# ---- led_mux ----
**led_mux: met2 routing**

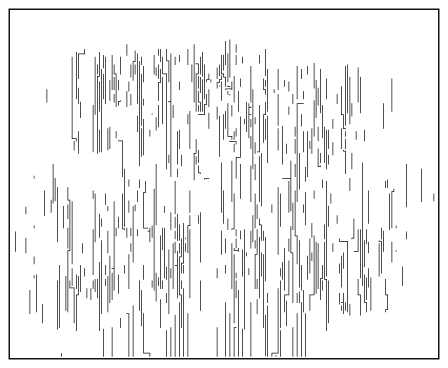

`src/rtl/led_mux.sv`:
```
// led_mux: picks one RDID byte (live or snapshot) for the 8 board LEDs,
// with a lamp test on select 3 and an optional blink.
//
// Ports:
//   clk             system clock
//   reset           asynchronous, active-high reset
//   SW[1:0]         byte select: 0 capacity, 1 type, 2 manufacturer, 3 all-on
//   SW[2]           1 = show snapshot registers, 0 = show live inputs
//   SW[3]           1 = blink the display
//   SW[7:4]         unused
//   memory_capacity live RDID byte 3
//   memory_type     live RDID byte 2
//   manufacture_id  live RDID byte 1
//   id_valid        one-cycle strobe; loads the snapshot
//   LED             displayed byte (combinational)
//   snap_valid      a snapshot has been taken since reset
module led_mux #(
  parameter int BLINK_DIV = 50_000_000
) (
  input  logic       clk,
  input  logic       reset,
  input  logic [7:0] SW,
  input  logic [7:0] memory_capacity,
  input  logic [7:0] memory_type,
  input  logic [7:0] manufacture_id,
  input  logic       id_valid,
  output logic [7:0] LED,
  output logic       snap_valid
);

  // A divider of 1 still needs a one-bit counter.
  localparam int CW =
    (BLINK_DIV > 1) ? $clog2(BLINK_DIV) : 1;
  localparam logic [CW-1:0] LAST =
    CW'(BLINK_DIV - 1);

  logic [7:0]    snap_cap;
  logic [7:0]    snap_type;
  logic [7:0]    snap_mfg;
  logic [CW-1:0] blink_cnt;
  logic          blink_phase;
  logic [7:0]    src_cap;
  logic [7:0]    src_type;
  logic [7:0]    src_mfg;
  logic [7:0]    sel_byte;
  logic          unused_sw;

  assign unused_sw = ^SW[7:4];

  always_ff @(posedge clk or posedge reset) begin
    if (reset) begin
      snap_cap   <= 8'h00;
      snap_type  <= 8'h00;
      snap_mfg   <= 8'h00;
      snap_valid <= 1'b0;
    end else if (id_valid) begin
      snap_cap   <= memory_capacity;
      snap_type  <= memory_type;
      snap_mfg   <= manufacture_id;
      snap_valid <= 1'b1;
    end
  end

  // Free-running; phase flips on the wrap edge.
  always_ff @(posedge clk or posedge reset) begin
    if (reset) begin
      blink_cnt   <= '0;
      blink_phase <= 1'b1;
    end else if (blink_cnt == LAST) begin
      blink_cnt   <= '0;
      blink_phase <= ~blink_phase;
    end else begin
      blink_cnt   <= blink_cnt + 1'b1;
    end
  end

  always_comb begin
    src_cap  = memory_capacity;
    src_type = memory_type;
    src_mfg  = manufacture_id;
    if (SW[2]) begin
      src_cap  = snap_cap;
      src_type = snap_type;
      src_mfg  = snap_mfg;
    end
  end

  always_comb begin
    sel_byte = 8'hFF;
    unique case (SW[1:0])
      2'b00:   sel_byte = src_cap;
      2'b01:   sel_byte = src_type;
      2'b10:   sel_byte = src_mfg;
      default: sel_byte = 8'hFF;
    endcase
  end

  always_comb begin
    LED = sel_byte;
    if (SW[3]) LED = sel_byte & {8{blink_phase}};
  end

endmodule

```
`config.mk`:
```
export PLATFORM = sky130hd
export DESIGN_NAME = led_mux
export DESIGN_NICKNAME = d
export VERILOG_FILES = /design/src/rtl/led_mux.sv
export SDC_FILE = /design/constraint.sdc
export NUM_CORES = 1
export LEC_CHECK = 0
export CORE_ASPECT_RATIO = 0.8
export CORE_MARGIN = 3
export CORE_UTILIZATION = 45
export CTS_CLUSTER_SIZE = 20
export DETAILED_ROUTE_END_ITERATION = 6
export PLACE_DENSITY = 0.72
export SYNTH_ARGS = -nofsm -noshare
export SYNTH_HDL_FRONTEND = slang
export SYNTH_SLANG_ARGS = --single-unit
```
`constraint.sdc`:
```
create_clock -name clk -period 2.1 [get_ports clk]
set_input_delay 0.21 -clock clk [delete_from_list [all_inputs] [get_ports clk]]
set_output_delay 0.21 -clock clk [all_outputs]
set_load 0.005 [all_outputs]
```
# ---- mux16to1_registered_flat ----
## config.mk

```make
export PLATFORM = sky130hd
export DESIGN_NAME = mux16to1_registered_flat
export DESIGN_NICKNAME = d
export VERILOG_FILES = /design/src/rtl/mux16to1_registered_pkg.sv /design/src/rtl/mux16to1_registered_if.sv /design/src/rtl/mux16to1_registered_leaf.sv /design/src/rtl/mux16to1_registered.sv /design/src/flat_wrapper.sv
export SDC_FILE = /design/constraint.sdc
export NUM_CORES = 1
export LEC_CHECK = 0
export CAP_MARGIN = 20
export CORE_AREA = 5 5 42 44
export DETAILED_ROUTE_END_ITERATION = 10
export DIE_AREA = 0 0 47 49
export HOLD_SLACK_MARGIN = 0.1
export PLACE_DENSITY = 0.52
export REMOVE_ABC_BUFFERS = 1
export SYNTH_ARGS = -nofsm -noshare
export SYNTH_HDL_FRONTEND = slang
export SYNTH_SLANG_ARGS = --single-unit
```

## constraint.sdc

```tcl
create_clock -name clk -period 0.85 [get_ports clk]
set_input_delay 0.17 -clock clk [delete_from_list [all_inputs] [get_ports clk]]
set_output_delay 0.17 -clock clk [all_outputs]
set_load 0.01 [all_outputs]
```

## src/rtl/mux16to1_registered_pkg.sv

```systemverilog
/*------------------------------------------------------------------------------
 * Module : mux16to1_registered_pkg
 * Brief  : Shared lane-count and select-width constants for the 16:1 selector.
 * Rev    : 1.0  initial release
 *----------------------------------------------------------------------------*/
`default_nettype none

package mux16to1_registered_pkg;

  localparam int N_IN  = 16;
  localparam int SEL_W = 4;

  typedef logic [SEL_W-1:0] sel_t;

endpackage

`default_nettype wire

```

## src/rtl/mux16to1_registered_if.sv

```systemverilog
/*------------------------------------------------------------------------------
 * Module : mux16to1_registered_if
 * Brief  : Lane/select/valid bundle for the registered 16:1 selector.
 * Rev    : 1.0  initial release
 *----------------------------------------------------------------------------*/
`default_nettype none

interface mux16to1_registered_if
  import mux16to1_registered_pkg::*;
#(
  parameter int WIDTH = 1
);

  logic [N_IN*WIDTH-1:0] in;
  sel_t                  sel;
  logic                  in_valid;
  logic [WIDTH-1:0]      out;
  logic                  out_valid;

  modport master (
    output in,
    output sel,
    output in_valid,
    input  out,
    input  out_valid
  );

  modport slave (
    input  in,
    input  sel,
    input  in_valid,
    output out,
    output out_valid
  );

endinterface

`default_nettype wire

```

## src/rtl/mux16to1_registered_leaf.sv

```systemverilog
/*------------------------------------------------------------------------------
 * Module : mux4to1_leaf
 * Brief  : Combinational 4:1 selector of WIDTH-bit lanes; tree node of the 16:1.
 * Rev    : 1.0  initial release
 *----------------------------------------------------------------------------*/
`default_nettype none

module mux4to1_leaf #(
  parameter int WIDTH = 1
) (
  input  logic [4*WIDTH-1:0] i_in,
  input  logic [1:0]         i_sel,
  output logic [WIDTH-1:0]   o_out
);

  always_comb begin
    o_out = i_in[WIDTH-1:0];
    case (i_sel)
      2'd1:    o_out = i_in[2*WIDTH-1:WIDTH];
      2'd2:    o_out = i_in[3*WIDTH-1:2*WIDTH];
      2'd3:    o_out = i_in[4*WIDTH-1:3*WIDTH];
      default: o_out = i_in[WIDTH-1:0];
    endcase
  end

endmodule

`default_nettype wire

```

## src/rtl/mux16to1_registered.sv

```systemverilog
/*------------------------------------------------------------------------------
 * Module : mux16to1_registered
 * Brief  : 16:1 lane selector built as a two-level 4:1 tree with a registered
 *          output. Define MUX16TO1_REGISTERED_IN_REG_EN to add an input stage
 *          (latency 2 instead of 1).
 * Rev    : 1.0  initial release
 *----------------------------------------------------------------------------*/
`default_nettype none

module mux16to1_registered
  import mux16to1_registered_pkg::*;
#(
  parameter int WIDTH = 1
) (
  input  logic                        clk,
  input  logic                        rst_n,
  mux16to1_registered_if.slave        bus
);

  logic [N_IN*WIDTH-1:0] w_in;
  sel_t                  w_sel;
  logic                  w_valid;
  logic [4*WIDTH-1:0]    w_lvl1;
  logic [WIDTH-1:0]      w_mux;
  logic [WIDTH-1:0]      r_out;
  logic                  r_out_valid;

`ifdef MUX16TO1_REGISTERED_IN_REG_EN
  logic [N_IN*WIDTH-1:0] r_in;
  sel_t                  r_sel;
  logic                  r_in_valid;

  always_ff @(posedge clk or negedge rst_n) begin
    if (!rst_n) begin
      r_in       <= '0;
      r_sel      <= '0;
      r_in_valid <= 1'b0;
    end else begin
      r_in       <= bus.in;
      r_sel      <= bus.sel;
      r_in_valid <= bus.in_valid;
    end
  end

  assign w_in    = r_in;
  assign w_sel   = r_sel;
  assign w_valid = r_in_valid;
`else
  assign w_in    = bus.in;
  assign w_sel   = bus.sel;
  assign w_valid = bus.in_valid;
`endif

  // First level: sel[1:0] picks within each group of four lanes.
  for (genvar g = 0; g < 4; g++) begin : g_leaf
    mux4to1_leaf #(
      .WIDTH (WIDTH)
    ) u_leaf (
      .i_in  (w_in[g*4*WIDTH +: 4*WIDTH]),
      .i_sel (w_sel[1:0]),
      .o_out (w_lvl1[g*WIDTH +: WIDTH])
    );
  end

  mux4to1_leaf #(
    .WIDTH (WIDTH)
  ) u_root (
    .i_in  (w_lvl1),
    .i_sel (w_sel[3:2]),
    .o_out (w_mux)
  );

  // Invalid cycles keep the last result but drop the valid flag.
  always_ff @(posedge clk or negedge rst_n) begin
    if (!rst_n) begin
      r_out       <= '0;
      r_out_valid <= 1'b0;
    end else begin
      r_out_valid <= w_valid;
      if (w_valid) begin
        r_out <= w_mux;
      end
    end
  end

  assign bus.out       = r_out;
  assign bus.out_valid = r_out_valid;

endmodule

`default_nettype wire

```

## src/flat_wrapper.sv

```systemverilog
// flat-port wrapper written by rule: the top's interface ports become plain ports
module mux16to1_registered_flat import mux16to1_registered_pkg::*;
#(
  parameter int WIDTH = 1
)
  (clk, rst_n, bus_in, bus_sel, bus_in_valid, bus_out, bus_out_valid);
  mux16to1_registered_if #(.WIDTH(WIDTH)) bus_i ();
  input  logic clk;
  input  logic rst_n;
  input wire logic [$bits(bus_i.in)-1:0] bus_in;
  input wire logic [$bits(bus_i.sel)-1:0] bus_sel;
  input wire logic [$bits(bus_i.in_valid)-1:0] bus_in_valid;
  output wire logic [$bits(bus_i.out)-1:0] bus_out;
  output wire logic [$bits(bus_i.out_valid)-1:0] bus_out_valid;
  assign bus_i.in = bus_in;
  assign bus_i.sel = bus_sel;
  assign bus_i.in_valid = bus_in_valid;
  assign bus_out = bus_i.out;
  assign bus_out_valid = bus_i.out_valid;
  mux16to1_registered #(.WIDTH(WIDTH)) u_core (.clk(clk), .rst_n(rst_n), .bus(bus_i));
endmodule
```

# ---- seg7_mux_driver ----
### config.mk
export PLATFORM = sky130hd
export DESIGN_NAME = seg7_mux_driver
export DESIGN_NICKNAME = d
export VERILOG_FILES = /design/src/rtl/seg7_mux_driver.sv
export SDC_FILE = /design/constraint.sdc
export NUM_CORES = 1
export LEC_CHECK = 0
export ABC_CLOCK_PERIOD_IN_PS = 1900
export CORE_MARGIN = 3
export CORE_UTILIZATION = 48
export DETAILED_ROUTE_END_ITERATION = 10
export GPL_ROUTABILITY_DRIVEN = 0
export PLACE_DENSITY = 0.79
export SLEW_MARGIN = 20
export SYNTH_ARGS = -nofsm -noshare
export SYNTH_HDL_FRONTEND = slang
export SYNTH_SLANG_ARGS = --single-unit
### constraint.sdc
create_clock -name clk -period 1.9 [get_ports clk]
set_input_delay 0.19 -clock clk [delete_from_list [all_inputs] [get_ports clk]]
set_output_delay 0.19 -clock clk [all_outputs]
set_load 0.02 [all_outputs]
### src/rtl/seg7_mux_driver.sv
// seg7_mux_driver: time-multiplexed common-anode 7-segment driver with shadow registers and an anti-ghost guard interval
module seg7_mux_driver #(
  parameter int NUM_DIGITS   = 4,
  parameter int REFRESH_DIV  = 100000,
  parameter int GUARD_CYCLES = 16,
  localparam int IW = NUM_DIGITS > 1 ? $clog2(NUM_DIGITS) : 1,
  localparam int CW = REFRESH_DIV > 1 ? $clog2(REFRESH_DIV) : 1
) (
  input  logic                    clk,
  input  logic                    rst,
  input  logic [4*NUM_DIGITS-1:0] data_in,
  input  logic [NUM_DIGITS-1:0]   blank_in,
  input  logic [NUM_DIGITS-1:0]   dp_in,
  input  logic                    load,
  output logic [6:0]              seg,
  output logic                    dp,
  output logic [NUM_DIGITS-1:0]   an,
  output logic [IW-1:0]           scan_idx
);
  logic [4*NUM_DIGITS-1:0] sh_data;
  logic [NUM_DIGITS-1:0]   sh_blank, sh_dp;
  logic [CW-1:0]           cnt;
  logic [IW-1:0]           idx;
  logic                    last, guard, off;
  logic [3:0]              nib;
  function automatic logic [6:0] dec(input logic [3:0] n);
    case (n)
      4'h0: dec = 7'b0000001;
      4'h1: dec = 7'b1001111;
      4'h2: dec = 7'b0010010;
      4'h3: dec = 7'b0000110;
      4'h4: dec = 7'b1001100;
      4'h5: dec = 7'b0100100;
      4'h6: dec = 7'b0100000;
      4'h7: dec = 7'b0001111;
      4'h8: dec = 7'b0000000;
      4'h9: dec = 7'b0000100;
      4'hA: dec = 7'b0001000;
      4'hB: dec = 7'b1100000;
      4'hC: dec = 7'b0110001;
      4'hD: dec = 7'b1000010;
      4'hE: dec = 7'b0110000;
      default: dec = 7'b0111000;
    endcase
  endfunction
  always_comb begin
    last  = cnt == CW'(REFRESH_DIV - 1);
    guard = cnt < CW'(GUARD_CYCLES);
    nib   = sh_data[4*idx +: 4];
    off   = guard || sh_blank[idx];
  end
  // outputs are derived from the pre-edge cnt/idx/shadow, giving one cycle of latency
  always_ff @(posedge clk) begin
    if (rst) begin
      sh_data  <= '0;
      sh_blank <= '1;
      sh_dp    <= '0;
      cnt      <= '0;
      idx      <= '0;
      seg      <= 7'h7F;
      dp       <= 1'b1;
      an       <= '1;
      scan_idx <= '0;
    end else begin
      if (load) begin
        sh_data  <= data_in;
        sh_blank <= blank_in;
        sh_dp    <= dp_in;
      end
      cnt <= last ? '0 : cnt + CW'(1);
      if (last) idx <= idx == IW'(NUM_DIGITS - 1) ? '0 : idx + IW'(1);
      an       <= guard ? '1 : ~(NUM_DIGITS'(1) << idx);
      seg      <= off ? 7'h7F : dec(nib);
      dp       <= off || !sh_dp[idx];
      scan_idx <= idx;
    end
  end
endmodule

# ---- fabric_reset_sequencer_flat ----
==> config.mk <==
export PLATFORM = sky130hd
export DESIGN_NAME = fabric_reset_sequencer_flat
export DESIGN_NICKNAME = d
export VERILOG_FILES = /design/src/rtl/fabric_reset_sequencer_if.sv /design/src/rtl/fabric_reset_sequencer.sv /design/src/flat_wrapper.sv
export SDC_FILE = /design/constraint.sdc
export NUM_CORES = 1
export LEC_CHECK = 0
export ABC_AREA = 1
export ABC_CLOCK_PERIOD_IN_PS = 2300
export CAP_MARGIN = 15
export CORE_MARGIN = 3
export CORE_UTILIZATION = 40
export DETAILED_ROUTE_END_ITERATION = 10
export DONT_BUFFER_PORTS = 1
export GPL_TIMING_DRIVEN = 0
export PLACE_DENSITY_LB_ADDON = 0.1
export SETUP_SLACK_MARGIN = 0.5
export SYNTH_ARGS = -nofsm -noshare
export SYNTH_HDL_FRONTEND = slang
export SYNTH_SLANG_ARGS = --single-unit
==> constraint.sdc <==
create_clock -name CLK -period 2.3 [get_ports CLK]
set_clock_uncertainty 0.05 [all_clocks]
set_input_delay 0.46 -clock CLK [delete_from_list [all_inputs] [get_ports CLK]]
set_output_delay 0.46 -clock CLK [all_outputs]
set_load 0.02 [all_outputs]
==> src/rtl/fabric_reset_sequencer_if.sv <==
// fabric_reset_sequencer_if: groups the fabric-side reset sequencing signals
interface fabric_reset_sequencer_if #(
    parameter int NUM_STAGES = 4
);
    logic                  FABRIC_RESET_N;
    logic                  SOFT_RST_REQ;
    logic [NUM_STAGES-1:0] STAGE_READY;
    logic [NUM_STAGES-1:0] STAGE_RESET_N;
    logic                  SEQ_DONE;
    logic                  SEQ_ERR;
    logic [2:0]            ERR_STAGE;
    modport master (
        output FABRIC_RESET_N, SOFT_RST_REQ, STAGE_READY,
        input  STAGE_RESET_N, SEQ_DONE, SEQ_ERR, ERR_STAGE
    );
    modport slave (
        input  FABRIC_RESET_N, SOFT_RST_REQ, STAGE_READY,
        output STAGE_RESET_N, SEQ_DONE, SEQ_ERR, ERR_STAGE
    );
endinterface

==> src/rtl/fabric_reset_sequencer.sv <==
// fabric_reset_sequencer: releases fabric reset domains in order, gated by per-stage ready
module fabric_reset_sequencer #(
    parameter int NUM_STAGES      = 4,
    parameter int STAGE_DELAY     = 16,
    parameter int READY_TIMEOUT   = 1024,
    parameter int SOFT_RST_CYCLES = 8
) (
    input logic                     CLK,
    input logic                     RST,
    fabric_reset_sequencer_if.slave bus
);
    localparam int CMAX0 = STAGE_DELAY > READY_TIMEOUT ? STAGE_DELAY : READY_TIMEOUT;
    localparam int CMAX  = CMAX0 > SOFT_RST_CYCLES ? CMAX0 : SOFT_RST_CYCLES;
    localparam int CW    = $clog2(CMAX + 1);
    localparam int TO    = READY_TIMEOUT > 0 ? READY_TIMEOUT : 1;
    localparam logic [CW-1:0] GAP_LAST  = CW'(STAGE_DELAY - 1);
    localparam logic [CW-1:0] TO_LAST   = CW'(TO - 1);
    localparam logic [CW-1:0] SOFT_LAST = CW'(SOFT_RST_CYCLES - 1);
    localparam logic [2:0] IDX_LAST = 3'(NUM_STAGES - 1);
    localparam logic [2:0] HOLD  = 3'd0;
    localparam logic [2:0] GAP   = 3'd1;
    localparam logic [2:0] WAIT  = 3'd2;
    localparam logic [2:0] DONE  = 3'd3;
    localparam logic [2:0] ERROR = 3'd4;
    localparam logic [2:0] SOFT  = 3'd5;
    logic [2:0]            state_q, state_d;
    logic [2:0]            idx_q, idx_d;
    logic [CW-1:0]         cnt_q, cnt_d;
    logic [NUM_STAGES-1:0] rel_q, rel_d;
    logic                  done_q, done_d;
    logic                  err_q, err_d;
    logic [2:0]            err_stage_q, err_stage_d;
    logic [NUM_STAGES-1:0] sel;
    logic                  rdy;
    logic                  last;
    always_comb begin
        sel = '0;
        for (int i = 0; i < NUM_STAGES; i++) sel[i] = 3'(i) == idx_q;
        rdy         = |(bus.STAGE_READY & sel);
        last        = idx_q == IDX_LAST;
        state_d     = state_q;
        idx_d       = idx_q;
        cnt_d       = cnt_q + CW'(cnt_q != '1);
        rel_d       = rel_q;
        done_d      = done_q;
        err_d       = err_q;
        err_stage_d = err_stage_q;
        if (!bus.FABRIC_RESET_N) begin
            state_d = HOLD;
            idx_d   = '0;
            cnt_d   = '0;
            rel_d   = '0;
            done_d  = 1'b0;
        end else if (bus.SOFT_RST_REQ && (state_q == DONE || state_q == ERROR)) begin
            state_d = SOFT;
            idx_d   = '0;
            cnt_d   = '0;
            rel_d   = '0;
            done_d  = 1'b0;
            err_d   = 1'b0;
        end else begin
            case (state_q)
                HOLD: begin
                    state_d = GAP;
                    cnt_d   = '0;
                end
                GAP: if (cnt_q == GAP_LAST) begin
                    state_d = WAIT;
                    cnt_d   = '0;
                    rel_d   = rel_q | sel;
                end
                WAIT: if (rdy) begin
                    state_d = last ? DONE : GAP;
                    idx_d   = last ? idx_q : idx_q + 3'd1;
                    done_d  = last;
                    cnt_d   = '0;
                end else if (READY_TIMEOUT != 0 && cnt_q == TO_LAST) begin
                    state_d     = ERROR;
                    err_d       = 1'b1;
                    err_stage_d = idx_q;
                end
                SOFT: if (cnt_q == SOFT_LAST) begin
                    state_d = GAP;
                    cnt_d   = '0;
                end
                default: ;
            endcase
        end
    end
    always_ff @(posedge CLK) begin
        if (RST) begin
            state_q     <= HOLD;
            idx_q       <= '0;
            cnt_q       <= '0;
            rel_q       <= '0;
            done_q      <= 1'b0;
            err_q       <= 1'b0;
            err_stage_q <= '0;
        end else begin
            state_q     <= state_d;
            idx_q       <= idx_d;
            cnt_q       <= cnt_d;
            rel_q       <= rel_d;
            done_q      <= done_d;
            err_q       <= err_d;
            err_stage_q <= err_stage_d;
        end
    end
    assign bus.STAGE_RESET_N = rel_q;
    assign bus.SEQ_DONE      = done_q;
    assign bus.SEQ_ERR       = err_q;
    assign bus.ERR_STAGE     = err_stage_q;
endmodule

==> src/flat_wrapper.sv <==
// flat-port wrapper written by rule: the top's interface ports become plain ports
module fabric_reset_sequencer_flat 
#(
    parameter int NUM_STAGES      = 4,
    parameter int STAGE_DELAY     = 16,
    parameter int READY_TIMEOUT   = 1024,
    parameter int SOFT_RST_CYCLES = 8
)
  (CLK, RST, bus_FABRIC_RESET_N, bus_SOFT_RST_REQ, bus_STAGE_READY, bus_STAGE_RESET_N, bus_SEQ_DONE, bus_SEQ_ERR, bus_ERR_STAGE);
  fabric_reset_sequencer_if #(.NUM_STAGES(NUM_STAGES)) bus_i ();
  input logic CLK;
  input logic RST;
  input wire logic [$bits(bus_i.FABRIC_RESET_N)-1:0] bus_FABRIC_RESET_N;
  input wire logic [$bits(bus_i.SOFT_RST_REQ)-1:0] bus_SOFT_RST_REQ;
  input wire logic [$bits(bus_i.STAGE_READY)-1:0] bus_STAGE_READY;
  output wire logic [$bits(bus_i.STAGE_RESET_N)-1:0] bus_STAGE_RESET_N;
  output wire logic [$bits(bus_i.SEQ_DONE)-1:0] bus_SEQ_DONE;
  output wire logic [$bits(bus_i.SEQ_ERR)-1:0] bus_SEQ_ERR;
  output wire logic [$bits(bus_i.ERR_STAGE)-1:0] bus_ERR_STAGE;
  assign bus_i.FABRIC_RESET_N = bus_FABRIC_RESET_N;
  assign bus_i.SOFT_RST_REQ = bus_SOFT_RST_REQ;
  assign bus_i.STAGE_READY = bus_STAGE_READY;
  assign bus_STAGE_RESET_N = bus_i.STAGE_RESET_N;
  assign bus_SEQ_DONE = bus_i.SEQ_DONE;
  assign bus_SEQ_ERR = bus_i.SEQ_ERR;
  assign bus_ERR_STAGE = bus_i.ERR_STAGE;
  fabric_reset_sequencer #(.NUM_STAGES(NUM_STAGES), .STAGE_DELAY(STAGE_DELAY), .READY_TIMEOUT(READY_TIMEOUT), .SOFT_RST_CYCLES(SOFT_RST_CYCLES)) u_core (.CLK(CLK), .RST(RST), .bus(bus_i));
endmodule
**mux16to1_registered_flat: cell classes on the final placement**

The bar under the picture is 10 um long. Fill, decap, tap and diode cells in gray.
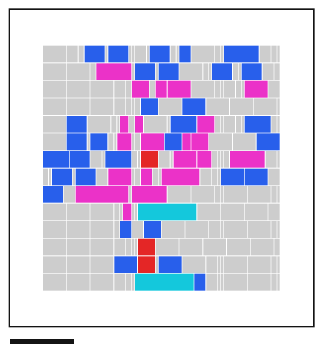
Magenta stands for remaining logic cells, cells 21, share of their area 36%. Cyan stands for registers, cells 2, share of their area 9.2%. Red stands for clock-net drivers, cells 3, share of their area 4.1%. Blue stands for remaining buffers and delay cells, cells 31, share of their area 51%.
Seq area share: 8.85%
Final Cell Area: 566 um2

==> results.py, mux16to1_registered_flat <==
# Generated from Yosys and OpenROAD reports
metrics = {
    "outcome": {
        "status": "finished with violations",
        "violations": "negative setup slack",
    },
    "place": {
        "dpl-instance-area_um2": 544,
        "dp_hpwl_um": 686,
    },
    "yosys": {
        "fa_ha_area_share_pct": 0,
        "common_cells": "dfrtp_1, inv_1, mux2_2, mux2i_1",
        "syn_area_um2": 248,
        "simple_gate_area_share_pct": 10.6,
        "synth_warnings": 0,
        "top_area_share_pct": 20.2,
        "synth-main-ff-cell": "dfrtp_1",
        "edf_count": 0,
    },
    "timing": {
        "final.setup.tns_ns": -0.309,
        "setup_viol": 3,
        "rsz0062_at_grt": "yes",
        "slew_headroom_pct": 86.6,
        "layout_setup_ws_ns": -0.251,
        "fin_hold_ws_ns": 0.112,
    },
    "setup_path": {
        "slowest_stage": "or3_1",
        "crit_family": "simple AND/OR/NAND/NOR gates",
        "worst-r2r-cell-count": 2,
        "max_stage_delay_ns": 0.32,
        "r2r_slack_ns": 0.19,
        "r2r-end": "u_core.bus.out$_DFFE_PN0P_",
        "crit_chain": "clkdlybuf4s15_1 > mux2_4 > or3_1 > a41oi_2 > a221oi_2",
    },
    "clocking": {
        "cts_buffers": 3,
        "path_clk_slew_ns": 0.03,
        "cts_root_buf": "clkbuf_4",
        "post_cts_buffers": 0,
    },
    "finish": {
        "buf_share_pct": 49.3,
        "largest_class": "buffers",
        "final.clkbuf_count": 3,
        "lay_top_count": "dlygate4sd2_1",
        "seq_area_um2": 50.0,
        "comb_area_um2": 186,
        "num-multi-input-gates": 19,
        "layout_top_cells": "dlygate4sd2_1, clkdlybuf4s50_1, buf_4",
        "stdcell_count": 73,
    },
    "global_route": {
        "grt_max_degree": 8,
        "top_usage_layer": "met2",
        "grt_pass1_vias": 326,
        "grt_pass1_wl_mm": 1.28,
        "track_usage_pct": 7.48,
    },
    "detailed_routing": {
        "route.detailed.drc": 0,
        "ant_nets": 0,
        "top_layer_used": "met3",
        "wl_met3_um": 50,
    },
    "die": {
        "die_w_um": 47,
        "fp-utilization_pct": 17.7,
        "die_h_um": 49,
        "taps": 16,
    },
    "pwr": {
        "ir_worst_vdd_mv": 0.389,
    },
}
-- mux16to1_registered_flat: report_power, final --
group | total (mW) | internal (mW) | leakage, nW | switching (mW)
logic | 0.219 | 0.145 | 0.231 | 0.0745
registers | 0.110 | 0.105 | 0.0229 | 0.00408
clock network | 0.203 | 0.155 | 0.0138 | 0.0482
-- mux16to1_registered_flat: state kept, by name, indices dropped and copies added (netlist names) --
signal	count
u_core.bus.out	1
u_core.bus.out_valid	1
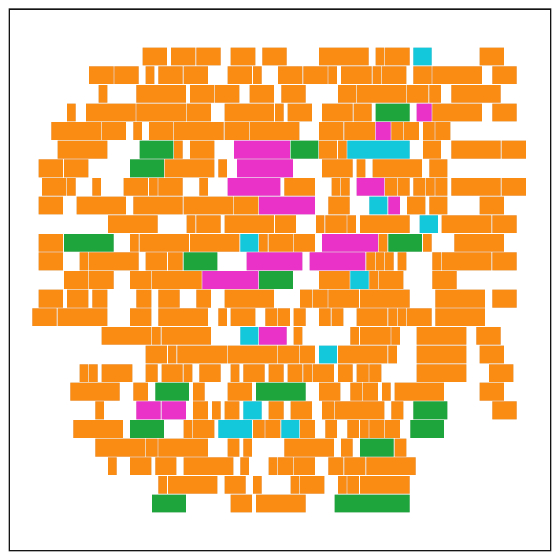
**Above:** seg7_mux_driver (cells by drive strength).
Magenta stands for x2, cells 15, share 4.8%. Green stands for x6 and larger, cells 16, share 5.1%. Cyan stands for x3 and x4, cells 11, share 3.5%. Orange stands for x1 and smaller, cells 270, share 87%.
final worst setup slack: 0.113 ns
buffers outside the clock class: 52
Final Cell Area: 3310 um2
P&R area growth vs syn: 29.7%

==> results.py, seg7_mux_driver <==
# Generated from Yosys and OpenROAD reports
metrics = {
    "setup_path": {
        "critPathRequiredTime_ns": 2.13,
        "max_stage_delay_ns": 0.59,
        "cp-startpoint": "idx[0]$_SDFFE_PP0N_",
    },
    "yosys": {
        "edf_count": 0,
        "syn-num-nets": 296,
        "syn_inst": 258,
        "mux_share_pct": 14.5,
    },
    "detailed_routing": {
        "wl_met2_mm": 2.37,
        "ant_nets": 0,
    },
    "pwr": {
        "power_frac_clock_pct": 44.0,
        "p_int_mw": 2.08,
    },
    "clocking": {
        "htree_levels": 3,
        "path_clk_slew_ns": 0.07,
    },
    "finish": {
        "largest_class": "combinational gates",
        "fillers": 405,
        "diodes": 0,
        "inverters_excl_clock": 8,
    },
    "global_route": {
        "grt_use_met1_pct": 25.2,
        "grt_overflow": 0,
    },
    "run": {
        "cap_violations": 0,
    },
    "timing": {
        "tightest_slew_ns": 0.447,
        "period_minus_slack_ns": 1.79,
    },
    "place": {
        "io_buffers": 40,
        "dpl_worst_slack_ns": 0.0380,
    },
    "outcome": {
        "status": "complete, no violations",
    },
}
seg7_mux_driver: per-stage QoR:
| step | power (mW) | hold WS (ns) |
|---|---|---|
| after floorplan | 1.41 | 0.312 |
| after global placement | 1.50 | 0.451 |
| after detailed placement | 1.51 | 0.464 |
| after CTS | 2.67 | 0.440 |
| after global routing | 2.76 | 0.458 |
| final | 2.66 | 0.443 |
seg7_mux_driver: critical path, delay by kind of cell (launching register included):
kind	cells	cell delay, ns
adders and majority gates	1	0.21
DFF	1	0.37
and+or+nand+nor	1	0.29
muxes	1	0.59
AOI/OAI and AO/OA	2	0.23
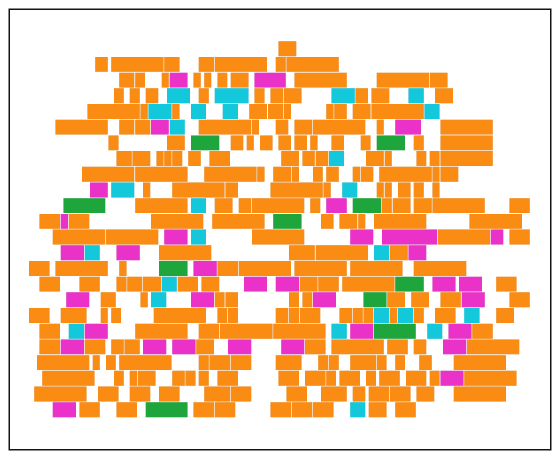
**Above:** led_mux (cells by drive strength).
Orange stands for x1 and smaller, cells 242, share 78%. Green stands for x6 and larger, cells 10, share 3.2%. Magenta stands for x2, cells 34, share 11%. Cyan stands for x3 and x4, cells 25, share 8.0%.
Final Cell Area: 3490 um2
P&R area growth vs syn: 26.4%
final worst setup slack: 0.0842 ns
buffers outside the clock class: 63

**led_mux: cell classes on the final placement**

The bar under the picture is 20 um long. Fill, decap, tap and diode cells in gray.
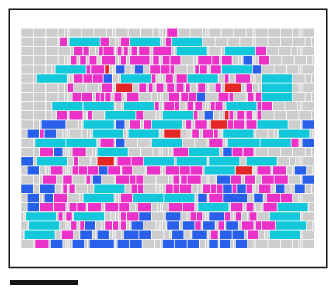
Magenta stands for remaining logic cells, cells 188, share of their area 41%. Blue stands for remaining buffers and delay cells, cells 63, share of their area 18%. Cyan stands for registers, cells 52, share of their area 38%. Red stands for clock drivers and dummy loads, cells 8, share of their area 2.7%.
Site Rows: 24
fin util: 61.5%

## Picture notes: 'met2 routing' of led_mux
The layer carries 2710 um of wire. The wires run mostly vertical. The layer holds 45% of the routed length. The longest straight run is 26.9 um.
total vias in the final route: 2119
DRT Wirelength: 6.00 mm
met2 usage: 26.5%

==> results.py, led_mux <==
# Generated from Yosys and OpenROAD reports
metrics = {
    "clocking": {
        "cts_hold_buf": 0,
        "cts_tree": "done",
        "ctsResizeCount": 4,
        "post_cts_buffers": 0,
        "cts_sinks": 52,
        "cts_root_buf": "clkbuf_8",
        "insertion_delay_ns": 0.30,
        "htree_levels": 2,
    },
    "pwr": {
        "seq_power_share_pct": 54.8,
        "leakage_nw": 1.55,
        "p_int_mw": 1.49,
        "powerComb_uw": 297,
        "p_sw_share_pct": 23.6,
        "pg_clk_uw": 585,
        "power_frac_clock_pct": 30.0,
        "p_comb_share_pct": 15.2,
    },
    "setup_path": {
        "max_stage_delay_ns": 0.50,
        "start_kind": "primary input",
        "arrival_ns": 1.81,
        "crit_buf_inv": 4,
        "cp-startpoint": "SW[2]",
        "path_depth": 8,
        "reg2reg_from": "blink_cnt[0]$_DFF_PP0_",
        "worst_setup_path_end_kind": "primary output",
    },
    "yosys": {
        "postSynthSeqShare_pct": 47.2,
        "syn_area_um2": 2760,
        "syn-num-nets": 293,
        "top_area_share_pct": 46.2,
        "edf_count": 0,
        "async_flop_share_pct": 100,
        "synth-main-ff-cell": "dfrtp_1",
    },
    "die": {
        "die_h_um": 76.1,
        "fp-utilization_pct": 48.7,
        "die_w_um": 93.6,
    },
    "global_route": {
        "antenna_found_initial": 0,
        "grt_pass1_vias": 2092,
        "top_usage_layer": "met2",
    },
    "timing": {
        "tightest_slew_ns": 0.411,
        "setup_viol": 0,
        "fin_hold_ws_ns": 0.170,
        "fin_skew_ns": 0.00479,
    },
    "finish": {
        "largest_register_ffs": 26,
        "layout_top_cells": "dfrtp_1, clkdlybuf4s50_1, mux2_2, buf_4, nor2_1",
        "drive_above_1_share_pct": 22.2,
    },
    "run": {
        "warnings": 30,
    },
    "detailed_routing": {
        "first_pass_iters": 4,
        "wl_met1_mm": 3.06,
        "vias_per_cell": 5.45,
        "wl_met3_um": 167,
        "wire_per_inst_um": 15.4,
        "ant_nets": 0,
        "top_layer_used": "met4",
    },
    "outcome": {
        "status": "complete, no violations",
    },
    "place": {
        "dpl-instance-area_um2": 3350,
        "io_buffers": 39,
    },
    "hold_path": {
        "hold_class": "primary input to asynchronous set/reset pin",
    },
}
[led_mux: final cells by class]
type,instances,area (um2)
fill,484,2190
clock buffer,8,90.1
inverter,4,15.0
timing repair buffer,63,621
multi-input combinational,184,1360
sequential,52,1300
tap,78,97.6
[led_mux: logic make-up after synthesis]
group,Yosys count,share of synthesized area (%)
AND/OR/NAND/NOR,82,17.6
flip-flops,52,47.2
AND-OR/OR-AND,50,12.5
adder cells (fa/ha/maj),1,0.453
XOR/XNOR,18,5.71
multiplexers,33,13.0
buffers and inverters,21,3.53
**fabric_reset_sequencer_flat: cells by drive strength**

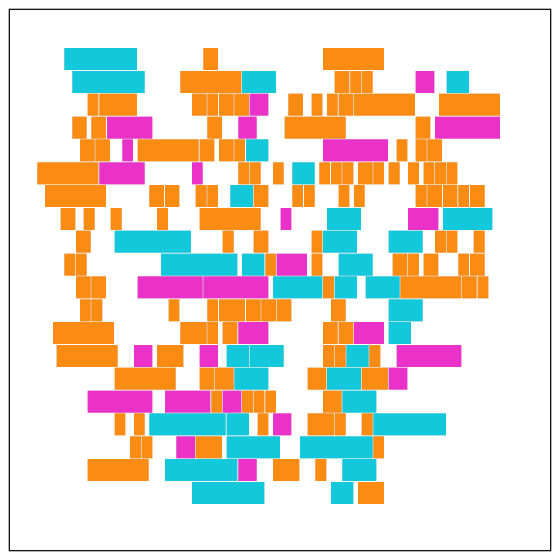
Orange stands for x1 and smaller, cells 132, share 68%. Magenta stands for x2, cells 26, share 13%. Cyan stands for x3 and x4, cells 35, share 18%.
buffers outside the clock class: 7
P&R area growth vs syn: 21.7%
final worst setup slack: 0.570 ns

==> results.py, fabric_reset_sequencer_flat <==
# Generated from Yosys and OpenROAD reports
metrics = {
    "detailed_routing": {
        "ant_nets": 0,
        "num_vias": 1160,
        "first_pass_iters": 4,
        "wirelength_mm": 2.95,
        "top_layer_used": "met4",
    },
    "yosys": {
        "common_cells": "nor2_1, dfxtp_1, nand2_1",
        "syn_area_um2": 1360,
        "synthTopCellsByArea": "dfxtp_1, nor2_1, nand2_1, ha_1, inv_1",
        "yosysMostFrequentCell": "nor2_1",
        "syn-num-nets": 197,
        "fa_ha_area_share_pct": 6.43,
    },
    "setup_path": {
        "start_kind": "register",
        "cp-endpoint": "u_core.cnt_q[10]$_SDFF_PP0_",
        "slowest_stage": "dfxtp_4",
        "r2r-end": "u_core.cnt_q[10]$_SDFF_PP0_",
        "reg2reg_from": "u_core.cnt_q[5]$_SDFF_PP0_",
        "crit_fanout": 4,
    },
    "global_route": {
        "antenna_found_initial": 0,
        "grt_use_met1_pct": 20.2,
    },
    "place": {
        "io_buffers": 0,
        "place_congestion": 0.807,
        "dp_cells": 226,
    },
    "pwr": {
        "power.switching_uw": 252,
        "p_per_area_nw_per_um2": 498,
        "p_comb_share_pct": 20.5,
        "power_frac_clock_pct": 23.0,
    },
    "clocking": {
        "cts_hold_buf": 0,
        "path_clk_slew_ns": 0.14,
        "clk_path_buf_depth": 2,
        "cts_tree": "done",
    },
    "timing": {
        "fmax_mhz": 578,
        "tightest_slew_ns": 0.313,
    },
    "finish": {
        "stdcell_area_um2": 1660,
    },
    "die": {
        "die_w_um": 64.3,
    },
    "outcome": {
        "status": "complete, no violations",
    },
    "hold_path": {
        "hold_class": "primary input to register",
    },
}
## fabric_reset_sequencer_flat: layout make-up
type / count / area (um2) / share of cell area [%]
multi-input cells: 134 / 886 / 53.5
flip-flops and latches: 26 / 551 / 33.2
inverters: 23 / 90.1 / 5.44
well taps: 44 / 55.1 / 3.32
repair buffers: 7 / 52.6 / 3.17
clock buffers: 3 / 22.5 / 1.36
## fabric_reset_sequencer_flat: stage by stage
stage                     setup slack [ns]  hold WS, ns
final                                0.570        0.146
after global routing                 0.491        0.123
after CTS                            0.495        0.135
after detailed placement             0.386        0.473
after global placement               0.357        0.476
after floorplan                      0.553        0.447

==> notes/layouts.md <==
Pictures saved along the way, in no particular order.

Clock nets.
shot_01.png
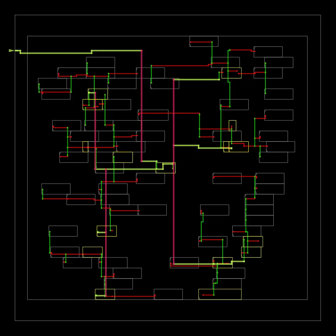
shot_02.png
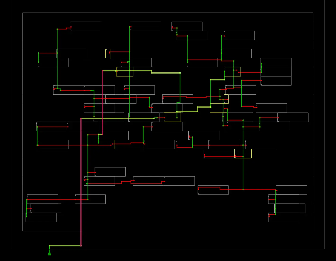
shot_03.png
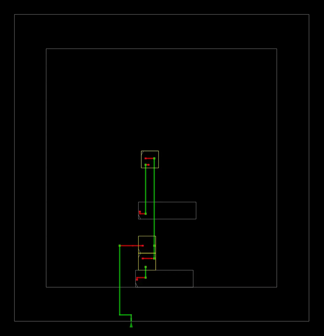
For led_mux, see shot_02.png.
For mux16to1_registered_flat, see shot_03.png.
For seg7_mux_driver, see shot_01.png.
The one with the fewest clock buffers is shot_03.png.
The one with the fewest sequential cells is shot_03.png.


# ---- seq_shift_add_multiplier ----
**seq_shift_add_multiplier: selected gate families**

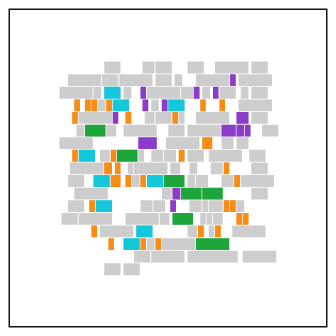

[config.mk]
export PLATFORM = sky130hd
export DESIGN_NAME = seq_shift_add_multiplier
export DESIGN_NICKNAME = d
export VERILOG_FILES = /design/src/rtl/sam_pkg.sv /design/src/rtl/sam_add_shift_step.sv /design/src/rtl/seq_shift_add_multiplier.sv
export SDC_FILE = /design/constraint.sdc
export NUM_CORES = 1
export LEC_CHECK = 0
export CAP_MARGIN = 40
export CORE_MARGIN = 10
export CORE_UTILIZATION = 50
export DETAILED_ROUTE_END_ITERATION = 8
export PLACE_DENSITY = 0.75
export SKIP_CTS_REPAIR_TIMING = 1
export SYNTH_ARGS = -nofsm -noshare
export SYNTH_HDL_FRONTEND = slang
export SYNTH_SLANG_ARGS = --single-unit
[constraint.sdc]
create_clock -name clk -period 2 [get_ports clk]
set_input_delay 0.4 -clock clk [delete_from_list [all_inputs] [get_ports clk]]
set_output_delay 0.4 -clock clk [all_outputs]
set_load 0.02 [all_outputs]
[src/rtl/sam_pkg.sv]
// Shared definitions for the sequential shift-and-add multiplier:
// FSM state encoding and the legal operand-width range.
package sam_pkg;

  typedef enum logic {
    SAM_IDLE = 1'b0,
    SAM_RUN  = 1'b1
  } sam_state_e;

  localparam int SAM_MIN_WIDTH = 2;
  localparam int SAM_MAX_WIDTH = 32;

  // True when an operand width lies in the supported range.
  function automatic bit sam_width_ok(input int w);
    return (w >= SAM_MIN_WIDTH) && (w <= SAM_MAX_WIDTH);
  endfunction

endpackage

[src/rtl/sam_add_shift_step.sv]
// One shift-and-add step: conditionally add the multiplicand into the
// upper half, then shift {carry, P, Q} right by one bit.
module sam_add_shift_step #(
  parameter int WIDTH = 4
) (
  input  logic [WIDTH-1:0] p,
  input  logic [WIDTH-1:0] q,
  input  logic [WIDTH-1:0] m,
  output logic [WIDTH-1:0] p_next,
  output logic [WIDTH-1:0] q_next
);

  // Sum is one bit wider than P so the carry is never lost.
  logic [WIDTH:0] sum;

  assign sum    = {1'b0, p} + (q[0] ? {1'b0, m} : {(WIDTH+1){1'b0}});
  assign p_next = sum[WIDTH:1];
  assign q_next = {sum[0], q[WIDTH-1:1]};

endmodule

[src/rtl/seq_shift_add_multiplier.sv]
// Sequential WIDTH x WIDTH -> 2*WIDTH shift-and-add multiplier with a
// start/busy/done handshake; one partial-product step per clock.
// Optional feature macro: SAM_SIGNED_EN adds an is_signed input that
// treats a and b as two's complement (magnitudes through the core,
// sign applied to the registered product).
module seq_shift_add_multiplier
  import sam_pkg::*;
#(
  parameter int WIDTH = 4
) (
  input  logic               clk,
  input  logic               rst,
  input  logic               start,
  input  logic [WIDTH-1:0]   a,
  input  logic [WIDTH-1:0]   b,
`ifdef SAM_SIGNED_EN
  input  logic               is_signed,
`endif
  output logic               busy,
  output logic               done,
  output logic [2*WIDTH-1:0] product
);

  localparam int CNT_W = $clog2(WIDTH) + 1;
  localparam logic [CNT_W-1:0] LAST_STEP = CNT_W'(WIDTH - 1);

  if (!sam_width_ok(WIDTH)) begin : g_bad_width
    $error("seq_shift_add_multiplier: WIDTH out of range 2..32");
  end

  sam_state_e         state;
  logic [WIDTH-1:0]   p;
  logic [WIDTH-1:0]   q;
  logic [WIDTH-1:0]   m;
  logic [CNT_W-1:0]   count;
  logic [WIDTH-1:0]   p_next;
  logic [WIDTH-1:0]   q_next;
  logic [WIDTH-1:0]   a_mag;
  logic [WIDTH-1:0]   b_mag;
  logic [2*WIDTH-1:0] prod_raw;
  logic [2*WIDTH-1:0] prod_final;

  assign prod_raw = {p_next, q_next};

`ifdef SAM_SIGNED_EN
  logic neg_a;
  logic neg_b;
  logic sign_r;

  // Magnitudes of negative operands; the most-negative value maps to
  // 2^(WIDTH-1), which still fits unsigned in WIDTH bits.
  assign neg_a      = is_signed & a[WIDTH-1];
  assign neg_b      = is_signed & b[WIDTH-1];
  assign a_mag      = neg_a ? -a : a;
  assign b_mag      = neg_b ? -b : b;
  assign prod_final = sign_r ? -prod_raw : prod_raw;
`else
  assign a_mag      = a;
  assign b_mag      = b;
  assign prod_final = prod_raw;
`endif

  sam_add_shift_step #(
    .WIDTH (WIDTH)
  ) u_step (
    .p      (p),
    .q      (q),
    .m      (m),
    .p_next (p_next),
    .q_next (q_next)
  );

  // Control FSM, step counter, operand capture and registered outputs.
  // NOTE: non-blocking assignments keep every register updating from
  // pre-edge values, so the step datapath sees a consistent P/Q/M.
  always_ff @(posedge clk) begin
    if (rst) begin
      // NOTE: datapath registers are reset too, so product and the
      // internal P/Q/M state read as zero straight after reset.
      state   <= SAM_IDLE;
      busy    <= 1'b0;
      done    <= 1'b0;
      product <= '0;
      p       <= '0;
      q       <= '0;
      m       <= '0;
      count   <= '0;
`ifdef SAM_SIGNED_EN
      sign_r  <= 1'b0;
`endif
    end else begin
      done <= 1'b0;
      case (state)
        SAM_IDLE: begin
          if (start) begin
            m      <= a_mag;
            q      <= b_mag;
            p      <= '0;
            count  <= '0;
            busy   <= 1'b1;
            state  <= SAM_RUN;
`ifdef SAM_SIGNED_EN
            sign_r <= neg_a ^ neg_b;
`endif
          end
        end
        SAM_RUN: begin
          p     <= p_next;
          q     <= q_next;
          count <= count + 1'b1;
          if (count == LAST_STEP) begin
            product <= prod_final;
            done    <= 1'b1;
            busy    <= 1'b0;
            state   <= SAM_IDLE;
          end
        end
        default: state <= SAM_IDLE;
      endcase
    end
  end

endmodule
# ---- lc3_mem_arbiter ----
[src/rtl/lc3_arb_pkg.sv]
// Shared types, default widths and the arbitration rule for the LC3 memory arbiter.
package lc3_arb_pkg;

  localparam int ADDR_W_DEF     = 16;
  localparam int DATA_W_DEF     = 16;
  localparam int STARVE_MAX_DEF = 4;
  localparam int TIMEOUT_DEF    = 1000;

  typedef enum logic [1:0] {
    IDLE   = 2'd0,
    BUSY_I = 2'd1,
    BUSY_D = 2'd2,
    DONE   = 2'd3
  } arb_state_e;

  typedef enum logic {
    GNT_I = 1'b0,
    GNT_D = 1'b1
  } grant_e;

  // Data wins unless a waiting fetch has hit the starvation limit; only valid when some request is present.
  function automatic grant_e pick_grant(input logic fetch_req, input logic data_req, input logic starved);
    if (data_req && !(fetch_req && starved)) begin
      return GNT_D;
    end else begin
      return GNT_I;
    end
  endfunction

endpackage

[src/rtl/lc3_arb_watchdog.sv]
// Stall watchdog: counts cycles while enabled and flags expiry on the TIMEOUT-th cycle.
module lc3_arb_watchdog
  import lc3_arb_pkg::*;
#(
  parameter int TIMEOUT = TIMEOUT_DEF
) (
  input  logic clock,
  input  logic reset,
  input  logic clear,
  input  logic enable,
  output logic expire
);

  localparam int CW = $clog2(TIMEOUT + 1);
  localparam logic [CW-1:0] LAST = CW'(TIMEOUT - 1);

  logic [CW-1:0] cnt_r;

  assign expire = enable & (cnt_r == LAST);

  // Cycle counter; holds at the expiry value until the owner leaves BUSY and clears it.
  always_ff @(posedge clock or negedge reset) begin
    if (!reset) begin
      cnt_r <= '0;
    end else if (clear) begin
      cnt_r <= '0;
    end else if (enable && !expire) begin
      cnt_r <= cnt_r + 1'b1;
    end else begin
      cnt_r <= cnt_r;
    end
  end

endmodule

[src/rtl/lc3_mem_arbiter.sv]
// Arbitrates the LC3 fetch and data ports onto one single-port memory, one access at a time,
// with fetch anti-starvation and a watchdog that aborts accesses the memory never acknowledges.
module lc3_mem_arbiter
  import lc3_arb_pkg::*;
#(
  parameter int ADDR_W     = ADDR_W_DEF,
  parameter int DATA_W     = DATA_W_DEF,
  parameter int STARVE_MAX = STARVE_MAX_DEF,
  parameter int TIMEOUT    = TIMEOUT_DEF
) (
  input  logic              clock,
  input  logic              reset,
  input  logic              instrmem_rd,
  input  logic [ADDR_W-1:0] pc,
  output logic [DATA_W-1:0] Instr_dout,
  output logic              complete_instr,
  input  logic              data_req,
  input  logic              Data_rd,
  input  logic [ADDR_W-1:0] Data_addr,
  input  logic [DATA_W-1:0] Data_din,
  output logic [DATA_W-1:0] Data_dout,
  output logic              complete_data,
  output logic              mem_req,
  output logic              mem_we,
  output logic [ADDR_W-1:0] mem_addr,
  output logic [DATA_W-1:0] mem_wdata,
  input  logic [DATA_W-1:0] mem_rdata,
  input  logic              mem_ack,
  output logic              timeout_err
);

  localparam int SW = $clog2(STARVE_MAX + 1);
  localparam logic [SW-1:0] STARVE_LIM = SW'(STARVE_MAX);

  arb_state_e        state_r, state_s;
  grant_e            gnt_s;
  logic [SW-1:0]     starve_r, starve_s;
  logic              mem_req_r, mem_req_s;
  logic              mem_we_r, mem_we_s;
  logic [ADDR_W-1:0] mem_addr_r, mem_addr_s;
  logic [DATA_W-1:0] mem_wdata_r, mem_wdata_s;
  logic [DATA_W-1:0] instr_dout_r, instr_dout_s;
  logic [DATA_W-1:0] data_dout_r, data_dout_s;
  logic              cmp_i_r, cmp_i_s;
  logic              cmp_d_r, cmp_d_s;
  logic              timeout_r, timeout_s;
  logic              busy_s;
  logic              expire_s;

  assign busy_s = (state_r == BUSY_I) || (state_r == BUSY_D);
  assign gnt_s  = pick_grant(instrmem_rd, data_req, starve_r == STARVE_LIM);

  lc3_arb_watchdog #(
    .TIMEOUT (TIMEOUT)
  ) u_watchdog (
    .clock  (clock),
    .reset  (reset),
    .clear  (!busy_s),
    .enable (busy_s),
    .expire (expire_s)
  );

  // Next-state and next-register computation for arbitration, access sequencing and completion.
  always_comb begin
    state_s      = state_r;
    starve_s     = starve_r;
    mem_req_s    = mem_req_r;
    mem_we_s     = mem_we_r;
    mem_addr_s   = mem_addr_r;
    mem_wdata_s  = mem_wdata_r;
    instr_dout_s = instr_dout_r;
    data_dout_s  = data_dout_r;
    cmp_i_s      = 1'b0;
    cmp_d_s      = 1'b0;
    timeout_s    = timeout_r;

    case (state_r)
      IDLE: begin
        if (instrmem_rd || data_req) begin
          mem_req_s = 1'b1;
          case (gnt_s)
            GNT_D: begin
              state_s     = BUSY_D;
              mem_we_s    = ~Data_rd;
              mem_addr_s  = Data_addr;
              mem_wdata_s = Data_din;
              // Only data grants that make a fetch wait count toward starvation.
              if (!instrmem_rd) begin
                starve_s = '0;
              end else if (starve_r != STARVE_LIM) begin
                starve_s = starve_r + 1'b1;
              end else begin
                starve_s = starve_r;
              end
            end
            GNT_I: begin
              state_s     = BUSY_I;
              mem_we_s    = 1'b0;
              mem_addr_s  = pc;
              mem_wdata_s = '0;
              starve_s    = '0;
            end
            default: begin
              state_s   = IDLE;
              mem_req_s = 1'b0;
            end
          endcase
        end else begin
          state_s = IDLE;
        end
      end
      BUSY_I, BUSY_D: begin
        if (mem_ack && mem_req_r) begin
          state_s   = DONE;
          mem_req_s = 1'b0;
          if (state_r == BUSY_I) begin
            instr_dout_s = mem_rdata;
            cmp_i_s      = 1'b1;
          end else begin
            cmp_d_s = 1'b1;
            if (!mem_we_r) begin
              data_dout_s = mem_rdata;
            end else begin
              data_dout_s = data_dout_r;
            end
          end
        end else if (expire_s) begin
          // Abandon the access silently; a still-held request is re-arbitrated from IDLE.
          state_s   = IDLE;
          mem_req_s = 1'b0;
          timeout_s = 1'b1;
        end else begin
          state_s = state_r;
        end
      end
      DONE: begin
        state_s = IDLE;
      end
      default: begin
        state_s   = IDLE;
        mem_req_s = 1'b0;
      end
    endcase
  end

  // FSM state register.
  always_ff @(posedge clock or negedge reset) begin
    if (!reset) begin
      state_r <= IDLE;
    end else begin
      state_r <= state_s;
    end
  end

  // Datapath and output registers; reset kills any in-flight access immediately.
  always_ff @(posedge clock or negedge reset) begin
    if (!reset) begin
      starve_r     <= '0;
      mem_req_r    <= 1'b0;
      mem_we_r     <= 1'b0;
      mem_addr_r   <= '0;
      mem_wdata_r  <= '0;
      instr_dout_r <= '0;
      data_dout_r  <= '0;
      cmp_i_r      <= 1'b0;
      cmp_d_r      <= 1'b0;
      timeout_r    <= 1'b0;
    end else begin
      starve_r     <= starve_s;
      mem_req_r    <= mem_req_s;
      mem_we_r     <= mem_we_s;
      mem_addr_r   <= mem_addr_s;
      mem_wdata_r  <= mem_wdata_s;
      instr_dout_r <= instr_dout_s;
      data_dout_r  <= data_dout_s;
      cmp_i_r      <= cmp_i_s;
      cmp_d_r      <= cmp_d_s;
      timeout_r    <= timeout_s;
    end
  end

  assign mem_req        = mem_req_r;
  assign mem_we         = mem_we_r;
  assign mem_addr       = mem_addr_r;
  assign mem_wdata      = mem_wdata_r;
  assign Instr_dout     = instr_dout_r;
  assign Data_dout      = data_dout_r;
  assign complete_instr = cmp_i_r;
  assign complete_data  = cmp_d_r;
  assign timeout_err    = timeout_r;

endmodule

[config.mk]
export PLATFORM = sky130hd
export DESIGN_NAME = lc3_mem_arbiter
export DESIGN_NICKNAME = d
export VERILOG_FILES = /design/src/rtl/lc3_arb_pkg.sv /design/src/rtl/lc3_arb_watchdog.sv /design/src/rtl/lc3_mem_arbiter.sv
export SDC_FILE = /design/constraint.sdc
export NUM_CORES = 1
export LEC_CHECK = 0
export ABC_CLOCK_PERIOD_IN_PS = 3500
export CAP_MARGIN = 20
export CORE_MARGIN = 2
export CORE_UTILIZATION = 35
export CTS_BUF_LIST = sky130_fd_sc_hd__clkbuf_2 sky130_fd_sc_hd__clkbuf_4 sky130_fd_sc_hd__clkbuf_8
export CTS_CLUSTER_SIZE = 8
export DETAILED_ROUTE_END_ITERATION = 6
export GPL_ROUTABILITY_DRIVEN = 0
export PLACE_DENSITY = 0.72
export SLEW_MARGIN = 10
export SYNTH_ARGS = -nofsm -noshare
export SYNTH_HDL_FRONTEND = slang
export SYNTH_HIERARCHICAL = 1
export SYNTH_SLANG_ARGS = --single-unit
[constraint.sdc]
create_clock -name clock -period 3.5 [get_ports clock]
set_input_delay 1.05 -clock clock [delete_from_list [all_inputs] [get_ports clock]]
set_output_delay 1.05 -clock clock [all_outputs]
set_load 0.05 [all_outputs]
**lc3_mem_arbiter: cells by drive strength**

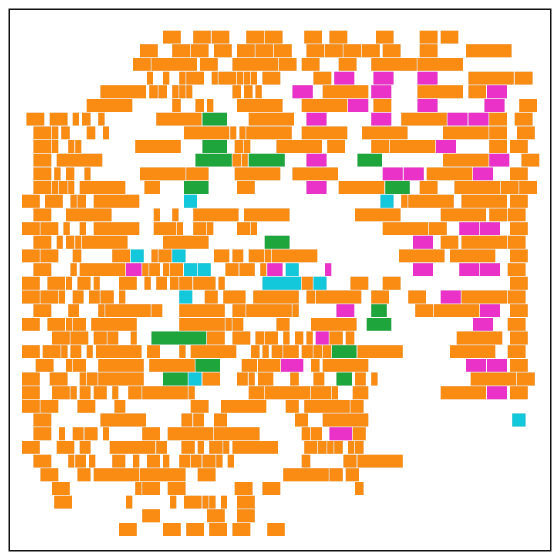
Orange stands for x1 and smaller, cells 420, share 86%. Green stands for x6 and larger, cells 15, share 3.1%. Magenta stands for x2, cells 39, share 8.0%. Cyan stands for x3 and x4, cells 12, share 2.5%.
Final Cell Area: 5490 um2
final worst setup slack: 0.758 ns

**lc3_mem_arbiter: clock nets**

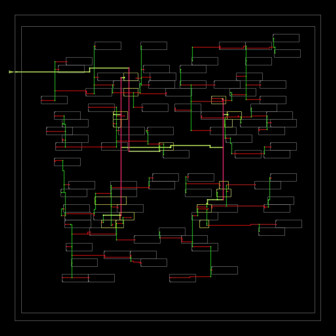
CTS sink cnt: 84
worst skew pair latency: 0.35 ns
Final Skew: 0.00870 ns
total CTS buffers: 9
final sequential cell count: 84

==> results.py, lc3_mem_arbiter <==
# Generated from Yosys and OpenROAD reports
metrics = {
    "yosys": {
        "ys_chip_area_um2": 3740,
        "ys_seq_elements": 84,
        "aoi_share_pct": 11.7,
        "synth_warnings": 6,
        "syn_inst": 344,
        "top_area_share_pct": 56.2,
        "netlist_logic_family_top": "simple AND/OR/NAND/NOR gates",
        "xor_share_pct": 0.234,
        "synth.distinct_cells": 48,
        "synthTopCellsByArea": "dfrtp_1, mux2_2, nand2_1, o211ai_1, nand4_1",
        "common_cells": "dfrtp_1, nand2_1, mux2_2",
        "yosysMostFrequentCell": "dfrtp_1",
        "mux_share_pct": 9.90,
        "synth.largest_area_cell": "dfrtp_1",
    },
    "pwr": {
        "report.power.total_mw": 1.80,
        "power.switching_uw": 408,
        "power_frac_clock_pct": 39.8,
        "powerComb_uw": 115,
        "p_seq_uw": 969,
        "ir_worst_vdd_mv": 0.176,
        "p_comb_share_pct": 6.4,
        "p_sw_share_pct": 22.6,
    },
    "setup_path": {
        "start_kind": "register",
        "path_depth": 1,
        "r2r_slack_ns": 1.05,
        "cp-startpoint": "mem_req$_DFFE_PN0P_",
        "critPathRequiredTime_ns": 2.45,
    },
    "place": {
        "dpl_worst_slack_ns": 0.686,
        "dp_hpwl_mm": 6.77,
        "io_buffers": 138,
    },
    "clocking": {
        "cts_root_buf": "clkbuf_8",
        "cts_tree": "done",
        "cts_hold_buf": 0,
        "path_clk_slew_ns": 0.09,
    },
    "die": {
        "io_pins": 139,
        "coreArea_um2": 10400,
        "die_area_um2": 11500,
    },
    "finish": {
        "seq_area_um2": 2100,
        "final.clkbuf_count": 10,
        "fillers": 933,
        "comb_area_um2": 1500,
        "seq_share_pct": 38.3,
        "fin_nets": 556,
        "buf_share_pct": 26.8,
    },
    "global_route": {
        "track_usage_pct": 16.5,
        "grtUsageMet3_pct": 3.03,
        "grt_overflow": 0,
        "top_usage_layer": "met2",
        "grt_use_met1_pct": 23.3,
    },
    "outcome": {
        "status": "complete, no violations",
    },
    "timing": {
        "fmax_mhz": 365,
        "final.setup.tns_ns": 0,
        "finalCritPeriodShare_pct": 78.3,
        "slew_violations": 0,
        "hold_viol": 0,
    },
    "run": {
        "warnings": 28,
    },
    "detailed_routing": {
        "num_vias": 3155,
        "route.detailed.drc": 0,
        "wl_met3_um": 568,
        "ant_nets": 0,
    },
    "hold_path": {
        "hold_path_end": "mem_wdata[10]$_DFFE_PN0P_",
        "holdPathStages": 2,
    },
}
lc3_mem_arbiter: metrics by stage:
| step | area [um2] | hold slack, ns | cells |
|---|---|---|---|
| global placement | 5290 | 0.456 | 606 |
| floorplan | 3740 | 0.483 | 344 |
| finish | 5490 | 0.488 | 622 |
| detailed placement | 5290 | 0.478 | 606 |
| CTS | 5490 | 0.500 | 622 |
| global route | 5490 | 0.519 | 622 |
**seq_shift_add_multiplier: cells by drive strength**

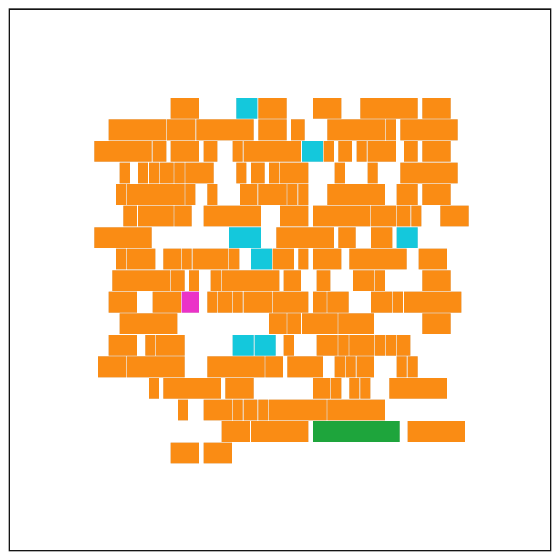
Cyan stands for x3 and x4, cells 7, share 4.6%. Green stands for x6 and larger, cells 1, share 0.66%. Orange stands for x1 and smaller, cells 142, share 94%. Magenta stands for x2, cells 1, share 0.66%.
P&R area growth vs syn: 22.9%
buffers outside the clock class: 23
final worst setup slack: 0.286 ns
Final Cell Area: 1430 um2

About 'selected gate families' of seq_shift_add_multiplier:
Green stands for fa/ha/maj cells, cells 7, most used ha_1, where center. Purple stands for nand cells, cells 14, most used nand2_1. Orange stands for nor cells, cells 31, most used nor2_1. Cyan stands for mux cells, cells 9, most used mux2i_1.
Commonest Layout Cell: nor2_1
fin cells: 179
Comb area share: 39.9%

==> results.py, seq_shift_add_multiplier <==
# Generated from Yosys and OpenROAD reports
metrics = {
    "finish": {
        "buf_share_pct": 15.6,
        "num-multi-input-gates": 91,
        "clock_area_share_pct": 3.69,
        "drive_above_1_share_pct": 5.96,
        "final.clkbuf_count": 3,
    },
    "pwr": {
        "ir_worst_vdd_mv": 0.495,
        "p_int_uw": 782,
        "p_seq_uw": 549,
        "p_per_area_nw_per_um2": 700,
    },
    "place": {
        "dp_cells": 175,
        "dpl-instance-area_um2": 1370,
    },
    "detailed_routing": {
        "ant_nets": 0,
        "wl_met3_um": 102,
        "num_vias": 959,
    },
    "clocking": {
        "cts_tree": "done",
        "cts_sinks": 26,
        "insertion_delay_ns": 0.33,
    },
    "run": {
        "cap_violations": 0,
    },
    "timing": {
        "fin_skew_ns": 0.0159,
        "rsz0062_at_grt": "no",
        "final.setup.tns_ns": 0,
        "slew_headroom_pct": 62.9,
        "setup_viol": 0,
        "hold_viol": 0,
    },
    "yosys": {
        "synthTopCellsByArea": "dfxtp_1, nor2_1, mux2i_1, ha_1, a21oi_1",
        "synth.largest_area_cell": "dfxtp_1",
        "syn_area_um2": 1160,
        "postSynthSeqShare_pct": 44.9,
        "common_cells": "nor2_1, dfxtp_1, a21oi_1",
        "mux_share_pct": 7.77,
        "synth.distinct_cells": 30,
    },
    "global_route": {
        "grt_pass1_vias": 923,
        "use_met2_pct": 18.7,
    },
    "setup_path": {
        "arrival_ns": 1.94,
        "crit_top_cell": "nor2_1",
        "start_kind": "register",
        "crit_chain": "and2_1 > ha_1 > inv_1 > fa_1 > xor2_1 > nor2_1 > a31oi_1 > nor2_1",
    },
    "outcome": {
        "status": "complete, no violations",
    },
}
seq_shift_add_multiplier: path summary, 6_finish.rpt:
check	from	to	slack (ns)	cells after the start
min	product[3]$_SDFFE_PP0P_	product[3]$_SDFFE_PP0P_	0.46	2
max	q[0]$_SDFFE_PP0P_	p[1]$_SDFFE_PP0P_	0.29	8
max reg2reg	q[0]$_SDFFE_PP0P_	p[1]$_SDFFE_PP0P_	0.29	8
min reg2reg	product[3]$_SDFFE_PP0P_	product[3]$_SDFFE_PP0P_	0.46	2

# ---- tweak_fetch ----
**tweak_fetch: selected gate families**

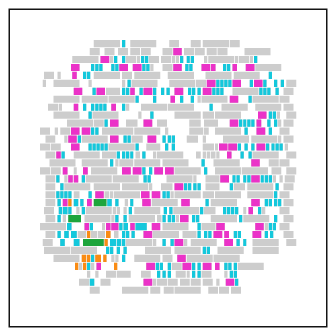

`src/rtl/tweak_pkg.sv`:
```
// Shared definitions for the tweak CPU front end.
// Holds the fetch FSM state type, default address/data widths and the
// instruction word width shared by the fetch stage, decoder and ROM.
package tweak_pkg;

    localparam int unsigned TWEAK_ADDR_W = 4;
    localparam int unsigned TWEAK_DATA_W = 32;
    localparam int unsigned TWEAK_INSN_W = 32;

    typedef enum logic [1:0] {
        StIdle,
        StRun,
        StHalted
    } fetch_state_e;

endpackage

```
`src/rtl/tweak_fetch_fifo.sv`:
```
// Synchronous instruction buffer for the fetch stage, with flush.
// Ports:
//   CLK, NRES    clock, asynchronous active-low reset
//   push/push_data  write an entry at the tail
//   pop          remove the head entry (caller guarantees valid)
//   flush        empty the buffer; overrides push and pop
//   count        current occupancy
//   valid/head   head entry present / head entry contents
// Push and pop in the same cycle is legal at any occupancy, including full:
// the popped head slot is the one being overwritten.
module tweak_fetch_fifo
    import tweak_pkg::*;
#(
    parameter int unsigned WIDTH = TWEAK_INSN_W + TWEAK_ADDR_W,
    parameter int unsigned DEPTH = 2,
    localparam int unsigned PTR_W = $clog2(DEPTH),
    localparam int unsigned CNT_W = $clog2(DEPTH + 1)
) (
    input  logic             CLK,
    input  logic             NRES,
    input  logic             push,
    input  logic [WIDTH-1:0] push_data,
    input  logic             pop,
    input  logic             flush,
    output logic [CNT_W-1:0] count,
    output logic             valid,
    output logic [WIDTH-1:0] head
);

    logic [WIDTH-1:0] mem [DEPTH];
    logic [PTR_W-1:0] rd_ptr;
    logic [PTR_W-1:0] wr_ptr;

    always_ff @(posedge CLK or negedge NRES) begin
        if (!NRES) begin
            rd_ptr <= '0;
            wr_ptr <= '0;
            count  <= '0;
            for (int i = 0; i < int'(DEPTH); i++) begin
                mem[i] <= '0;
            end
        end else if (flush) begin
            rd_ptr <= '0;
            wr_ptr <= '0;
            count  <= '0;
        end else begin
            if (push) begin
                mem[wr_ptr] <= push_data;
                wr_ptr      <= wr_ptr + PTR_W'(1);
            end
            if (pop) begin
                rd_ptr <= rd_ptr + PTR_W'(1);
            end
            case ({push, pop})
                2'b10:   count <= count + CNT_W'(1);
                2'b01:   count <= count - CNT_W'(1);
                default: count <= count;
            endcase
        end
    end

    assign valid = (count != '0);
    assign head  = mem[rd_ptr];

endmodule

```
`src/rtl/tweak_fetch.sv`:
```
// Instruction fetch stage of the tweak CPU.
// Owns the PC, issues single-cycle-latency ROM reads, buffers returned words
// with their PC and hands them to the decoder over valid/ready.
// Ports:
//   CLK, NRES                 clock, asynchronous active-low reset
//   rom_rd/rom_addr/rom_data  ROM read strobe, address, data (next cycle)
//   ins_valid/ins_ready       handshake to the decoder
//   ins_data/ins_pc           head instruction word and its PC
//   redir_valid/redir_pc      redirect: flush buffer, kill inflight, load PC
//   halt                      level; suppresses new reads while high
//   fetch_count               pop counter, only with TWEAK_FETCH_PERF_EN
// Build option: define TWEAK_FETCH_PERF_EN to add the fetch_count port.
module tweak_fetch
    import tweak_pkg::*;
#(
    parameter int unsigned ADDR_W     = TWEAK_ADDR_W,
    parameter int unsigned DATA_W     = TWEAK_DATA_W,
    parameter int unsigned FIFO_DEPTH = 2
) (
    input  logic              CLK,
    input  logic              NRES,
    output logic              rom_rd,
    output logic [ADDR_W-1:0] rom_addr,
    input  logic [DATA_W-1:0] rom_data,
    output logic              ins_valid,
    input  logic              ins_ready,
    output logic [DATA_W-1:0] ins_data,
    output logic [ADDR_W-1:0] ins_pc,
    input  logic              redir_valid,
    input  logic [ADDR_W-1:0] redir_pc,
    input  logic              halt
`ifdef TWEAK_FETCH_PERF_EN
    ,
    output logic [15:0]       fetch_count
`endif
);

    localparam int unsigned CNT_W = $clog2(FIFO_DEPTH + 1);
    localparam int unsigned ENT_W = DATA_W + ADDR_W;

    fetch_state_e      state;
    logic [ADDR_W-1:0] pc;
    logic [ADDR_W-1:0] inflight_pc;
    logic              inflight;

    logic              redir;
    logic              push;
    logic              pop;
    logic              fifo_valid;
    logic [CNT_W-1:0]  fifo_count;
    logic [ENT_W-1:0]  fifo_head;
    logic [CNT_W:0]    occupancy;

    // Redirect is ignored in IDLE; nothing is buffered or inflight there.
    assign redir = redir_valid && (state != StIdle);

    // A redirect hides the head so a concurrent ready cannot pop stale data.
    assign ins_valid = fifo_valid && !redir;
    assign pop       = ins_valid && ins_ready;
    assign push      = inflight && !redir;

    // Slots already committed (buffered + inflight) after this cycle's pop.
    assign occupancy = {1'b0, fifo_count} + {{CNT_W{1'b0}}, inflight}
                     - {{CNT_W{1'b0}}, pop};

    assign rom_rd   = (state == StRun) && !halt && !redir_valid
                   && (occupancy < (CNT_W + 1)'(FIFO_DEPTH));
    assign rom_addr = pc;

    assign ins_data = fifo_head[ENT_W-1:ADDR_W];
    assign ins_pc   = fifo_head[ADDR_W-1:0];

    always_ff @(posedge CLK or negedge NRES) begin
        if (!NRES) begin
            state       <= StIdle;
            pc          <= '0;
            inflight    <= 1'b0;
            inflight_pc <= '0;
        end else begin
            case (state)
                StIdle:   state <= StRun;
                StRun:    if (halt) state <= StHalted;
                StHalted: if (!halt) state <= StRun;
                default:  state <= StIdle;
            endcase

            if (redir) begin
                pc <= redir_pc;
            end else if (rom_rd) begin
                pc <= pc + ADDR_W'(1);
            end

            // rom_rd is low during a redirect, so this also kills the response.
            inflight <= rom_rd;
            if (rom_rd) begin
                inflight_pc <= pc;
            end
        end
    end

    tweak_fetch_fifo #(
        .WIDTH (ENT_W),
        .DEPTH (FIFO_DEPTH)
    ) u_fifo (
        .CLK       (CLK),
        .NRES      (NRES),
        .push      (push),
        .push_data ({rom_data, inflight_pc}),
        .pop       (pop),
        .flush     (redir),
        .count     (fifo_count),
        .valid     (fifo_valid),
        .head      (fifo_head)
    );

`ifdef TWEAK_FETCH_PERF_EN
    always_ff @(posedge CLK or negedge NRES) begin
        if (!NRES) begin
            fetch_count <= '0;
        end else if (pop) begin
            fetch_count <= fetch_count + 16'd1;
        end
    end
`endif

endmodule

```
`config.mk`:
```
export PLATFORM = sky130hd
export DESIGN_NAME = tweak_fetch
export DESIGN_NICKNAME = d
export VERILOG_FILES = /design/src/rtl/tweak_pkg.sv /design/src/rtl/tweak_fetch_fifo.sv /design/src/rtl/tweak_fetch.sv
export SDC_FILE = /design/constraint.sdc
export NUM_CORES = 1
export LEC_CHECK = 0
export ABC_AREA = 1
export CAP_MARGIN = 10
export CORE_MARGIN = 10
export CORE_UTILIZATION = 55
export CTS_BUF_LIST = sky130_fd_sc_hd__clkbuf_4 sky130_fd_sc_hd__clkbuf_8
export CTS_CLUSTER_SIZE = 25
export DETAILED_ROUTE_END_ITERATION = 12
export GPL_TIMING_DRIVEN = 0
export PLACE_DENSITY = 0.92
export RECOVER_POWER = 50
export SYNTH_ARGS = -nofsm -noshare
export SYNTH_HDL_FRONTEND = slang
export SYNTH_SLANG_ARGS = --single-unit
```
`constraint.sdc`:
```
create_clock -name CLK -period 5.7 [get_ports CLK]
set_clock_uncertainty 0.05 [all_clocks]
set_input_delay 1.14 -clock CLK [delete_from_list [all_inputs] [get_ports CLK]]
set_output_delay 1.14 -clock CLK [all_outputs]
set_load 0.01 [all_outputs]
```
# ---- divider32_seq ----
### config.mk
export PLATFORM = sky130hd
export DESIGN_NAME = divider32_seq
export DESIGN_NICKNAME = d
export VERILOG_FILES = /design/src/rtl/div32_pkg.sv /design/src/rtl/sub32b.sv /design/src/rtl/divider32_seq.sv
export SDC_FILE = /design/constraint.sdc
export NUM_CORES = 1
export LEC_CHECK = 0
export CAP_MARGIN = 20
export CELL_PAD_IN_SITES_DETAIL_PLACEMENT = 1
export CELL_PAD_IN_SITES_GLOBAL_PLACEMENT = 2
export CORE_ASPECT_RATIO = 0.75
export CORE_MARGIN = 2
export CORE_UTILIZATION = 41
export DETAILED_ROUTE_END_ITERATION = 10
export DONT_BUFFER_PORTS = 1
export PLACE_DENSITY = 0.93
export REMOVE_ABC_BUFFERS = 1
export SLEW_MARGIN = 15
export SYNTH_ARGS = -nofsm -noshare
export SYNTH_HDL_FRONTEND = slang
export SYNTH_HIERARCHICAL = 1
export SYNTH_SLANG_ARGS = --single-unit
### constraint.sdc
create_clock -name clk -period 28.5 [get_ports clk]
set_input_delay 4.275 -clock clk [delete_from_list [all_inputs] [get_ports clk]]
set_output_delay 4.275 -clock clk [all_outputs]
set_load 0.1 [all_outputs]
### src/rtl/div32_pkg.sv
// ============================================================================
// Module      : div32_pkg
// Description : Shared constants and FSM state encoding for divider32_seq.
// Revision    : 1.0 - initial release
// ============================================================================
`default_nettype none

package div32_pkg;

   localparam int DIV_WIDTH = 32;
   localparam int DIV_STEPS = 32;

   localparam logic [1:0] IDLE = 2'd0;
   localparam logic [1:0] RUN  = 2'd1;
   localparam logic [1:0] DONE = 2'd2;

endpackage

`default_nettype wire

### src/rtl/sub32b.sv
// ============================================================================
// Module      : sub32b
// Description : Ripple-chain subtractor d = a - b computed as a + ~b + 1;
//               cout=1 means no borrow.
// Revision    : 1.0 - initial release
// ============================================================================
`default_nettype none

module sub32b #(
   parameter int WIDTH = 32
) (
   output logic [WIDTH-1:0] d,
   output logic             cout,
   input  logic [WIDTH-1:0] a,
   input  logic [WIDTH-1:0] b
);

   logic [WIDTH:0]   w_c;
   logic [WIDTH-1:0] w_nb;

   assign w_c[0] = 1'b1;
   assign w_nb   = ~b;

   genvar i;
   for (i = 0; i < WIDTH; i++) begin : g_ripple
      assign d[i]     = a[i] ^ w_nb[i] ^ w_c[i];
      assign w_c[i+1] = (a[i] & w_nb[i]) | (a[i] & w_c[i]) | (w_nb[i] & w_c[i]);
   end

   assign cout = w_c[WIDTH];

endmodule

`default_nettype wire

### src/rtl/divider32_seq.sv
// ============================================================================
// Module      : divider32_seq
// Description : Multi-cycle restoring divider, one quotient bit per clock,
//               33-clock start-to-done latency. Define DIV_SIGNED_EN to
//               enable signed division selected by sgn.
// Revision    : 1.0 - initial release
// ============================================================================
`default_nettype none

module divider32_seq
   import div32_pkg::*;
#(
   parameter int WIDTH = DIV_WIDTH,
   parameter int CNT_W = 6
) (
   input  logic             clk,
   input  logic             rst,
   input  logic             start,
   input  logic             sgn,
   input  logic [WIDTH-1:0] dividend,
   input  logic [WIDTH-1:0] divisor,
   output logic             busy,
   output logic             done,
   output logic [WIDTH-1:0] quotient,
   output logic [WIDTH-1:0] remainder,
   output logic             dz
);

   localparam logic [CNT_W-1:0] C_STEPS = CNT_W'(DIV_STEPS);

   logic [1:0]       r_state;
   logic [1:0]       w_next;
   logic [CNT_W-1:0] r_cnt;
   logic [WIDTH-1:0] r_rem;
   logic [WIDTH-1:0] r_quo;
   logic [WIDTH-1:0] r_dvs;
   logic             r_dz;
   logic [WIDTH-1:0] r_q_out;
   logic [WIDTH-1:0] r_r_out;
   logic             r_dz_out;

   logic [WIDTH:0]   w_t;
   logic [WIDTH-1:0] w_diff;
   logic             w_cout;
   logic             w_take;
   logic [WIDTH-1:0] w_a;
   logic [WIDTH-1:0] w_b;
   logic [WIDTH-1:0] w_q_fin;
   logic [WIDTH-1:0] w_r_fin;

   // T is WIDTH+1 bits: a set top bit means T already exceeds any divisor
   assign w_t    = {r_rem, r_quo[WIDTH-1]};
   assign w_take = w_t[WIDTH] | w_cout;

   sub32b #(.WIDTH(WIDTH)) u_sub (
      .d    (w_diff),
      .cout (w_cout),
      .a    (w_t[WIDTH-1:0]),
      .b    (r_dvs)
   );

`ifdef DIV_SIGNED_EN
   logic r_sd;
   logic r_sv;
   logic w_sd;
   logic w_sv;

   assign w_sd    = sgn & dividend[WIDTH-1];
   assign w_sv    = sgn & divisor[WIDTH-1];
   assign w_a     = w_sd ? -dividend : dividend;
   assign w_b     = w_sv ? -divisor  : divisor;
   assign w_q_fin = r_dz ? {WIDTH{1'b1}} : ((r_sd ^ r_sv) ? -r_quo : r_quo);
   assign w_r_fin = r_sd ? -r_rem : r_rem;

   always_ff @(posedge clk) begin
      if (rst) begin
         r_sd <= 1'b0;
         r_sv <= 1'b0;
      end else if (r_state == IDLE && start) begin
         r_sd <= w_sd;
         r_sv <= w_sv;
      end
   end
`else
   logic w_unused_sgn;

   assign w_unused_sgn = sgn;
   assign w_a          = dividend;
   assign w_b          = divisor;
   assign w_q_fin      = r_quo;
   assign w_r_fin      = r_rem;
`endif

   always_ff @(posedge clk) begin
      if (rst) r_state <= IDLE;
      else     r_state <= w_next;
   end

   always_comb begin
      w_next = r_state;
      case (r_state)
         IDLE:    if (start) w_next = RUN;
         RUN:     if (r_cnt == C_STEPS) w_next = DONE;
         DONE:    w_next = IDLE;
         default: w_next = IDLE;
      endcase
   end

   always_comb begin
      busy = (r_state == RUN);
      done = (r_state == DONE);
   end

   always_ff @(posedge clk) begin
      if (rst) begin
         r_cnt    <= '0;
         r_rem    <= '0;
         r_quo    <= '0;
         r_dvs    <= '0;
         r_dz     <= 1'b0;
         r_q_out  <= '0;
         r_r_out  <= '0;
         r_dz_out <= 1'b0;
      end else begin
         case (r_state)
            IDLE: if (start) begin
               r_cnt <= '0;
               r_rem <= '0;
               r_quo <= w_a;
               r_dvs <= w_b;
               r_dz  <= (divisor == '0);
            end
            RUN: if (r_cnt != C_STEPS) begin
               r_rem <= w_take ? w_diff : w_t[WIDTH-1:0];
               r_quo <= {r_quo[WIDTH-2:0], w_take};
               r_cnt <= r_cnt + CNT_W'(1);
            end else begin
               r_q_out  <= w_q_fin;
               r_r_out  <= w_r_fin;
               r_dz_out <= r_dz;
            end
            default: ;
         endcase
      end
   end

   assign quotient  = r_q_out;
   assign remainder = r_r_out;
   assign dz        = r_dz_out;

endmodule

`default_nettype wire

# ---- flag_save_restore ----
$ cat src/rtl/flag_save_restore.sv
// Saves the CPU flags onto a small LIFO on interrupt entry and writes them back on return.
// Optionally clears selected flags after a push. Nested interrupts are supported up to DEPTH levels.
`timescale 1ns/1ps
module flag_save_restore #(
   parameter int         DEPTH         = 4,
   parameter int         PTR_W         = 2,
   parameter logic [4:0] PUSH_CLR_MASK = 5'b10000
) (
   input  logic             CLK,
   input  logic             RESET,
   input  logic             D0,
   input  logic             CF,
   input  logic             OF,
   input  logic             NF,
   input  logic             ZF,
   input  logic             PUSH,
   input  logic             POP,
   input  logic             ERR_CLR,
   output logic [4:0]       Flags,
   output logic [4:0]       FWE,
   output logic             BUSY,
   output logic             EMPTY,
   output logic             FULL,
   output logic [PTR_W:0]   LEVEL,
   output logic             ERR
);

   typedef enum logic [1:0] {
      S_IDLE     = 2'd0,
      S_PUSH_CLR = 2'd1,
      S_POP_WR   = 2'd2
   } state_t;

   localparam logic [PTR_W:0] ONE     = (PTR_W+1)'(1);
   localparam logic [PTR_W:0] DEPTH_L = (PTR_W+1)'(DEPTH);

   state_t             state_q, state_d;
   logic [PTR_W:0]     sp_q, sp_d;
   logic [4:0]         flags_q, flags_d;
   logic [4:0]         fwe_q, fwe_d;
   logic               busy_q, busy_d;
   logic               empty_q, empty_d;
   logic               full_q, full_d;
   logic               err_q, err_d;
   logic               push_we;
   logic               new_err;
   logic [4:0]         flags_in;
   logic [PTR_W-1:0]   wr_idx;
   logic [PTR_W-1:0]   rd_idx;
   logic [4:0]         stack_q [DEPTH];

   assign flags_in = {D0, CF, OF, NF, ZF};
   assign wr_idx   = sp_q[PTR_W-1:0];
   assign rd_idx   = sp_q[PTR_W-1:0] - {{(PTR_W-1){1'b0}}, 1'b1};

   always_comb begin
      state_d = state_q;
      sp_d    = sp_q;
      flags_d = 5'b00000;
      fwe_d   = 5'b00000;
      busy_d  = 1'b0;
      push_we = 1'b0;
      new_err = 1'b0;
      case (state_q)
         S_IDLE: begin
            // PUSH wins over a simultaneous POP; the POP is dropped silently
            if (PUSH) begin
               if (full_q) begin
                  new_err = 1'b1;
               end else begin
                  push_we = 1'b1;
                  sp_d    = sp_q + ONE;
                  if (PUSH_CLR_MASK != 5'b00000) begin
                     state_d = S_PUSH_CLR;
                     fwe_d   = PUSH_CLR_MASK;
                     busy_d  = 1'b1;
                  end
               end
            end else if (POP) begin
               if (empty_q) begin
                  new_err = 1'b1;
               end else begin
                  sp_d    = sp_q - ONE;
                  flags_d = stack_q[rd_idx];
                  fwe_d   = 5'b11111;
                  busy_d  = 1'b1;
                  state_d = S_POP_WR;
               end
            end
         end
         default: begin
            state_d = S_IDLE;
            if (PUSH || POP) new_err = 1'b1;
         end
      endcase
      empty_d = (sp_d == '0);
      full_d  = (sp_d == DEPTH_L);
      // a fresh error in the same cycle as ERR_CLR keeps ERR set
      err_d   = new_err | (err_q & ~ERR_CLR);
   end

   always_ff @(posedge CLK or negedge RESET) begin
      if (!RESET) begin
         state_q <= S_IDLE;
         sp_q    <= '0;
         flags_q <= 5'b00000;
         fwe_q   <= 5'b00000;
         busy_q  <= 1'b0;
         empty_q <= 1'b1;
         full_q  <= 1'b0;
         err_q   <= 1'b0;
      end else begin
         state_q <= state_d;
         sp_q    <= sp_d;
         flags_q <= flags_d;
         fwe_q   <= fwe_d;
         busy_q  <= busy_d;
         empty_q <= empty_d;
         full_q  <= full_d;
         err_q   <= err_d;
      end
   end

   // stack contents carry no reset; they are meaningless once SP is cleared
   always_ff @(posedge CLK) begin
      if (push_we) stack_q[wr_idx] <= flags_in;
   end

   assign Flags = flags_q;
   assign FWE   = fwe_q;
   assign BUSY  = busy_q;
   assign EMPTY = empty_q;
   assign FULL  = full_q;
   assign LEVEL = sp_q;
   assign ERR   = err_q;

endmodule

$ cat config.mk
export PLATFORM = sky130hd
export DESIGN_NAME = flag_save_restore
export DESIGN_NICKNAME = d
export VERILOG_FILES = /design/src/rtl/flag_save_restore.sv
export SDC_FILE = /design/constraint.sdc
export NUM_CORES = 1
export LEC_CHECK = 0
export CELL_PAD_IN_SITES_DETAIL_PLACEMENT = 0
export CELL_PAD_IN_SITES_GLOBAL_PLACEMENT = 1
export CORE_AREA = 2 2 59 75
export CTS_CLUSTER_SIZE = 25
export DETAILED_ROUTE_END_ITERATION = 12
export DIE_AREA = 0 0 61 77
export PLACE_DENSITY_LB_ADDON = 0.1
export SLEW_MARGIN = 20
export SYNTH_ARGS = -nofsm -noshare
export SYNTH_HDL_FRONTEND = slang
export SYNTH_SLANG_ARGS = --single-unit
$ cat constraint.sdc
create_clock -name CLK -period 1.9 [get_ports CLK]
set_input_delay 0.38 -clock CLK [delete_from_list [all_inputs] [get_ports CLK]]
set_output_delay 0.38 -clock CLK [all_outputs]
set_load 0.03 [all_outputs]
**flag_save_restore: cell classes on the final placement**

The bar under the picture is 20 um long. Fill, decap, tap and diode cells in gray.
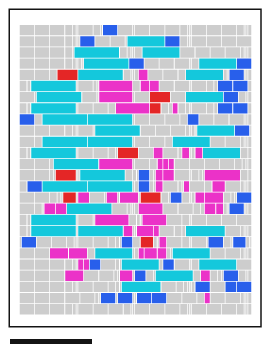
Blue stands for remaining buffers and delay cells, cells 35, share of their area 18%. Magenta stands for remaining logic cells, cells 47, share of their area 24%. Red stands for clock drivers and dummy loads, cells 8, share of their area 5.1%. Cyan stands for registers, cells 35, share of their area 53%.
fin util: 47.5%
Final Cell Area: 1900 um2
Site Rows: 26
core footprint: 4000 um2
Seq area share: 51.5%

==> results.py, flag_save_restore <==
# Generated from Yosys and OpenROAD reports
metrics = {
    "outcome": {
        "status": "complete, no violations",
    },
    "setup_path": {
        "critPathKind": "register to primary output",
        "r2r_slack_ns": 0.33,
        "slowest_stage": "clkdlybuf4s50_1",
        "r2r-end": "Flags[0]$_DFF_PN0_",
        "critPathRequiredTime_ns": 1.52,
        "max_stage_delay_ns": 0.70,
    },
    "clocking": {
        "cts_sinks": 35,
        "post_cts_buffers": 0,
    },
    "finish": {
        "seq_area_um2": 978,
    },
    "pwr": {
        "p_per_area_nw_per_um2": 1530,
        "p_comb_share_pct": 43.9,
        "ir_worst_vdd_mv": 0.559,
    },
    "yosys": {
        "yosysMostFrequentCell": "edfxtp_1",
        "synth_warnings": 0,
        "ys_cells": 88,
        "postSynthSeqShare_pct": 67.1,
        "syn_area_um2": 1460,
    },
    "global_route": {
        "top_usage_layer": "met2",
    },
    "timing": {
        "fmax_mhz": 563,
        "slew_violations": 0,
    },
    "die": {
        "die_area_um2": 4700,
    },
    "place": {
        "dpl_worst_slack_ns": -0.0100,
    },
}
## flag_save_restore: final cells by class
class,instances,share of cell area [%]
inverter,5,0.987
multi-input combinational,42,21.7
timing repair buffer,35,17.2
clock buffer,5,3.62
clock inverter,3,1.32
tap,56,3.69
sequential,35,51.5
## flag_save_restore: cells by family after synthesis
| logic type | synth area share (%) |
|---|---|
| AND-OR/OR-AND | 4.04 |
| XOR/XNOR | 1.72 |
| adder cells (fa/ha/maj) | 3.44 |
| buffers and inverters | 4.55 |
| flip-flops | 67.1 |
| multiplexers | 8.51 |
| AND/OR/NAND/NOR | 10.7 |
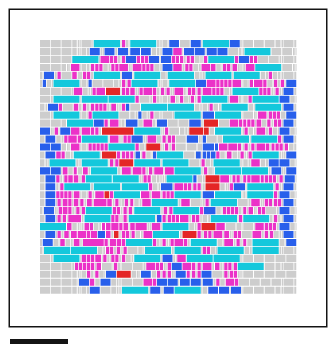
**Above:** tweak_fetch (cell classes on the final placement).
The bar under the picture is 20 um long. Fill, decap, tap and diode cells in gray.
Magenta stands for remaining logic cells, cells 379, share of their area 35%. Blue stands for remaining buffers and delay cells, cells 106, share of their area 19%. Cyan stands for registers, cells 87, share of their area 42%. Red stands for clock drivers and dummy loads, cells 15, share of their area 3.8%.
Final Cell Area: 5320 um2
core footprint: 7650 um2
Site Rows: 32
Seq area share: 40.9%
fin util: 69.6%

**tweak_fetch: cells by drive strength**

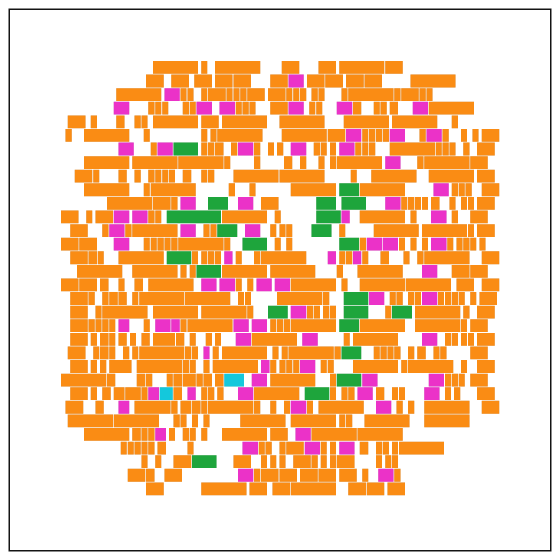
Magenta stands for x2, cells 72, share 12%. Orange stands for x1 and smaller, cells 491, share 84%. Cyan stands for x3 and x4, cells 2, share 0.34%. Green stands for x6 and larger, cells 22, share 3.7%.
final worst setup slack: 0.249 ns
buffers outside the clock class: 106

Notes on 'selected gate families' of tweak_fetch above:
Magenta stands for aoi and oai cells, cells 84, most used o21ai_2. Cyan stands for nand cells, cells 226, most used nand2_1. Green stands for fa/ha/maj cells, cells 3, most used ha_1. Orange stands for nor cells, cells 11, most used nor2_1, where lower left.
Commonest Layout Cell: nand2_1
Comb area share: 30.7%
fin cells: 689

==> results.py, tweak_fetch <==
# Generated from Yosys and OpenROAD reports
metrics = {
    "outcome": {
        "status": "finished with violations",
        "violations": "max-capacitance violations, max-slew violations",
    },
    "yosys": {
        "synth.distinct_cells": 24,
        "postSynthSeqShare_pct": 51.1,
        "synth-main-ff-cell": "dfrtp_1",
        "ys_cells": 489,
        "aoi_share_pct": 16.3,
        "synth.largest_area_cell": "dfrtp_1",
        "ys_seq_elements": 87,
        "syn_inst": 489,
        "syn_avg_cell_area_um2": 8.72,
        "syn_area_um2": 4260,
        "xor_share_pct": 0.205,
        "top_area_share_pct": 51.1,
        "edf_count": 0,
        "ys_chip_area_um2": 4260,
    },
    "timing": {
        "final.setup.tns_ns": 0,
        "rsz0062_at_grt": "no",
        "slew_violations": 90,
        "period_minus_slack_ns": 5.45,
        "hold_viol": 0,
        "tightest_slew_ns": 2.45,
        "finalCritPeriodShare_pct": 95.6,
    },
    "setup_path": {
        "worst-r2r-cell-count": 12,
        "crit_buf_inv": 4,
        "slowest_stage": "clkdlybuf4s50_1",
        "arrival_ns": 4.26,
        "r2r_slack_ns": 2.75,
        "critPathKind": "primary input to primary output",
        "reg2reg_from": "state[1]$_DFFE_PN0P_",
        "worst_setup_path_end_kind": "primary output",
        "crit_family": "buffers and inverters",
    },
    "clocking": {
        "cts_buffers": 9,
        "post_cts_buffers": 0,
        "ctsResizeCount": 0,
    },
    "die": {
        "io_pins": 83,
        "taps": 102,
        "fp-utilization_pct": 55.8,
        "die_h_um": 108,
        "die_w_um": 108,
    },
    "global_route": {
        "track_usage_pct": 17.8,
        "top_usage_layer": "met2",
        "grt_pass1_vias": 3563,
        "grt_max_degree": 48,
        "grt_pass1_wl_mm": 16.9,
    },
    "run": {
        "cap_violations": 2,
        "warnings": 26,
    },
    "finish": {
        "clock_area_share_pct": 3.69,
        "inverters_excl_clock": 52,
        "num-multi-input-gates": 327,
        "seq_area_um2": 2180,
        "buf_share_pct": 18.6,
        "final.clkbuf_count": 11,
    },
    "detailed_routing": {
        "drt_iter0_markers": 153,
        "vias_per_cell": 5.04,
        "wirelength_mm": 10.0,
        "wl_met1_mm": 4.17,
        "route.detailed.drc": 0,
    },
    "place": {
        "dp_hpwl_mm": 7.22,
        "dpl_worst_slack_ns": 0.196,
        "dp_cells": 674,
        "place_congestion": 0.796,
    },
    "hold_path": {
        "hold_class": "register to register",
        "hold_path_end": "u_fifo.mem[7]$_DFFE_PN0P_",
    },
}
-- tweak_fetch: power breakdown --
group          internal, mW  switching (mW)  total, mW  leakage, nW
Clock                 0.222           0.206      0.428        0.105
Combinational         0.459           0.520      0.979         1.43
Sequential            0.800           0.116      0.916         1.16
Total                  1.48           0.842       2.32         2.70
-- tweak_fetch: tightest hold or removal path, stage by stage (launching register included) --
cell     delay, ns
dfrtp_1       0.35
nand2_1       0.06
o21ai_2       0.05
**divider32_seq: cells by drive strength**

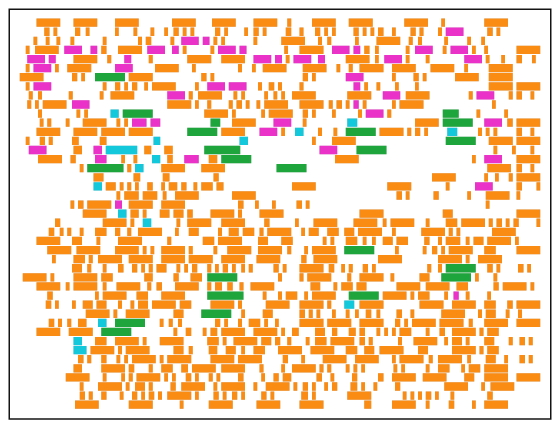
Cyan stands for x3 and x4, cells 16, share 1.9%. Orange stands for x1 and smaller, cells 761, share 90%. Green stands for x6 and larger, cells 22, share 2.6%. Magenta stands for x2, cells 49, share 5.8%.
P&R area growth vs syn: 9.12%
Final Cell Area: 8320 um2

==> results.py, divider32_seq <==
# Generated from Yosys and OpenROAD reports
metrics = {
    "finish": {
        "comb_share_pct": 44.3,
        "fin_nets": 937,
        "diodes": 0,
        "buf_share_pct": 0.812,
        "comb_area_um2": 3680,
        "inverters_excl_clock": 69,
    },
    "timing": {
        "finalCritPeriodShare_pct": 48.9,
        "hold_viol": 0,
        "final.setup.tns_ns": 0,
    },
    "clocking": {
        "cts_sinks": 170,
        "post_cts_buffers": 0,
    },
    "die": {
        "taps": 247,
    },
    "detailed_routing": {
        "top_layer_used": "met4",
    },
    "pwr": {
        "leakage_nw": 3.03,
        "ir_worst_vdd_mv": 0.0927,
    },
    "outcome": {
        "status": "complete, no violations",
    },
}
[divider32_seq: through the flow]
step / cells / power [mW] / util, % / hold slack [ns]
after detailed placement: 1063 / 0.501 / 42.1 / 0.443
after global placement: 1063 / 0.489 / 42.1 / 0.441
after global routing: 1095 / 0.786 / 45.4 / 0.481
after CTS: 1095 / 0.745 / 45.4 / 0.456
final: 1095 / 0.733 / 45.4 / 0.463
after floorplan: 807 / 0.452 / - / 0.426
[divider32_seq: flip-flops by register name, indices dropped and copies added (netlist names)]
signal     count
r_dvs         32
r_cnt          6
remainder     32
dz             1
r_dz           1
quotient      32
r_rem         32
r_state        2
r_quo         32

==> notes/layouts.md <==
Pictures saved along the way, in no particular order.

Clock nets.
Plate I
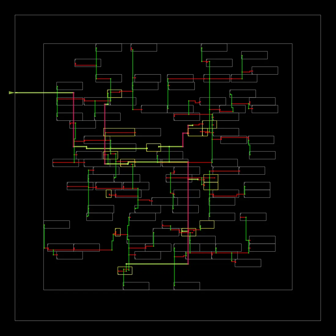
Plate II
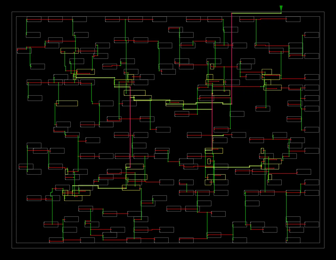
Plate III
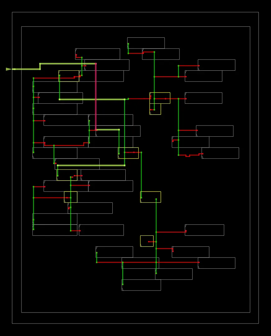
- most sequential cells: Plate II
- most clock buffers: Plate II
flag_save_restore: Plate III
divider32_seq: Plate II
tweak_fetch: Plate I


# ---- multicycle_ctrl ----
**src/rtl/ctrl_pkg.sv**
```systemverilog
// Shared encodings for the multi-cycle RV64 subset controller: opcodes,
// FSM state encoding and the datapath select codes it drives.
package ctrl_pkg;

  localparam logic [6:0] OPC_R   = 7'b0110011;
  localparam logic [6:0] OPC_I   = 7'b0010011;
  localparam logic [6:0] OPC_LD  = 7'b0000011;
  localparam logic [6:0] OPC_SD  = 7'b0100011;
  localparam logic [6:0] OPC_BEQ = 7'b1100011;

  typedef enum logic [3:0] {
    ST_FETCH     = 4'd0,
    ST_DECODE    = 4'd1,
    ST_EXEC_R    = 4'd2,
    ST_EXEC_I    = 4'd3,
    ST_EXEC_ADDR = 4'd4,
    ST_MEM_RD    = 4'd5,
    ST_MEM_WR    = 4'd6,
    ST_WB_ALU    = 4'd7,
    ST_WB_MEM    = 4'd8,
    ST_BRANCH    = 4'd9,
    ST_ILLEGAL   = 4'd10
  } state_t;

  localparam logic [1:0] ALU_OP_ADD    = 2'b00;
  localparam logic [1:0] ALU_OP_SUB    = 2'b01;
  localparam logic [1:0] ALU_OP_RFUNCT = 2'b10;
  localparam logic [1:0] ALU_OP_IFUNCT = 2'b11;

  localparam logic [1:0] SRCB_RS2  = 2'b00;
  localparam logic [1:0] SRCB_FOUR = 2'b01;
  localparam logic [1:0] SRCB_IMM  = 2'b10;

endpackage

```
**src/rtl/instret_counter.sv**
```systemverilog
// Retired-instruction counter: synchronous clear, increment enable,
// wraps modulo 2^CNT_W.
module instret_counter #(
  parameter int CNT_W = 64
) (
  input  logic             clk,
  input  logic             i_clr,
  input  logic             i_inc,
  output logic [CNT_W-1:0] o_count
);

  logic [CNT_W-1:0] r_count;

  // NOTE: sequential state is updated with <= so every flop samples the
  // pre-edge values of its inputs regardless of block ordering.
  always_ff @(posedge clk) begin
    if (i_clr) begin
      r_count <= '0;
    end else if (i_inc) begin
      r_count <= r_count + CNT_W'(1);
    end
  end

  assign o_count = r_count;

endmodule

```
**src/rtl/multicycle_ctrl.sv**
```systemverilog
// Multi-cycle control FSM: sequences FETCH/DECODE/EXEC/MEM/WB over a shared
// ALU and memory, stalling on mem_ready, and counts retired instructions.
module multicycle_ctrl
  import ctrl_pkg::*;
#(
  parameter int CNT_W = 64,
  parameter int OPC_W = 7
) (
  input  logic             clk,
  input  logic             reset,
  input  logic [OPC_W-1:0] opcode,
  input  logic             zero,
  input  logic             mem_ready,
  output logic             mem_req,
  output logic             mem_we,
  output logic             iord,
  output logic             ir_write,
  output logic             pc_en,
  output logic             pc_src,
  output logic             alu_src_a,
  output logic [1:0]       alu_src_b,
  output logic [1:0]       alu_op,
  output logic             reg_write,
  output logic             mem_to_reg,
  output logic             illegal,
  output logic [3:0]       state,
  output logic [CNT_W-1:0] instret
);

  state_t           r_state;
  state_t           w_next;
  logic             w_retire;
  logic [CNT_W-1:0] w_count;

  always_ff @(posedge clk) begin
    if (reset) begin
      r_state <= ST_FETCH;
    end else begin
      r_state <= w_next;
    end
  end

  // NOTE: every output and the next state get a default before the case so
  // no path through the block leaves a value unassigned (no latches).
  always_comb begin
    w_next     = r_state;
    w_retire   = 1'b0;
    mem_req    = 1'b0;
    mem_we     = 1'b0;
    iord       = 1'b0;
    ir_write   = 1'b0;
    pc_en      = 1'b0;
    pc_src     = 1'b0;
    alu_src_a  = 1'b0;
    alu_src_b  = SRCB_RS2;
    alu_op     = ALU_OP_ADD;
    reg_write  = 1'b0;
    mem_to_reg = 1'b0;
    illegal    = 1'b0;

    // Reset forces every control output low, not just the next state.
    if (!reset) begin
      unique case (r_state)
        ST_FETCH: begin
          mem_req   = 1'b1;
          alu_src_b = SRCB_FOUR;
          ir_write  = mem_ready;
          pc_en     = mem_ready;
          if (mem_ready) w_next = ST_DECODE;
        end
        ST_DECODE: begin
          alu_src_b = SRCB_IMM;
          if (opcode == OPC_W'(OPC_R))        w_next = ST_EXEC_R;
          else if (opcode == OPC_W'(OPC_I))   w_next = ST_EXEC_I;
          else if (opcode == OPC_W'(OPC_LD) ||
                   opcode == OPC_W'(OPC_SD))  w_next = ST_EXEC_ADDR;
          else if (opcode == OPC_W'(OPC_BEQ)) w_next = ST_BRANCH;
          else                                w_next = ST_ILLEGAL;
        end
        ST_EXEC_R: begin
          alu_src_a = 1'b1;
          alu_op    = ALU_OP_RFUNCT;
          w_next    = ST_WB_ALU;
        end
        ST_EXEC_I: begin
          alu_src_a = 1'b1;
          alu_src_b = SRCB_IMM;
          alu_op    = ALU_OP_IFUNCT;
          w_next    = ST_WB_ALU;
        end
        ST_EXEC_ADDR: begin
          alu_src_a = 1'b1;
          alu_src_b = SRCB_IMM;
          w_next    = (opcode == OPC_W'(OPC_LD)) ? ST_MEM_RD : ST_MEM_WR;
        end
        ST_MEM_RD: begin
          mem_req = 1'b1;
          iord    = 1'b1;
          if (mem_ready) w_next = ST_WB_MEM;
        end
        ST_MEM_WR: begin
          mem_req = 1'b1;
          mem_we  = 1'b1;
          iord    = 1'b1;
          if (mem_ready) begin
            w_next   = ST_FETCH;
            w_retire = 1'b1;
          end
        end
        ST_WB_ALU: begin
          reg_write = 1'b1;
          w_next    = ST_FETCH;
          w_retire  = 1'b1;
        end
        ST_WB_MEM: begin
          reg_write  = 1'b1;
          mem_to_reg = 1'b1;
          w_next     = ST_FETCH;
          w_retire   = 1'b1;
        end
        ST_BRANCH: begin
          alu_src_a = 1'b1;
          alu_op    = ALU_OP_SUB;
          pc_src    = 1'b1;
          pc_en     = zero;
          w_next    = ST_FETCH;
          w_retire  = 1'b1;
        end
        ST_ILLEGAL: begin
          // PC was already advanced in FETCH, so just resume there.
          illegal = 1'b1;
          w_next  = ST_FETCH;
        end
        default: w_next = ST_FETCH;
      endcase
    end
  end

  instret_counter #(
    .CNT_W (CNT_W)
  ) u_instret (
    .clk     (clk),
    .i_clr   (reset),
    .i_inc   (w_retire),
    .o_count (w_count)
  );

  assign state   = reset ? ST_FETCH : r_state;
  assign instret = reset ? '0 : w_count;

endmodule

```
**config.mk**
```make
export PLATFORM = sky130hd
export DESIGN_NAME = multicycle_ctrl
export DESIGN_NICKNAME = d
export VERILOG_FILES = /design/src/rtl/ctrl_pkg.sv /design/src/rtl/instret_counter.sv /design/src/rtl/multicycle_ctrl.sv
export SDC_FILE = /design/constraint.sdc
export NUM_CORES = 1
export LEC_CHECK = 0
export ABC_CLOCK_PERIOD_IN_PS = 5200
export CORE_ASPECT_RATIO = 0.6
export CORE_MARGIN = 4
export CORE_UTILIZATION = 25
export CTS_CLUSTER_DIAMETER = 100
export DETAILED_ROUTE_END_ITERATION = 8
export PLACE_DENSITY = 0.5
export SKIP_LAST_GASP = 1
export SLEW_MARGIN = 30
export SYNTH_ARGS = -nofsm -noshare
export SYNTH_HDL_FRONTEND = slang
export SYNTH_SLANG_ARGS = --single-unit
```
**constraint.sdc**
```tcl
create_clock -name clk -period 5.2 [get_ports clk]
set_input_delay 1.04 -clock clk [delete_from_list [all_inputs] [get_ports clk]]
set_output_delay 1.04 -clock clk [all_outputs]
set_load 0.005 [all_outputs]
```
# ---- present80_key_schedule_flat ----
File: src/rtl/present_pkg.sv
// rtl/present_pkg.sv - shared PRESENT-80 widths, constants, state encoding and key rotation helper
package present_pkg;

    localparam int PRESENT_KEY_W   = 80;
    localparam int PRESENT_BLK_W   = 64;
    localparam int PRESENT_NUM_RK  = 32;
    localparam int PRESENT_KEY_ROT = 61;
    localparam int PRESENT_IDX_W   = 5;

    typedef enum logic {
        ST_IDLE,
        ST_RUN
    } ks_state_e;

    // Rotate an 80-bit key left by 61 with bit 0 as the MSB (k79 = k[0]).
    function automatic logic [0:PRESENT_KEY_W-1] key_rotate(input logic [0:PRESENT_KEY_W-1] k);
        return {k[PRESENT_KEY_ROT:PRESENT_KEY_W-1], k[0:PRESENT_KEY_ROT-1]};
    endfunction

endpackage

File: src/rtl/present80_key_schedule_if.sv
// rtl/present80_key_schedule_if.sv - key load / round-key stream interface of the PRESENT-80 key schedule
//
// Signals (bit 0 is the MSB on all buses):
//   abort      synchronous abandon of the current schedule
//   key_valid  master key offered;   key_ready  master key accepted
//   key_in     [0:79] master key, key_in[0] = k79
//   rk_valid   round key available;  rk_ready   consumer takes the round key
//   rk         [0:63] current round key
//   rk_idx     [4:0]  index of rk (wraps to 0 for index 32)
//   rk_last    rk is the final round key of the schedule
// master: key source / round-key consumer side.  slave: the key schedule.
interface present80_key_schedule_if;
    import present_pkg::*;

    logic                       abort;
    logic                       key_valid;
    logic                       key_ready;
    logic [0:PRESENT_KEY_W-1]   key_in;
    logic                       rk_valid;
    logic                       rk_ready;
    logic [0:PRESENT_BLK_W-1]   rk;
    logic [PRESENT_IDX_W-1:0]   rk_idx;
    logic                       rk_last;

    modport master (
        output abort,
        output key_valid,
        output key_in,
        output rk_ready,
        input  key_ready,
        input  rk_valid,
        input  rk,
        input  rk_idx,
        input  rk_last
    );

    modport slave (
        input  abort,
        input  key_valid,
        input  key_in,
        input  rk_ready,
        output key_ready,
        output rk_valid,
        output rk,
        output rk_idx,
        output rk_last
    );

endinterface

File: src/rtl/present80_key_schedule_sbox.sv
// rtl/present80_key_schedule_sbox.sv - PRESENT 4-bit S-box, same table as the datapath S-box layer
//
// Ports:
//   a  in  [0:3]  input nibble, a[0] is the MSB
//   y  out [0:3]  substituted nibble, y[0] is the MSB
module present80_key_schedule_sbox (
    input  logic [0:3] a,
    output logic [0:3] y
);

    always_comb begin
        y = 4'h0;
        case (a)
            4'h0: y = 4'hC;
            4'h1: y = 4'h5;
            4'h2: y = 4'h6;
            4'h3: y = 4'hB;
            4'h4: y = 4'h9;
            4'h5: y = 4'h0;
            4'h6: y = 4'hA;
            4'h7: y = 4'hD;
            4'h8: y = 4'h3;
            4'h9: y = 4'hE;
            4'hA: y = 4'hF;
            4'hB: y = 4'h8;
            4'hC: y = 4'h4;
            4'hD: y = 4'h7;
            4'hE: y = 4'h1;
            4'hF: y = 4'h2;
            default: y = 4'h0;
        endcase
    end

endmodule

File: src/rtl/present80_key_schedule.sv
// rtl/present80_key_schedule.sv - PRESENT-80 round-key generator feeding the add-round-key stage
//
// Loads an 80-bit master key, then streams round keys K1..K_NUM_RK, one per accepted
// rk_valid/rk_ready handshake, applying the PRESENT-80 key update between keys.
//
// Ports:
//   clk    in  rising-edge clock
//   rst_n  in  asynchronous active-low reset
//   ks     slave modport of present80_key_schedule_if (abort, key load, round-key stream)
// Parameters:
//   NUM_RK round keys emitted per load, legal range 2..32
module present80_key_schedule
    import present_pkg::*;
#(
    parameter int NUM_RK = PRESENT_NUM_RK
) (
    input  logic                     clk,
    input  logic                     rst_n,
    present80_key_schedule_if.slave  ks
);

    // rk_idx is 5 bits wide, so index 32 is carried as 0; within RUN the counter
    // starts at 1, which keeps that encoding unambiguous for the last-key decode.
    localparam logic [PRESENT_IDX_W-1:0] LAST_IDX = PRESENT_IDX_W'(NUM_RK);

    ks_state_e                  state_q, state_d;
    logic [0:PRESENT_KEY_W-1]   key_q, key_d;
    logic [PRESENT_IDX_W-1:0]   idx_q, idx_d;

    logic [0:PRESENT_KEY_W-1]   key_rot;
    logic [0:3]                 sbox_out;
    logic [0:PRESENT_KEY_W-1]   key_upd;
    logic                       at_last;

    // Key update: rotate, substitute the top nibble, fold the round counter into k19..k15.
    assign key_rot = key_rotate(key_q);

    present80_key_schedule_sbox u_sbox (
        .a (key_rot[0:3]),
        .y (sbox_out)
    );

    assign key_upd = {sbox_out, key_rot[4:59], key_rot[60:64] ^ idx_q, key_rot[65:79]};

    assign at_last = (idx_q == LAST_IDX);

    always_ff @(posedge clk or negedge rst_n) begin
        if (!rst_n) begin
            state_q <= ST_IDLE;
            key_q   <= '0;
            idx_q   <= '0;
        end else begin
            state_q <= state_d;
            key_q   <= key_d;
            idx_q   <= idx_d;
        end
    end

    always_comb begin
        state_d = state_q;
        key_d   = key_q;
        idx_d   = idx_q;

        if (ks.abort) begin
            // Abort wins over both a load and a handshake in the same cycle.
            state_d = ST_IDLE;
            idx_d   = '0;
        end else begin
            case (state_q)
                ST_IDLE: begin
                    if (ks.key_valid) begin
                        key_d   = ks.key_in;
                        idx_d   = PRESENT_IDX_W'(1);
                        state_d = ST_RUN;
                    end
                end
                ST_RUN: begin
                    if (ks.rk_ready) begin
                        if (at_last) begin
                            // Last key consumed: key register holds, schedule ends.
                            state_d = ST_IDLE;
                            idx_d   = '0;
                        end else begin
                            key_d = key_upd;
                            idx_d = idx_q + PRESENT_IDX_W'(1);
                        end
                    end
                end
                default: begin
                    state_d = ST_IDLE;
                    idx_d   = '0;
                end
            endcase
        end
    end

    // All outputs come straight from registers, so nothing reaches rk/rk_idx from rk_ready.
    assign ks.key_ready = (state_q == ST_IDLE);
    assign ks.rk_valid  = (state_q == ST_RUN);
    assign ks.rk        = key_q[0:PRESENT_BLK_W-1];
    assign ks.rk_idx    = idx_q;
    assign ks.rk_last   = (state_q == ST_RUN) && at_last;

endmodule
File: src/flat_wrapper.sv
// flat-port wrapper written by rule: the top's interface ports become plain ports
module present80_key_schedule_flat import present_pkg::*;
#(
    parameter int NUM_RK = PRESENT_NUM_RK
)
  (clk, rst_n, ks_abort, ks_key_valid, ks_key_in, ks_rk_ready, ks_key_ready, ks_rk_valid, ks_rk, ks_rk_idx, ks_rk_last);
  present80_key_schedule_if ks_i ();
  input  logic clk;
  input  logic rst_n;
  input wire logic [$bits(ks_i.abort)-1:0] ks_abort;
  input wire logic [$bits(ks_i.key_valid)-1:0] ks_key_valid;
  input wire logic [$bits(ks_i.key_in)-1:0] ks_key_in;
  input wire logic [$bits(ks_i.rk_ready)-1:0] ks_rk_ready;
  output wire logic [$bits(ks_i.key_ready)-1:0] ks_key_ready;
  output wire logic [$bits(ks_i.rk_valid)-1:0] ks_rk_valid;
  output wire logic [$bits(ks_i.rk)-1:0] ks_rk;
  output wire logic [$bits(ks_i.rk_idx)-1:0] ks_rk_idx;
  output wire logic [$bits(ks_i.rk_last)-1:0] ks_rk_last;
  assign ks_i.abort = ks_abort;
  assign ks_i.key_valid = ks_key_valid;
  assign ks_i.key_in = ks_key_in;
  assign ks_i.rk_ready = ks_rk_ready;
  assign ks_key_ready = ks_i.key_ready;
  assign ks_rk_valid = ks_i.rk_valid;
  assign ks_rk = ks_i.rk;
  assign ks_rk_idx = ks_i.rk_idx;
  assign ks_rk_last = ks_i.rk_last;
  present80_key_schedule #(.NUM_RK(NUM_RK)) u_core (.clk(clk), .rst_n(rst_n), .ks(ks_i));
endmodule
File: config.mk
export PLATFORM = sky130hd
export DESIGN_NAME = present80_key_schedule_flat
export DESIGN_NICKNAME = d
export VERILOG_FILES = /design/src/rtl/present_pkg.sv /design/src/rtl/present80_key_schedule_if.sv /design/src/rtl/present80_key_schedule_sbox.sv /design/src/rtl/present80_key_schedule.sv /design/src/flat_wrapper.sv
export SDC_FILE = /design/constraint.sdc
export NUM_CORES = 1
export LEC_CHECK = 0
export ABC_CLOCK_PERIOD_IN_PS = 2100
export CORE_MARGIN = 5
export CORE_UTILIZATION = 40
export DETAILED_ROUTE_END_ITERATION = 16
export PLACE_DENSITY = 0.8
export SYNTH_ARGS = -nofsm -noshare
export SYNTH_HDL_FRONTEND = slang
export SYNTH_HIERARCHICAL = 1
export SYNTH_SLANG_ARGS = --single-unit
File: constraint.sdc
create_clock -name clk -period 2.1 [get_ports clk]
set_clock_uncertainty 0.15 [all_clocks]
set_input_delay 0.42 -clock clk [delete_from_list [all_inputs] [get_ports clk]]
set_output_delay 0.42 -clock clk [all_outputs]
set_load 0.03 [all_outputs]
**present80_key_schedule_flat: selected gate families**

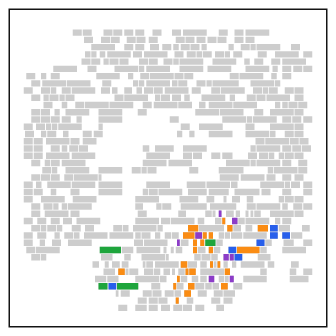
Orange stands for nor cells, cells 25, most used nor2_1, where bottom center. Purple stands for nand cells, cells 8. Green stands for mux cells, cells 4, most used mux4_2. Blue stands for xor and xnor cells, cells 7, most used xor2_1, where lower right.
Commonest Layout Cell: clkdlybuf4s50_1
Comb area share: 28.3%

==> results.py, present80_key_schedule_flat <==
# Generated from Yosys and OpenROAD reports
metrics = {
    "timing": {
        "final.setup.tns_ns": -5.00,
        "layout_setup_ws_ns": -0.124,
        "setup_viol": 76,
        "tightest_slew_ns": 0.537,
        "slew_violations": 0,
    },
    "die": {
        "die_w_um": 119,
        "coreArea_um2": 11500,
        "die_h_um": 119,
    },
    "detailed_routing": {
        "ant_nets": 0,
        "vias_per_cell": 5.39,
    },
    "place": {
        "dp_cells": 651,
        "dpl_worst_slack_ns": -0.0895,
    },
    "finish": {
        "final_core_util_pct": 57.7,
        "seq_area_um2": 2160,
        "num-multi-input-gates": 228,
        "fin_nets": 625,
    },
    "global_route": {
        "grtUsageMet3_pct": 5.49,
        "use_met2_pct": 29.4,
        "grt_use_met1_pct": 22.7,
        "track_usage_pct": 17.9,
        "antenna_found_initial": 0,
    },
    "hold_path": {
        "min-delay-start": "u_core/key_q[66]$_DFFE_PN0P_",
    },
    "clocking": {
        "clk_path_buf_depth": 2,
        "htree_levels": 3,
    },
    "yosys": {
        "ys_cells": 420,
    },
    "outcome": {
        "status": "finished with violations",
        "violations": "negative setup slack",
    },
}
present80_key_schedule_flat: layer usage:
layer	vias to the layer above	wire [um]	share of wire [%]
met3	14	883	6.6
met2	154	6700	50
met1	1796	5700	42
met4	0	174	1.3
met5	-	0	0
li1	1707	-	-
present80_key_schedule_flat: registers in the layout, summed over array words and instances (netlist names):
signal              count
u_core/key_q           80
u_core/ks.rk_idx        5
u_core/ks.rk_valid      1
present80_key_schedule_flat: repair_timing:
action,CTS,global route
hold endpoints to repair,54,0
hold buffers,1,0
endpoints found under the setup margin,7,80
cloned,1,7
resized,10,10
pin swaps,3,3
setup buffers,3,2
**multicycle_ctrl: cell classes on the final placement**

The bar under the picture is 50 um long. Fill, decap, tap and diode cells in gray.
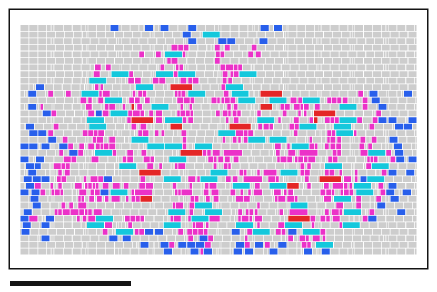
Cyan stands for registers, cells 68, share of their area 26%. Magenta stands for remaining logic cells, cells 429, share of their area 50%. Red stands for clock drivers and dummy loads, cells 15, share of their area 5.6%. Blue stands for remaining buffers and delay cells, cells 94, share of their area 18%.
core footprint: 15600 um2
fin util: 34.7%

**multicycle_ctrl: cells by drive strength**

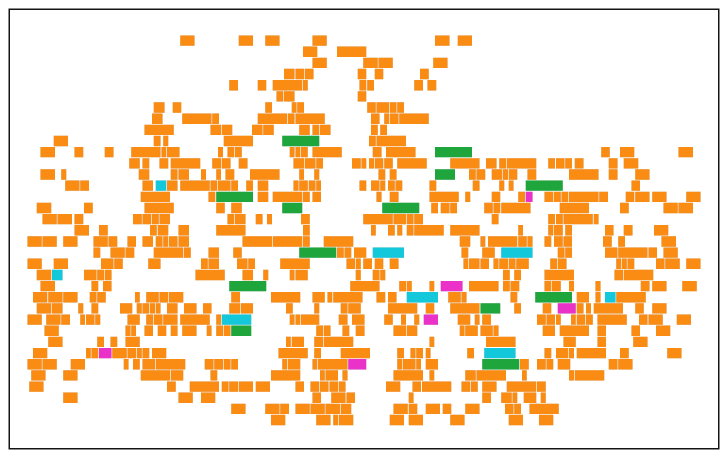
Magenta stands for x2, cells 6, share 0.99%. Green stands for x6 and larger, cells 13, share 2.1%. Orange stands for x1 and smaller, cells 579, share 96%. Cyan stands for x3 and x4, cells 8, share 1.3%.
final worst setup slack: 1.36 ns
P&R area growth vs syn: 33.6%

==> results.py, multicycle_ctrl <==
# Generated from Yosys and OpenROAD reports
metrics = {
    "yosys": {
        "syn-num-nets": 536,
        "top_area_share_pct": 33.5,
        "ys_cells": 524,
        "async_flop_share_pct": 0,
        "common_cells": "dfxtp_1, nor2b_1, a21oi_1",
        "postSynthSeqShare_pct": 33.5,
        "synthTopCellsByArea": "dfxtp_1, nor2b_1, a21oi_1, nor2_1, nand4_1",
        "ys_seq_elements": 68,
        "synth.largest_area_cell": "dfxtp_1",
        "synth.distinct_cells": 44,
        "syn_avg_cell_area_um2": 7.75,
        "yosysMostFrequentCell": "dfxtp_1",
    },
    "setup_path": {
        "reg2reg_from": "r_state[1]$_SDFFE_PP0P_",
        "crit_fanout": 73,
        "path_depth": 4,
        "start_kind": "primary input",
        "critPathRequiredTime_ns": 4.16,
        "crit_chain": "buf_4 > buf_4 > nor2b_1 > clkdlybuf4s50_1",
        "cp-endpoint": "instret[31]",
        "arrival_ns": 2.80,
    },
    "finish": {
        "fillers": 1644,
        "largest_class": "combinational gates",
        "lay_top_count": "clkdlybuf4s50_1",
        "layout_top_cells": "clkdlybuf4s50_1, dfxtp_1, nor2b_1, a21oi_1, nor2_1",
        "buffers": 94,
        "stdcell_area_um2": 5430,
        "drive_above_1_share_pct": 4.46,
        "stdcell_count": 809,
        "largest_register_ffs": 64,
        "diodes": 0,
    },
    "detailed_routing": {
        "drt_iter0_markers": 182,
        "wl_met3_um": 700,
        "ant_nets": 0,
        "wirelength_mm": 12.3,
    },
    "pwr": {
        "p_seq_uw": 583,
        "pg_clk_uw": 592,
        "p_comb_share_pct": 16.7,
        "power_frac_clock_pct": 42.0,
        "top_power_group": "clock",
    },
    "timing": {
        "rsz0062_at_grt": "no",
        "slew_headroom_pct": 48.0,
        "fin_skew_ns": 0.00761,
        "setup_viol": 0,
        "slew_violations": 0,
        "final.setup.tns_ns": 0,
    },
    "die": {
        "rows": 35,
        "io_pins": 93,
    },
    "global_route": {
        "top_usage_layer": "met1",
        "grt_pass1_vias": 3878,
        "grt_use_met1_pct": 19.0,
    },
    "hold_path": {
        "hold_class": "register to register",
        "min-delay-start": "u_instret.o_count[63]$_SDFFE_PP0P_",
    },
    "place": {
        "dp_hpwl_mm": 8.97,
        "io_buffers": 92,
        "dp_cells": 794,
    },
    "clocking": {
        "cts_sinks": 68,
        "cts_tree": "done",
        "cts_root_buf": "clkbuf_16",
        "insertion_delay_ns": 0.34,
    },
    "outcome": {
        "status": "complete, no violations",
    },
    "run": {
        "warnings": 26,
        "cap_violations": 0,
    },
}
==> multicycle_ctrl: cells by family (layout without fill, tap and decap cells) <==
logic type / Yosys count / count (layout) / share of synthesized area [%]
adder cells (fa/ha/maj): 1 / 1 / 0.308
flip-flops: 68 / 68 / 33.5
XOR/XNOR: 24 / 24 / 5.18
AND-OR/OR-AND: 103 / 103 / 15.0
buffers and inverters: 37 / 119 / 3.70
AND/OR/NAND/NOR: 291 / 291 / 42.3


==> layout pictures side by side <==
Cells by drive strength.
panel A
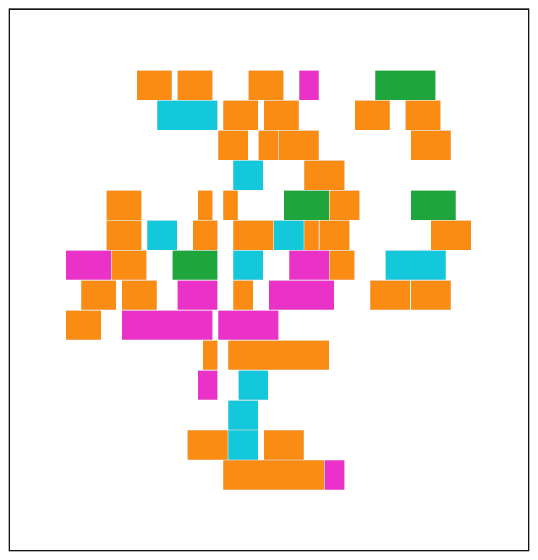
panel B
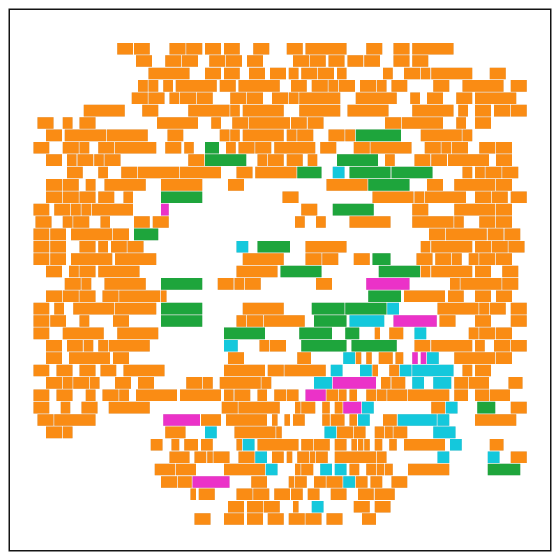
panel C
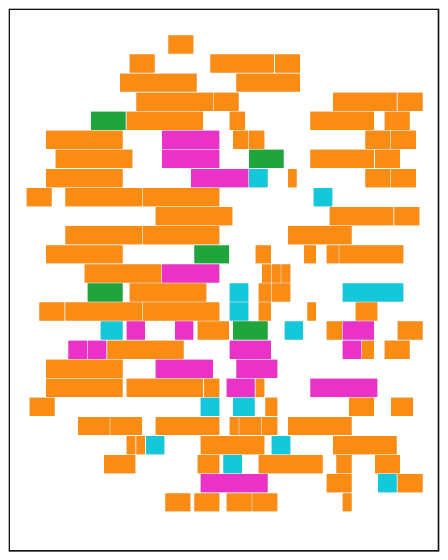
| picture | from |
|---|---|
| panel B | present80_key_schedule_flat |
| panel C | flag_save_restore |
| panel A | mux16to1_registered_flat |
Of these, fewest cells: panel A
Of these, most cells: panel B


==> notes/layouts.md <==
Pictures saved along the way, in no particular order.

Cell classes on the final placement.
image #1
The bar under the picture is 50 um long. Fill, decap, tap and diode cells in gray.
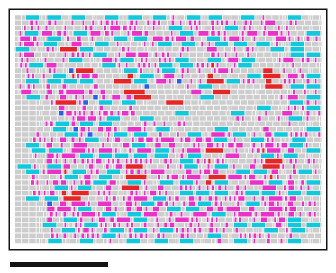
image #2
The bar under the picture is 20 um long. Fill, decap, tap and diode cells in gray.
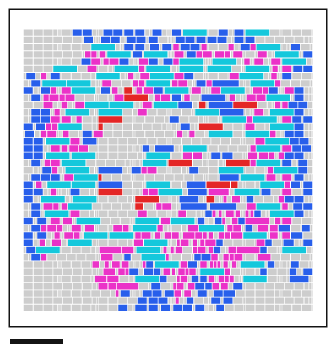
image #3
The bar under the picture is 20 um long. Fill, decap, tap and diode cells in gray.
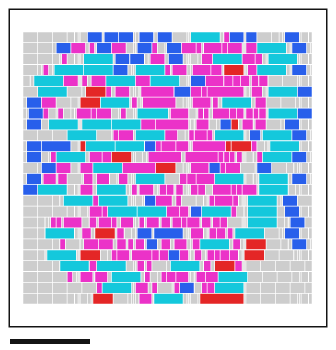
image #4
The bar under the picture is 20 um long. Fill, decap, tap and diode cells in gray.
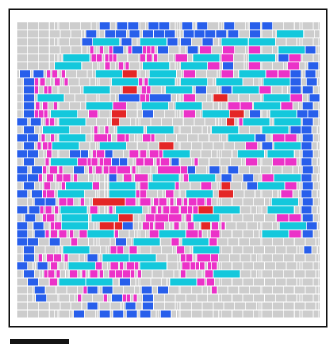
image #5
The bar under the picture is 20 um long. Fill, decap, tap and diode cells in gray.
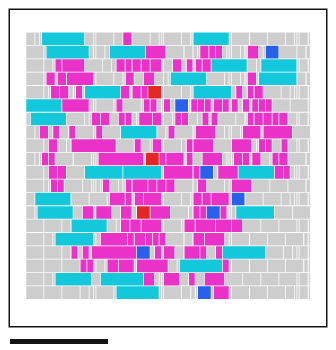
image #6
The bar under the picture is 20 um long. Fill, decap, tap and diode cells in gray.
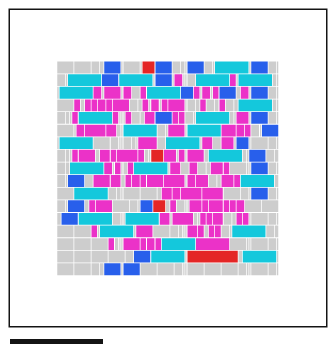
For seq_shift_add_multiplier, see image #6.
For present80_key_schedule_flat, see image #2.
For fabric_reset_sequencer_flat, see image #5.
For divider32_seq, see image #1.
For seg7_mux_driver, see image #3.
For lc3_mem_arbiter, see image #4.

Power is estimated from default activity; no workload was simulated.
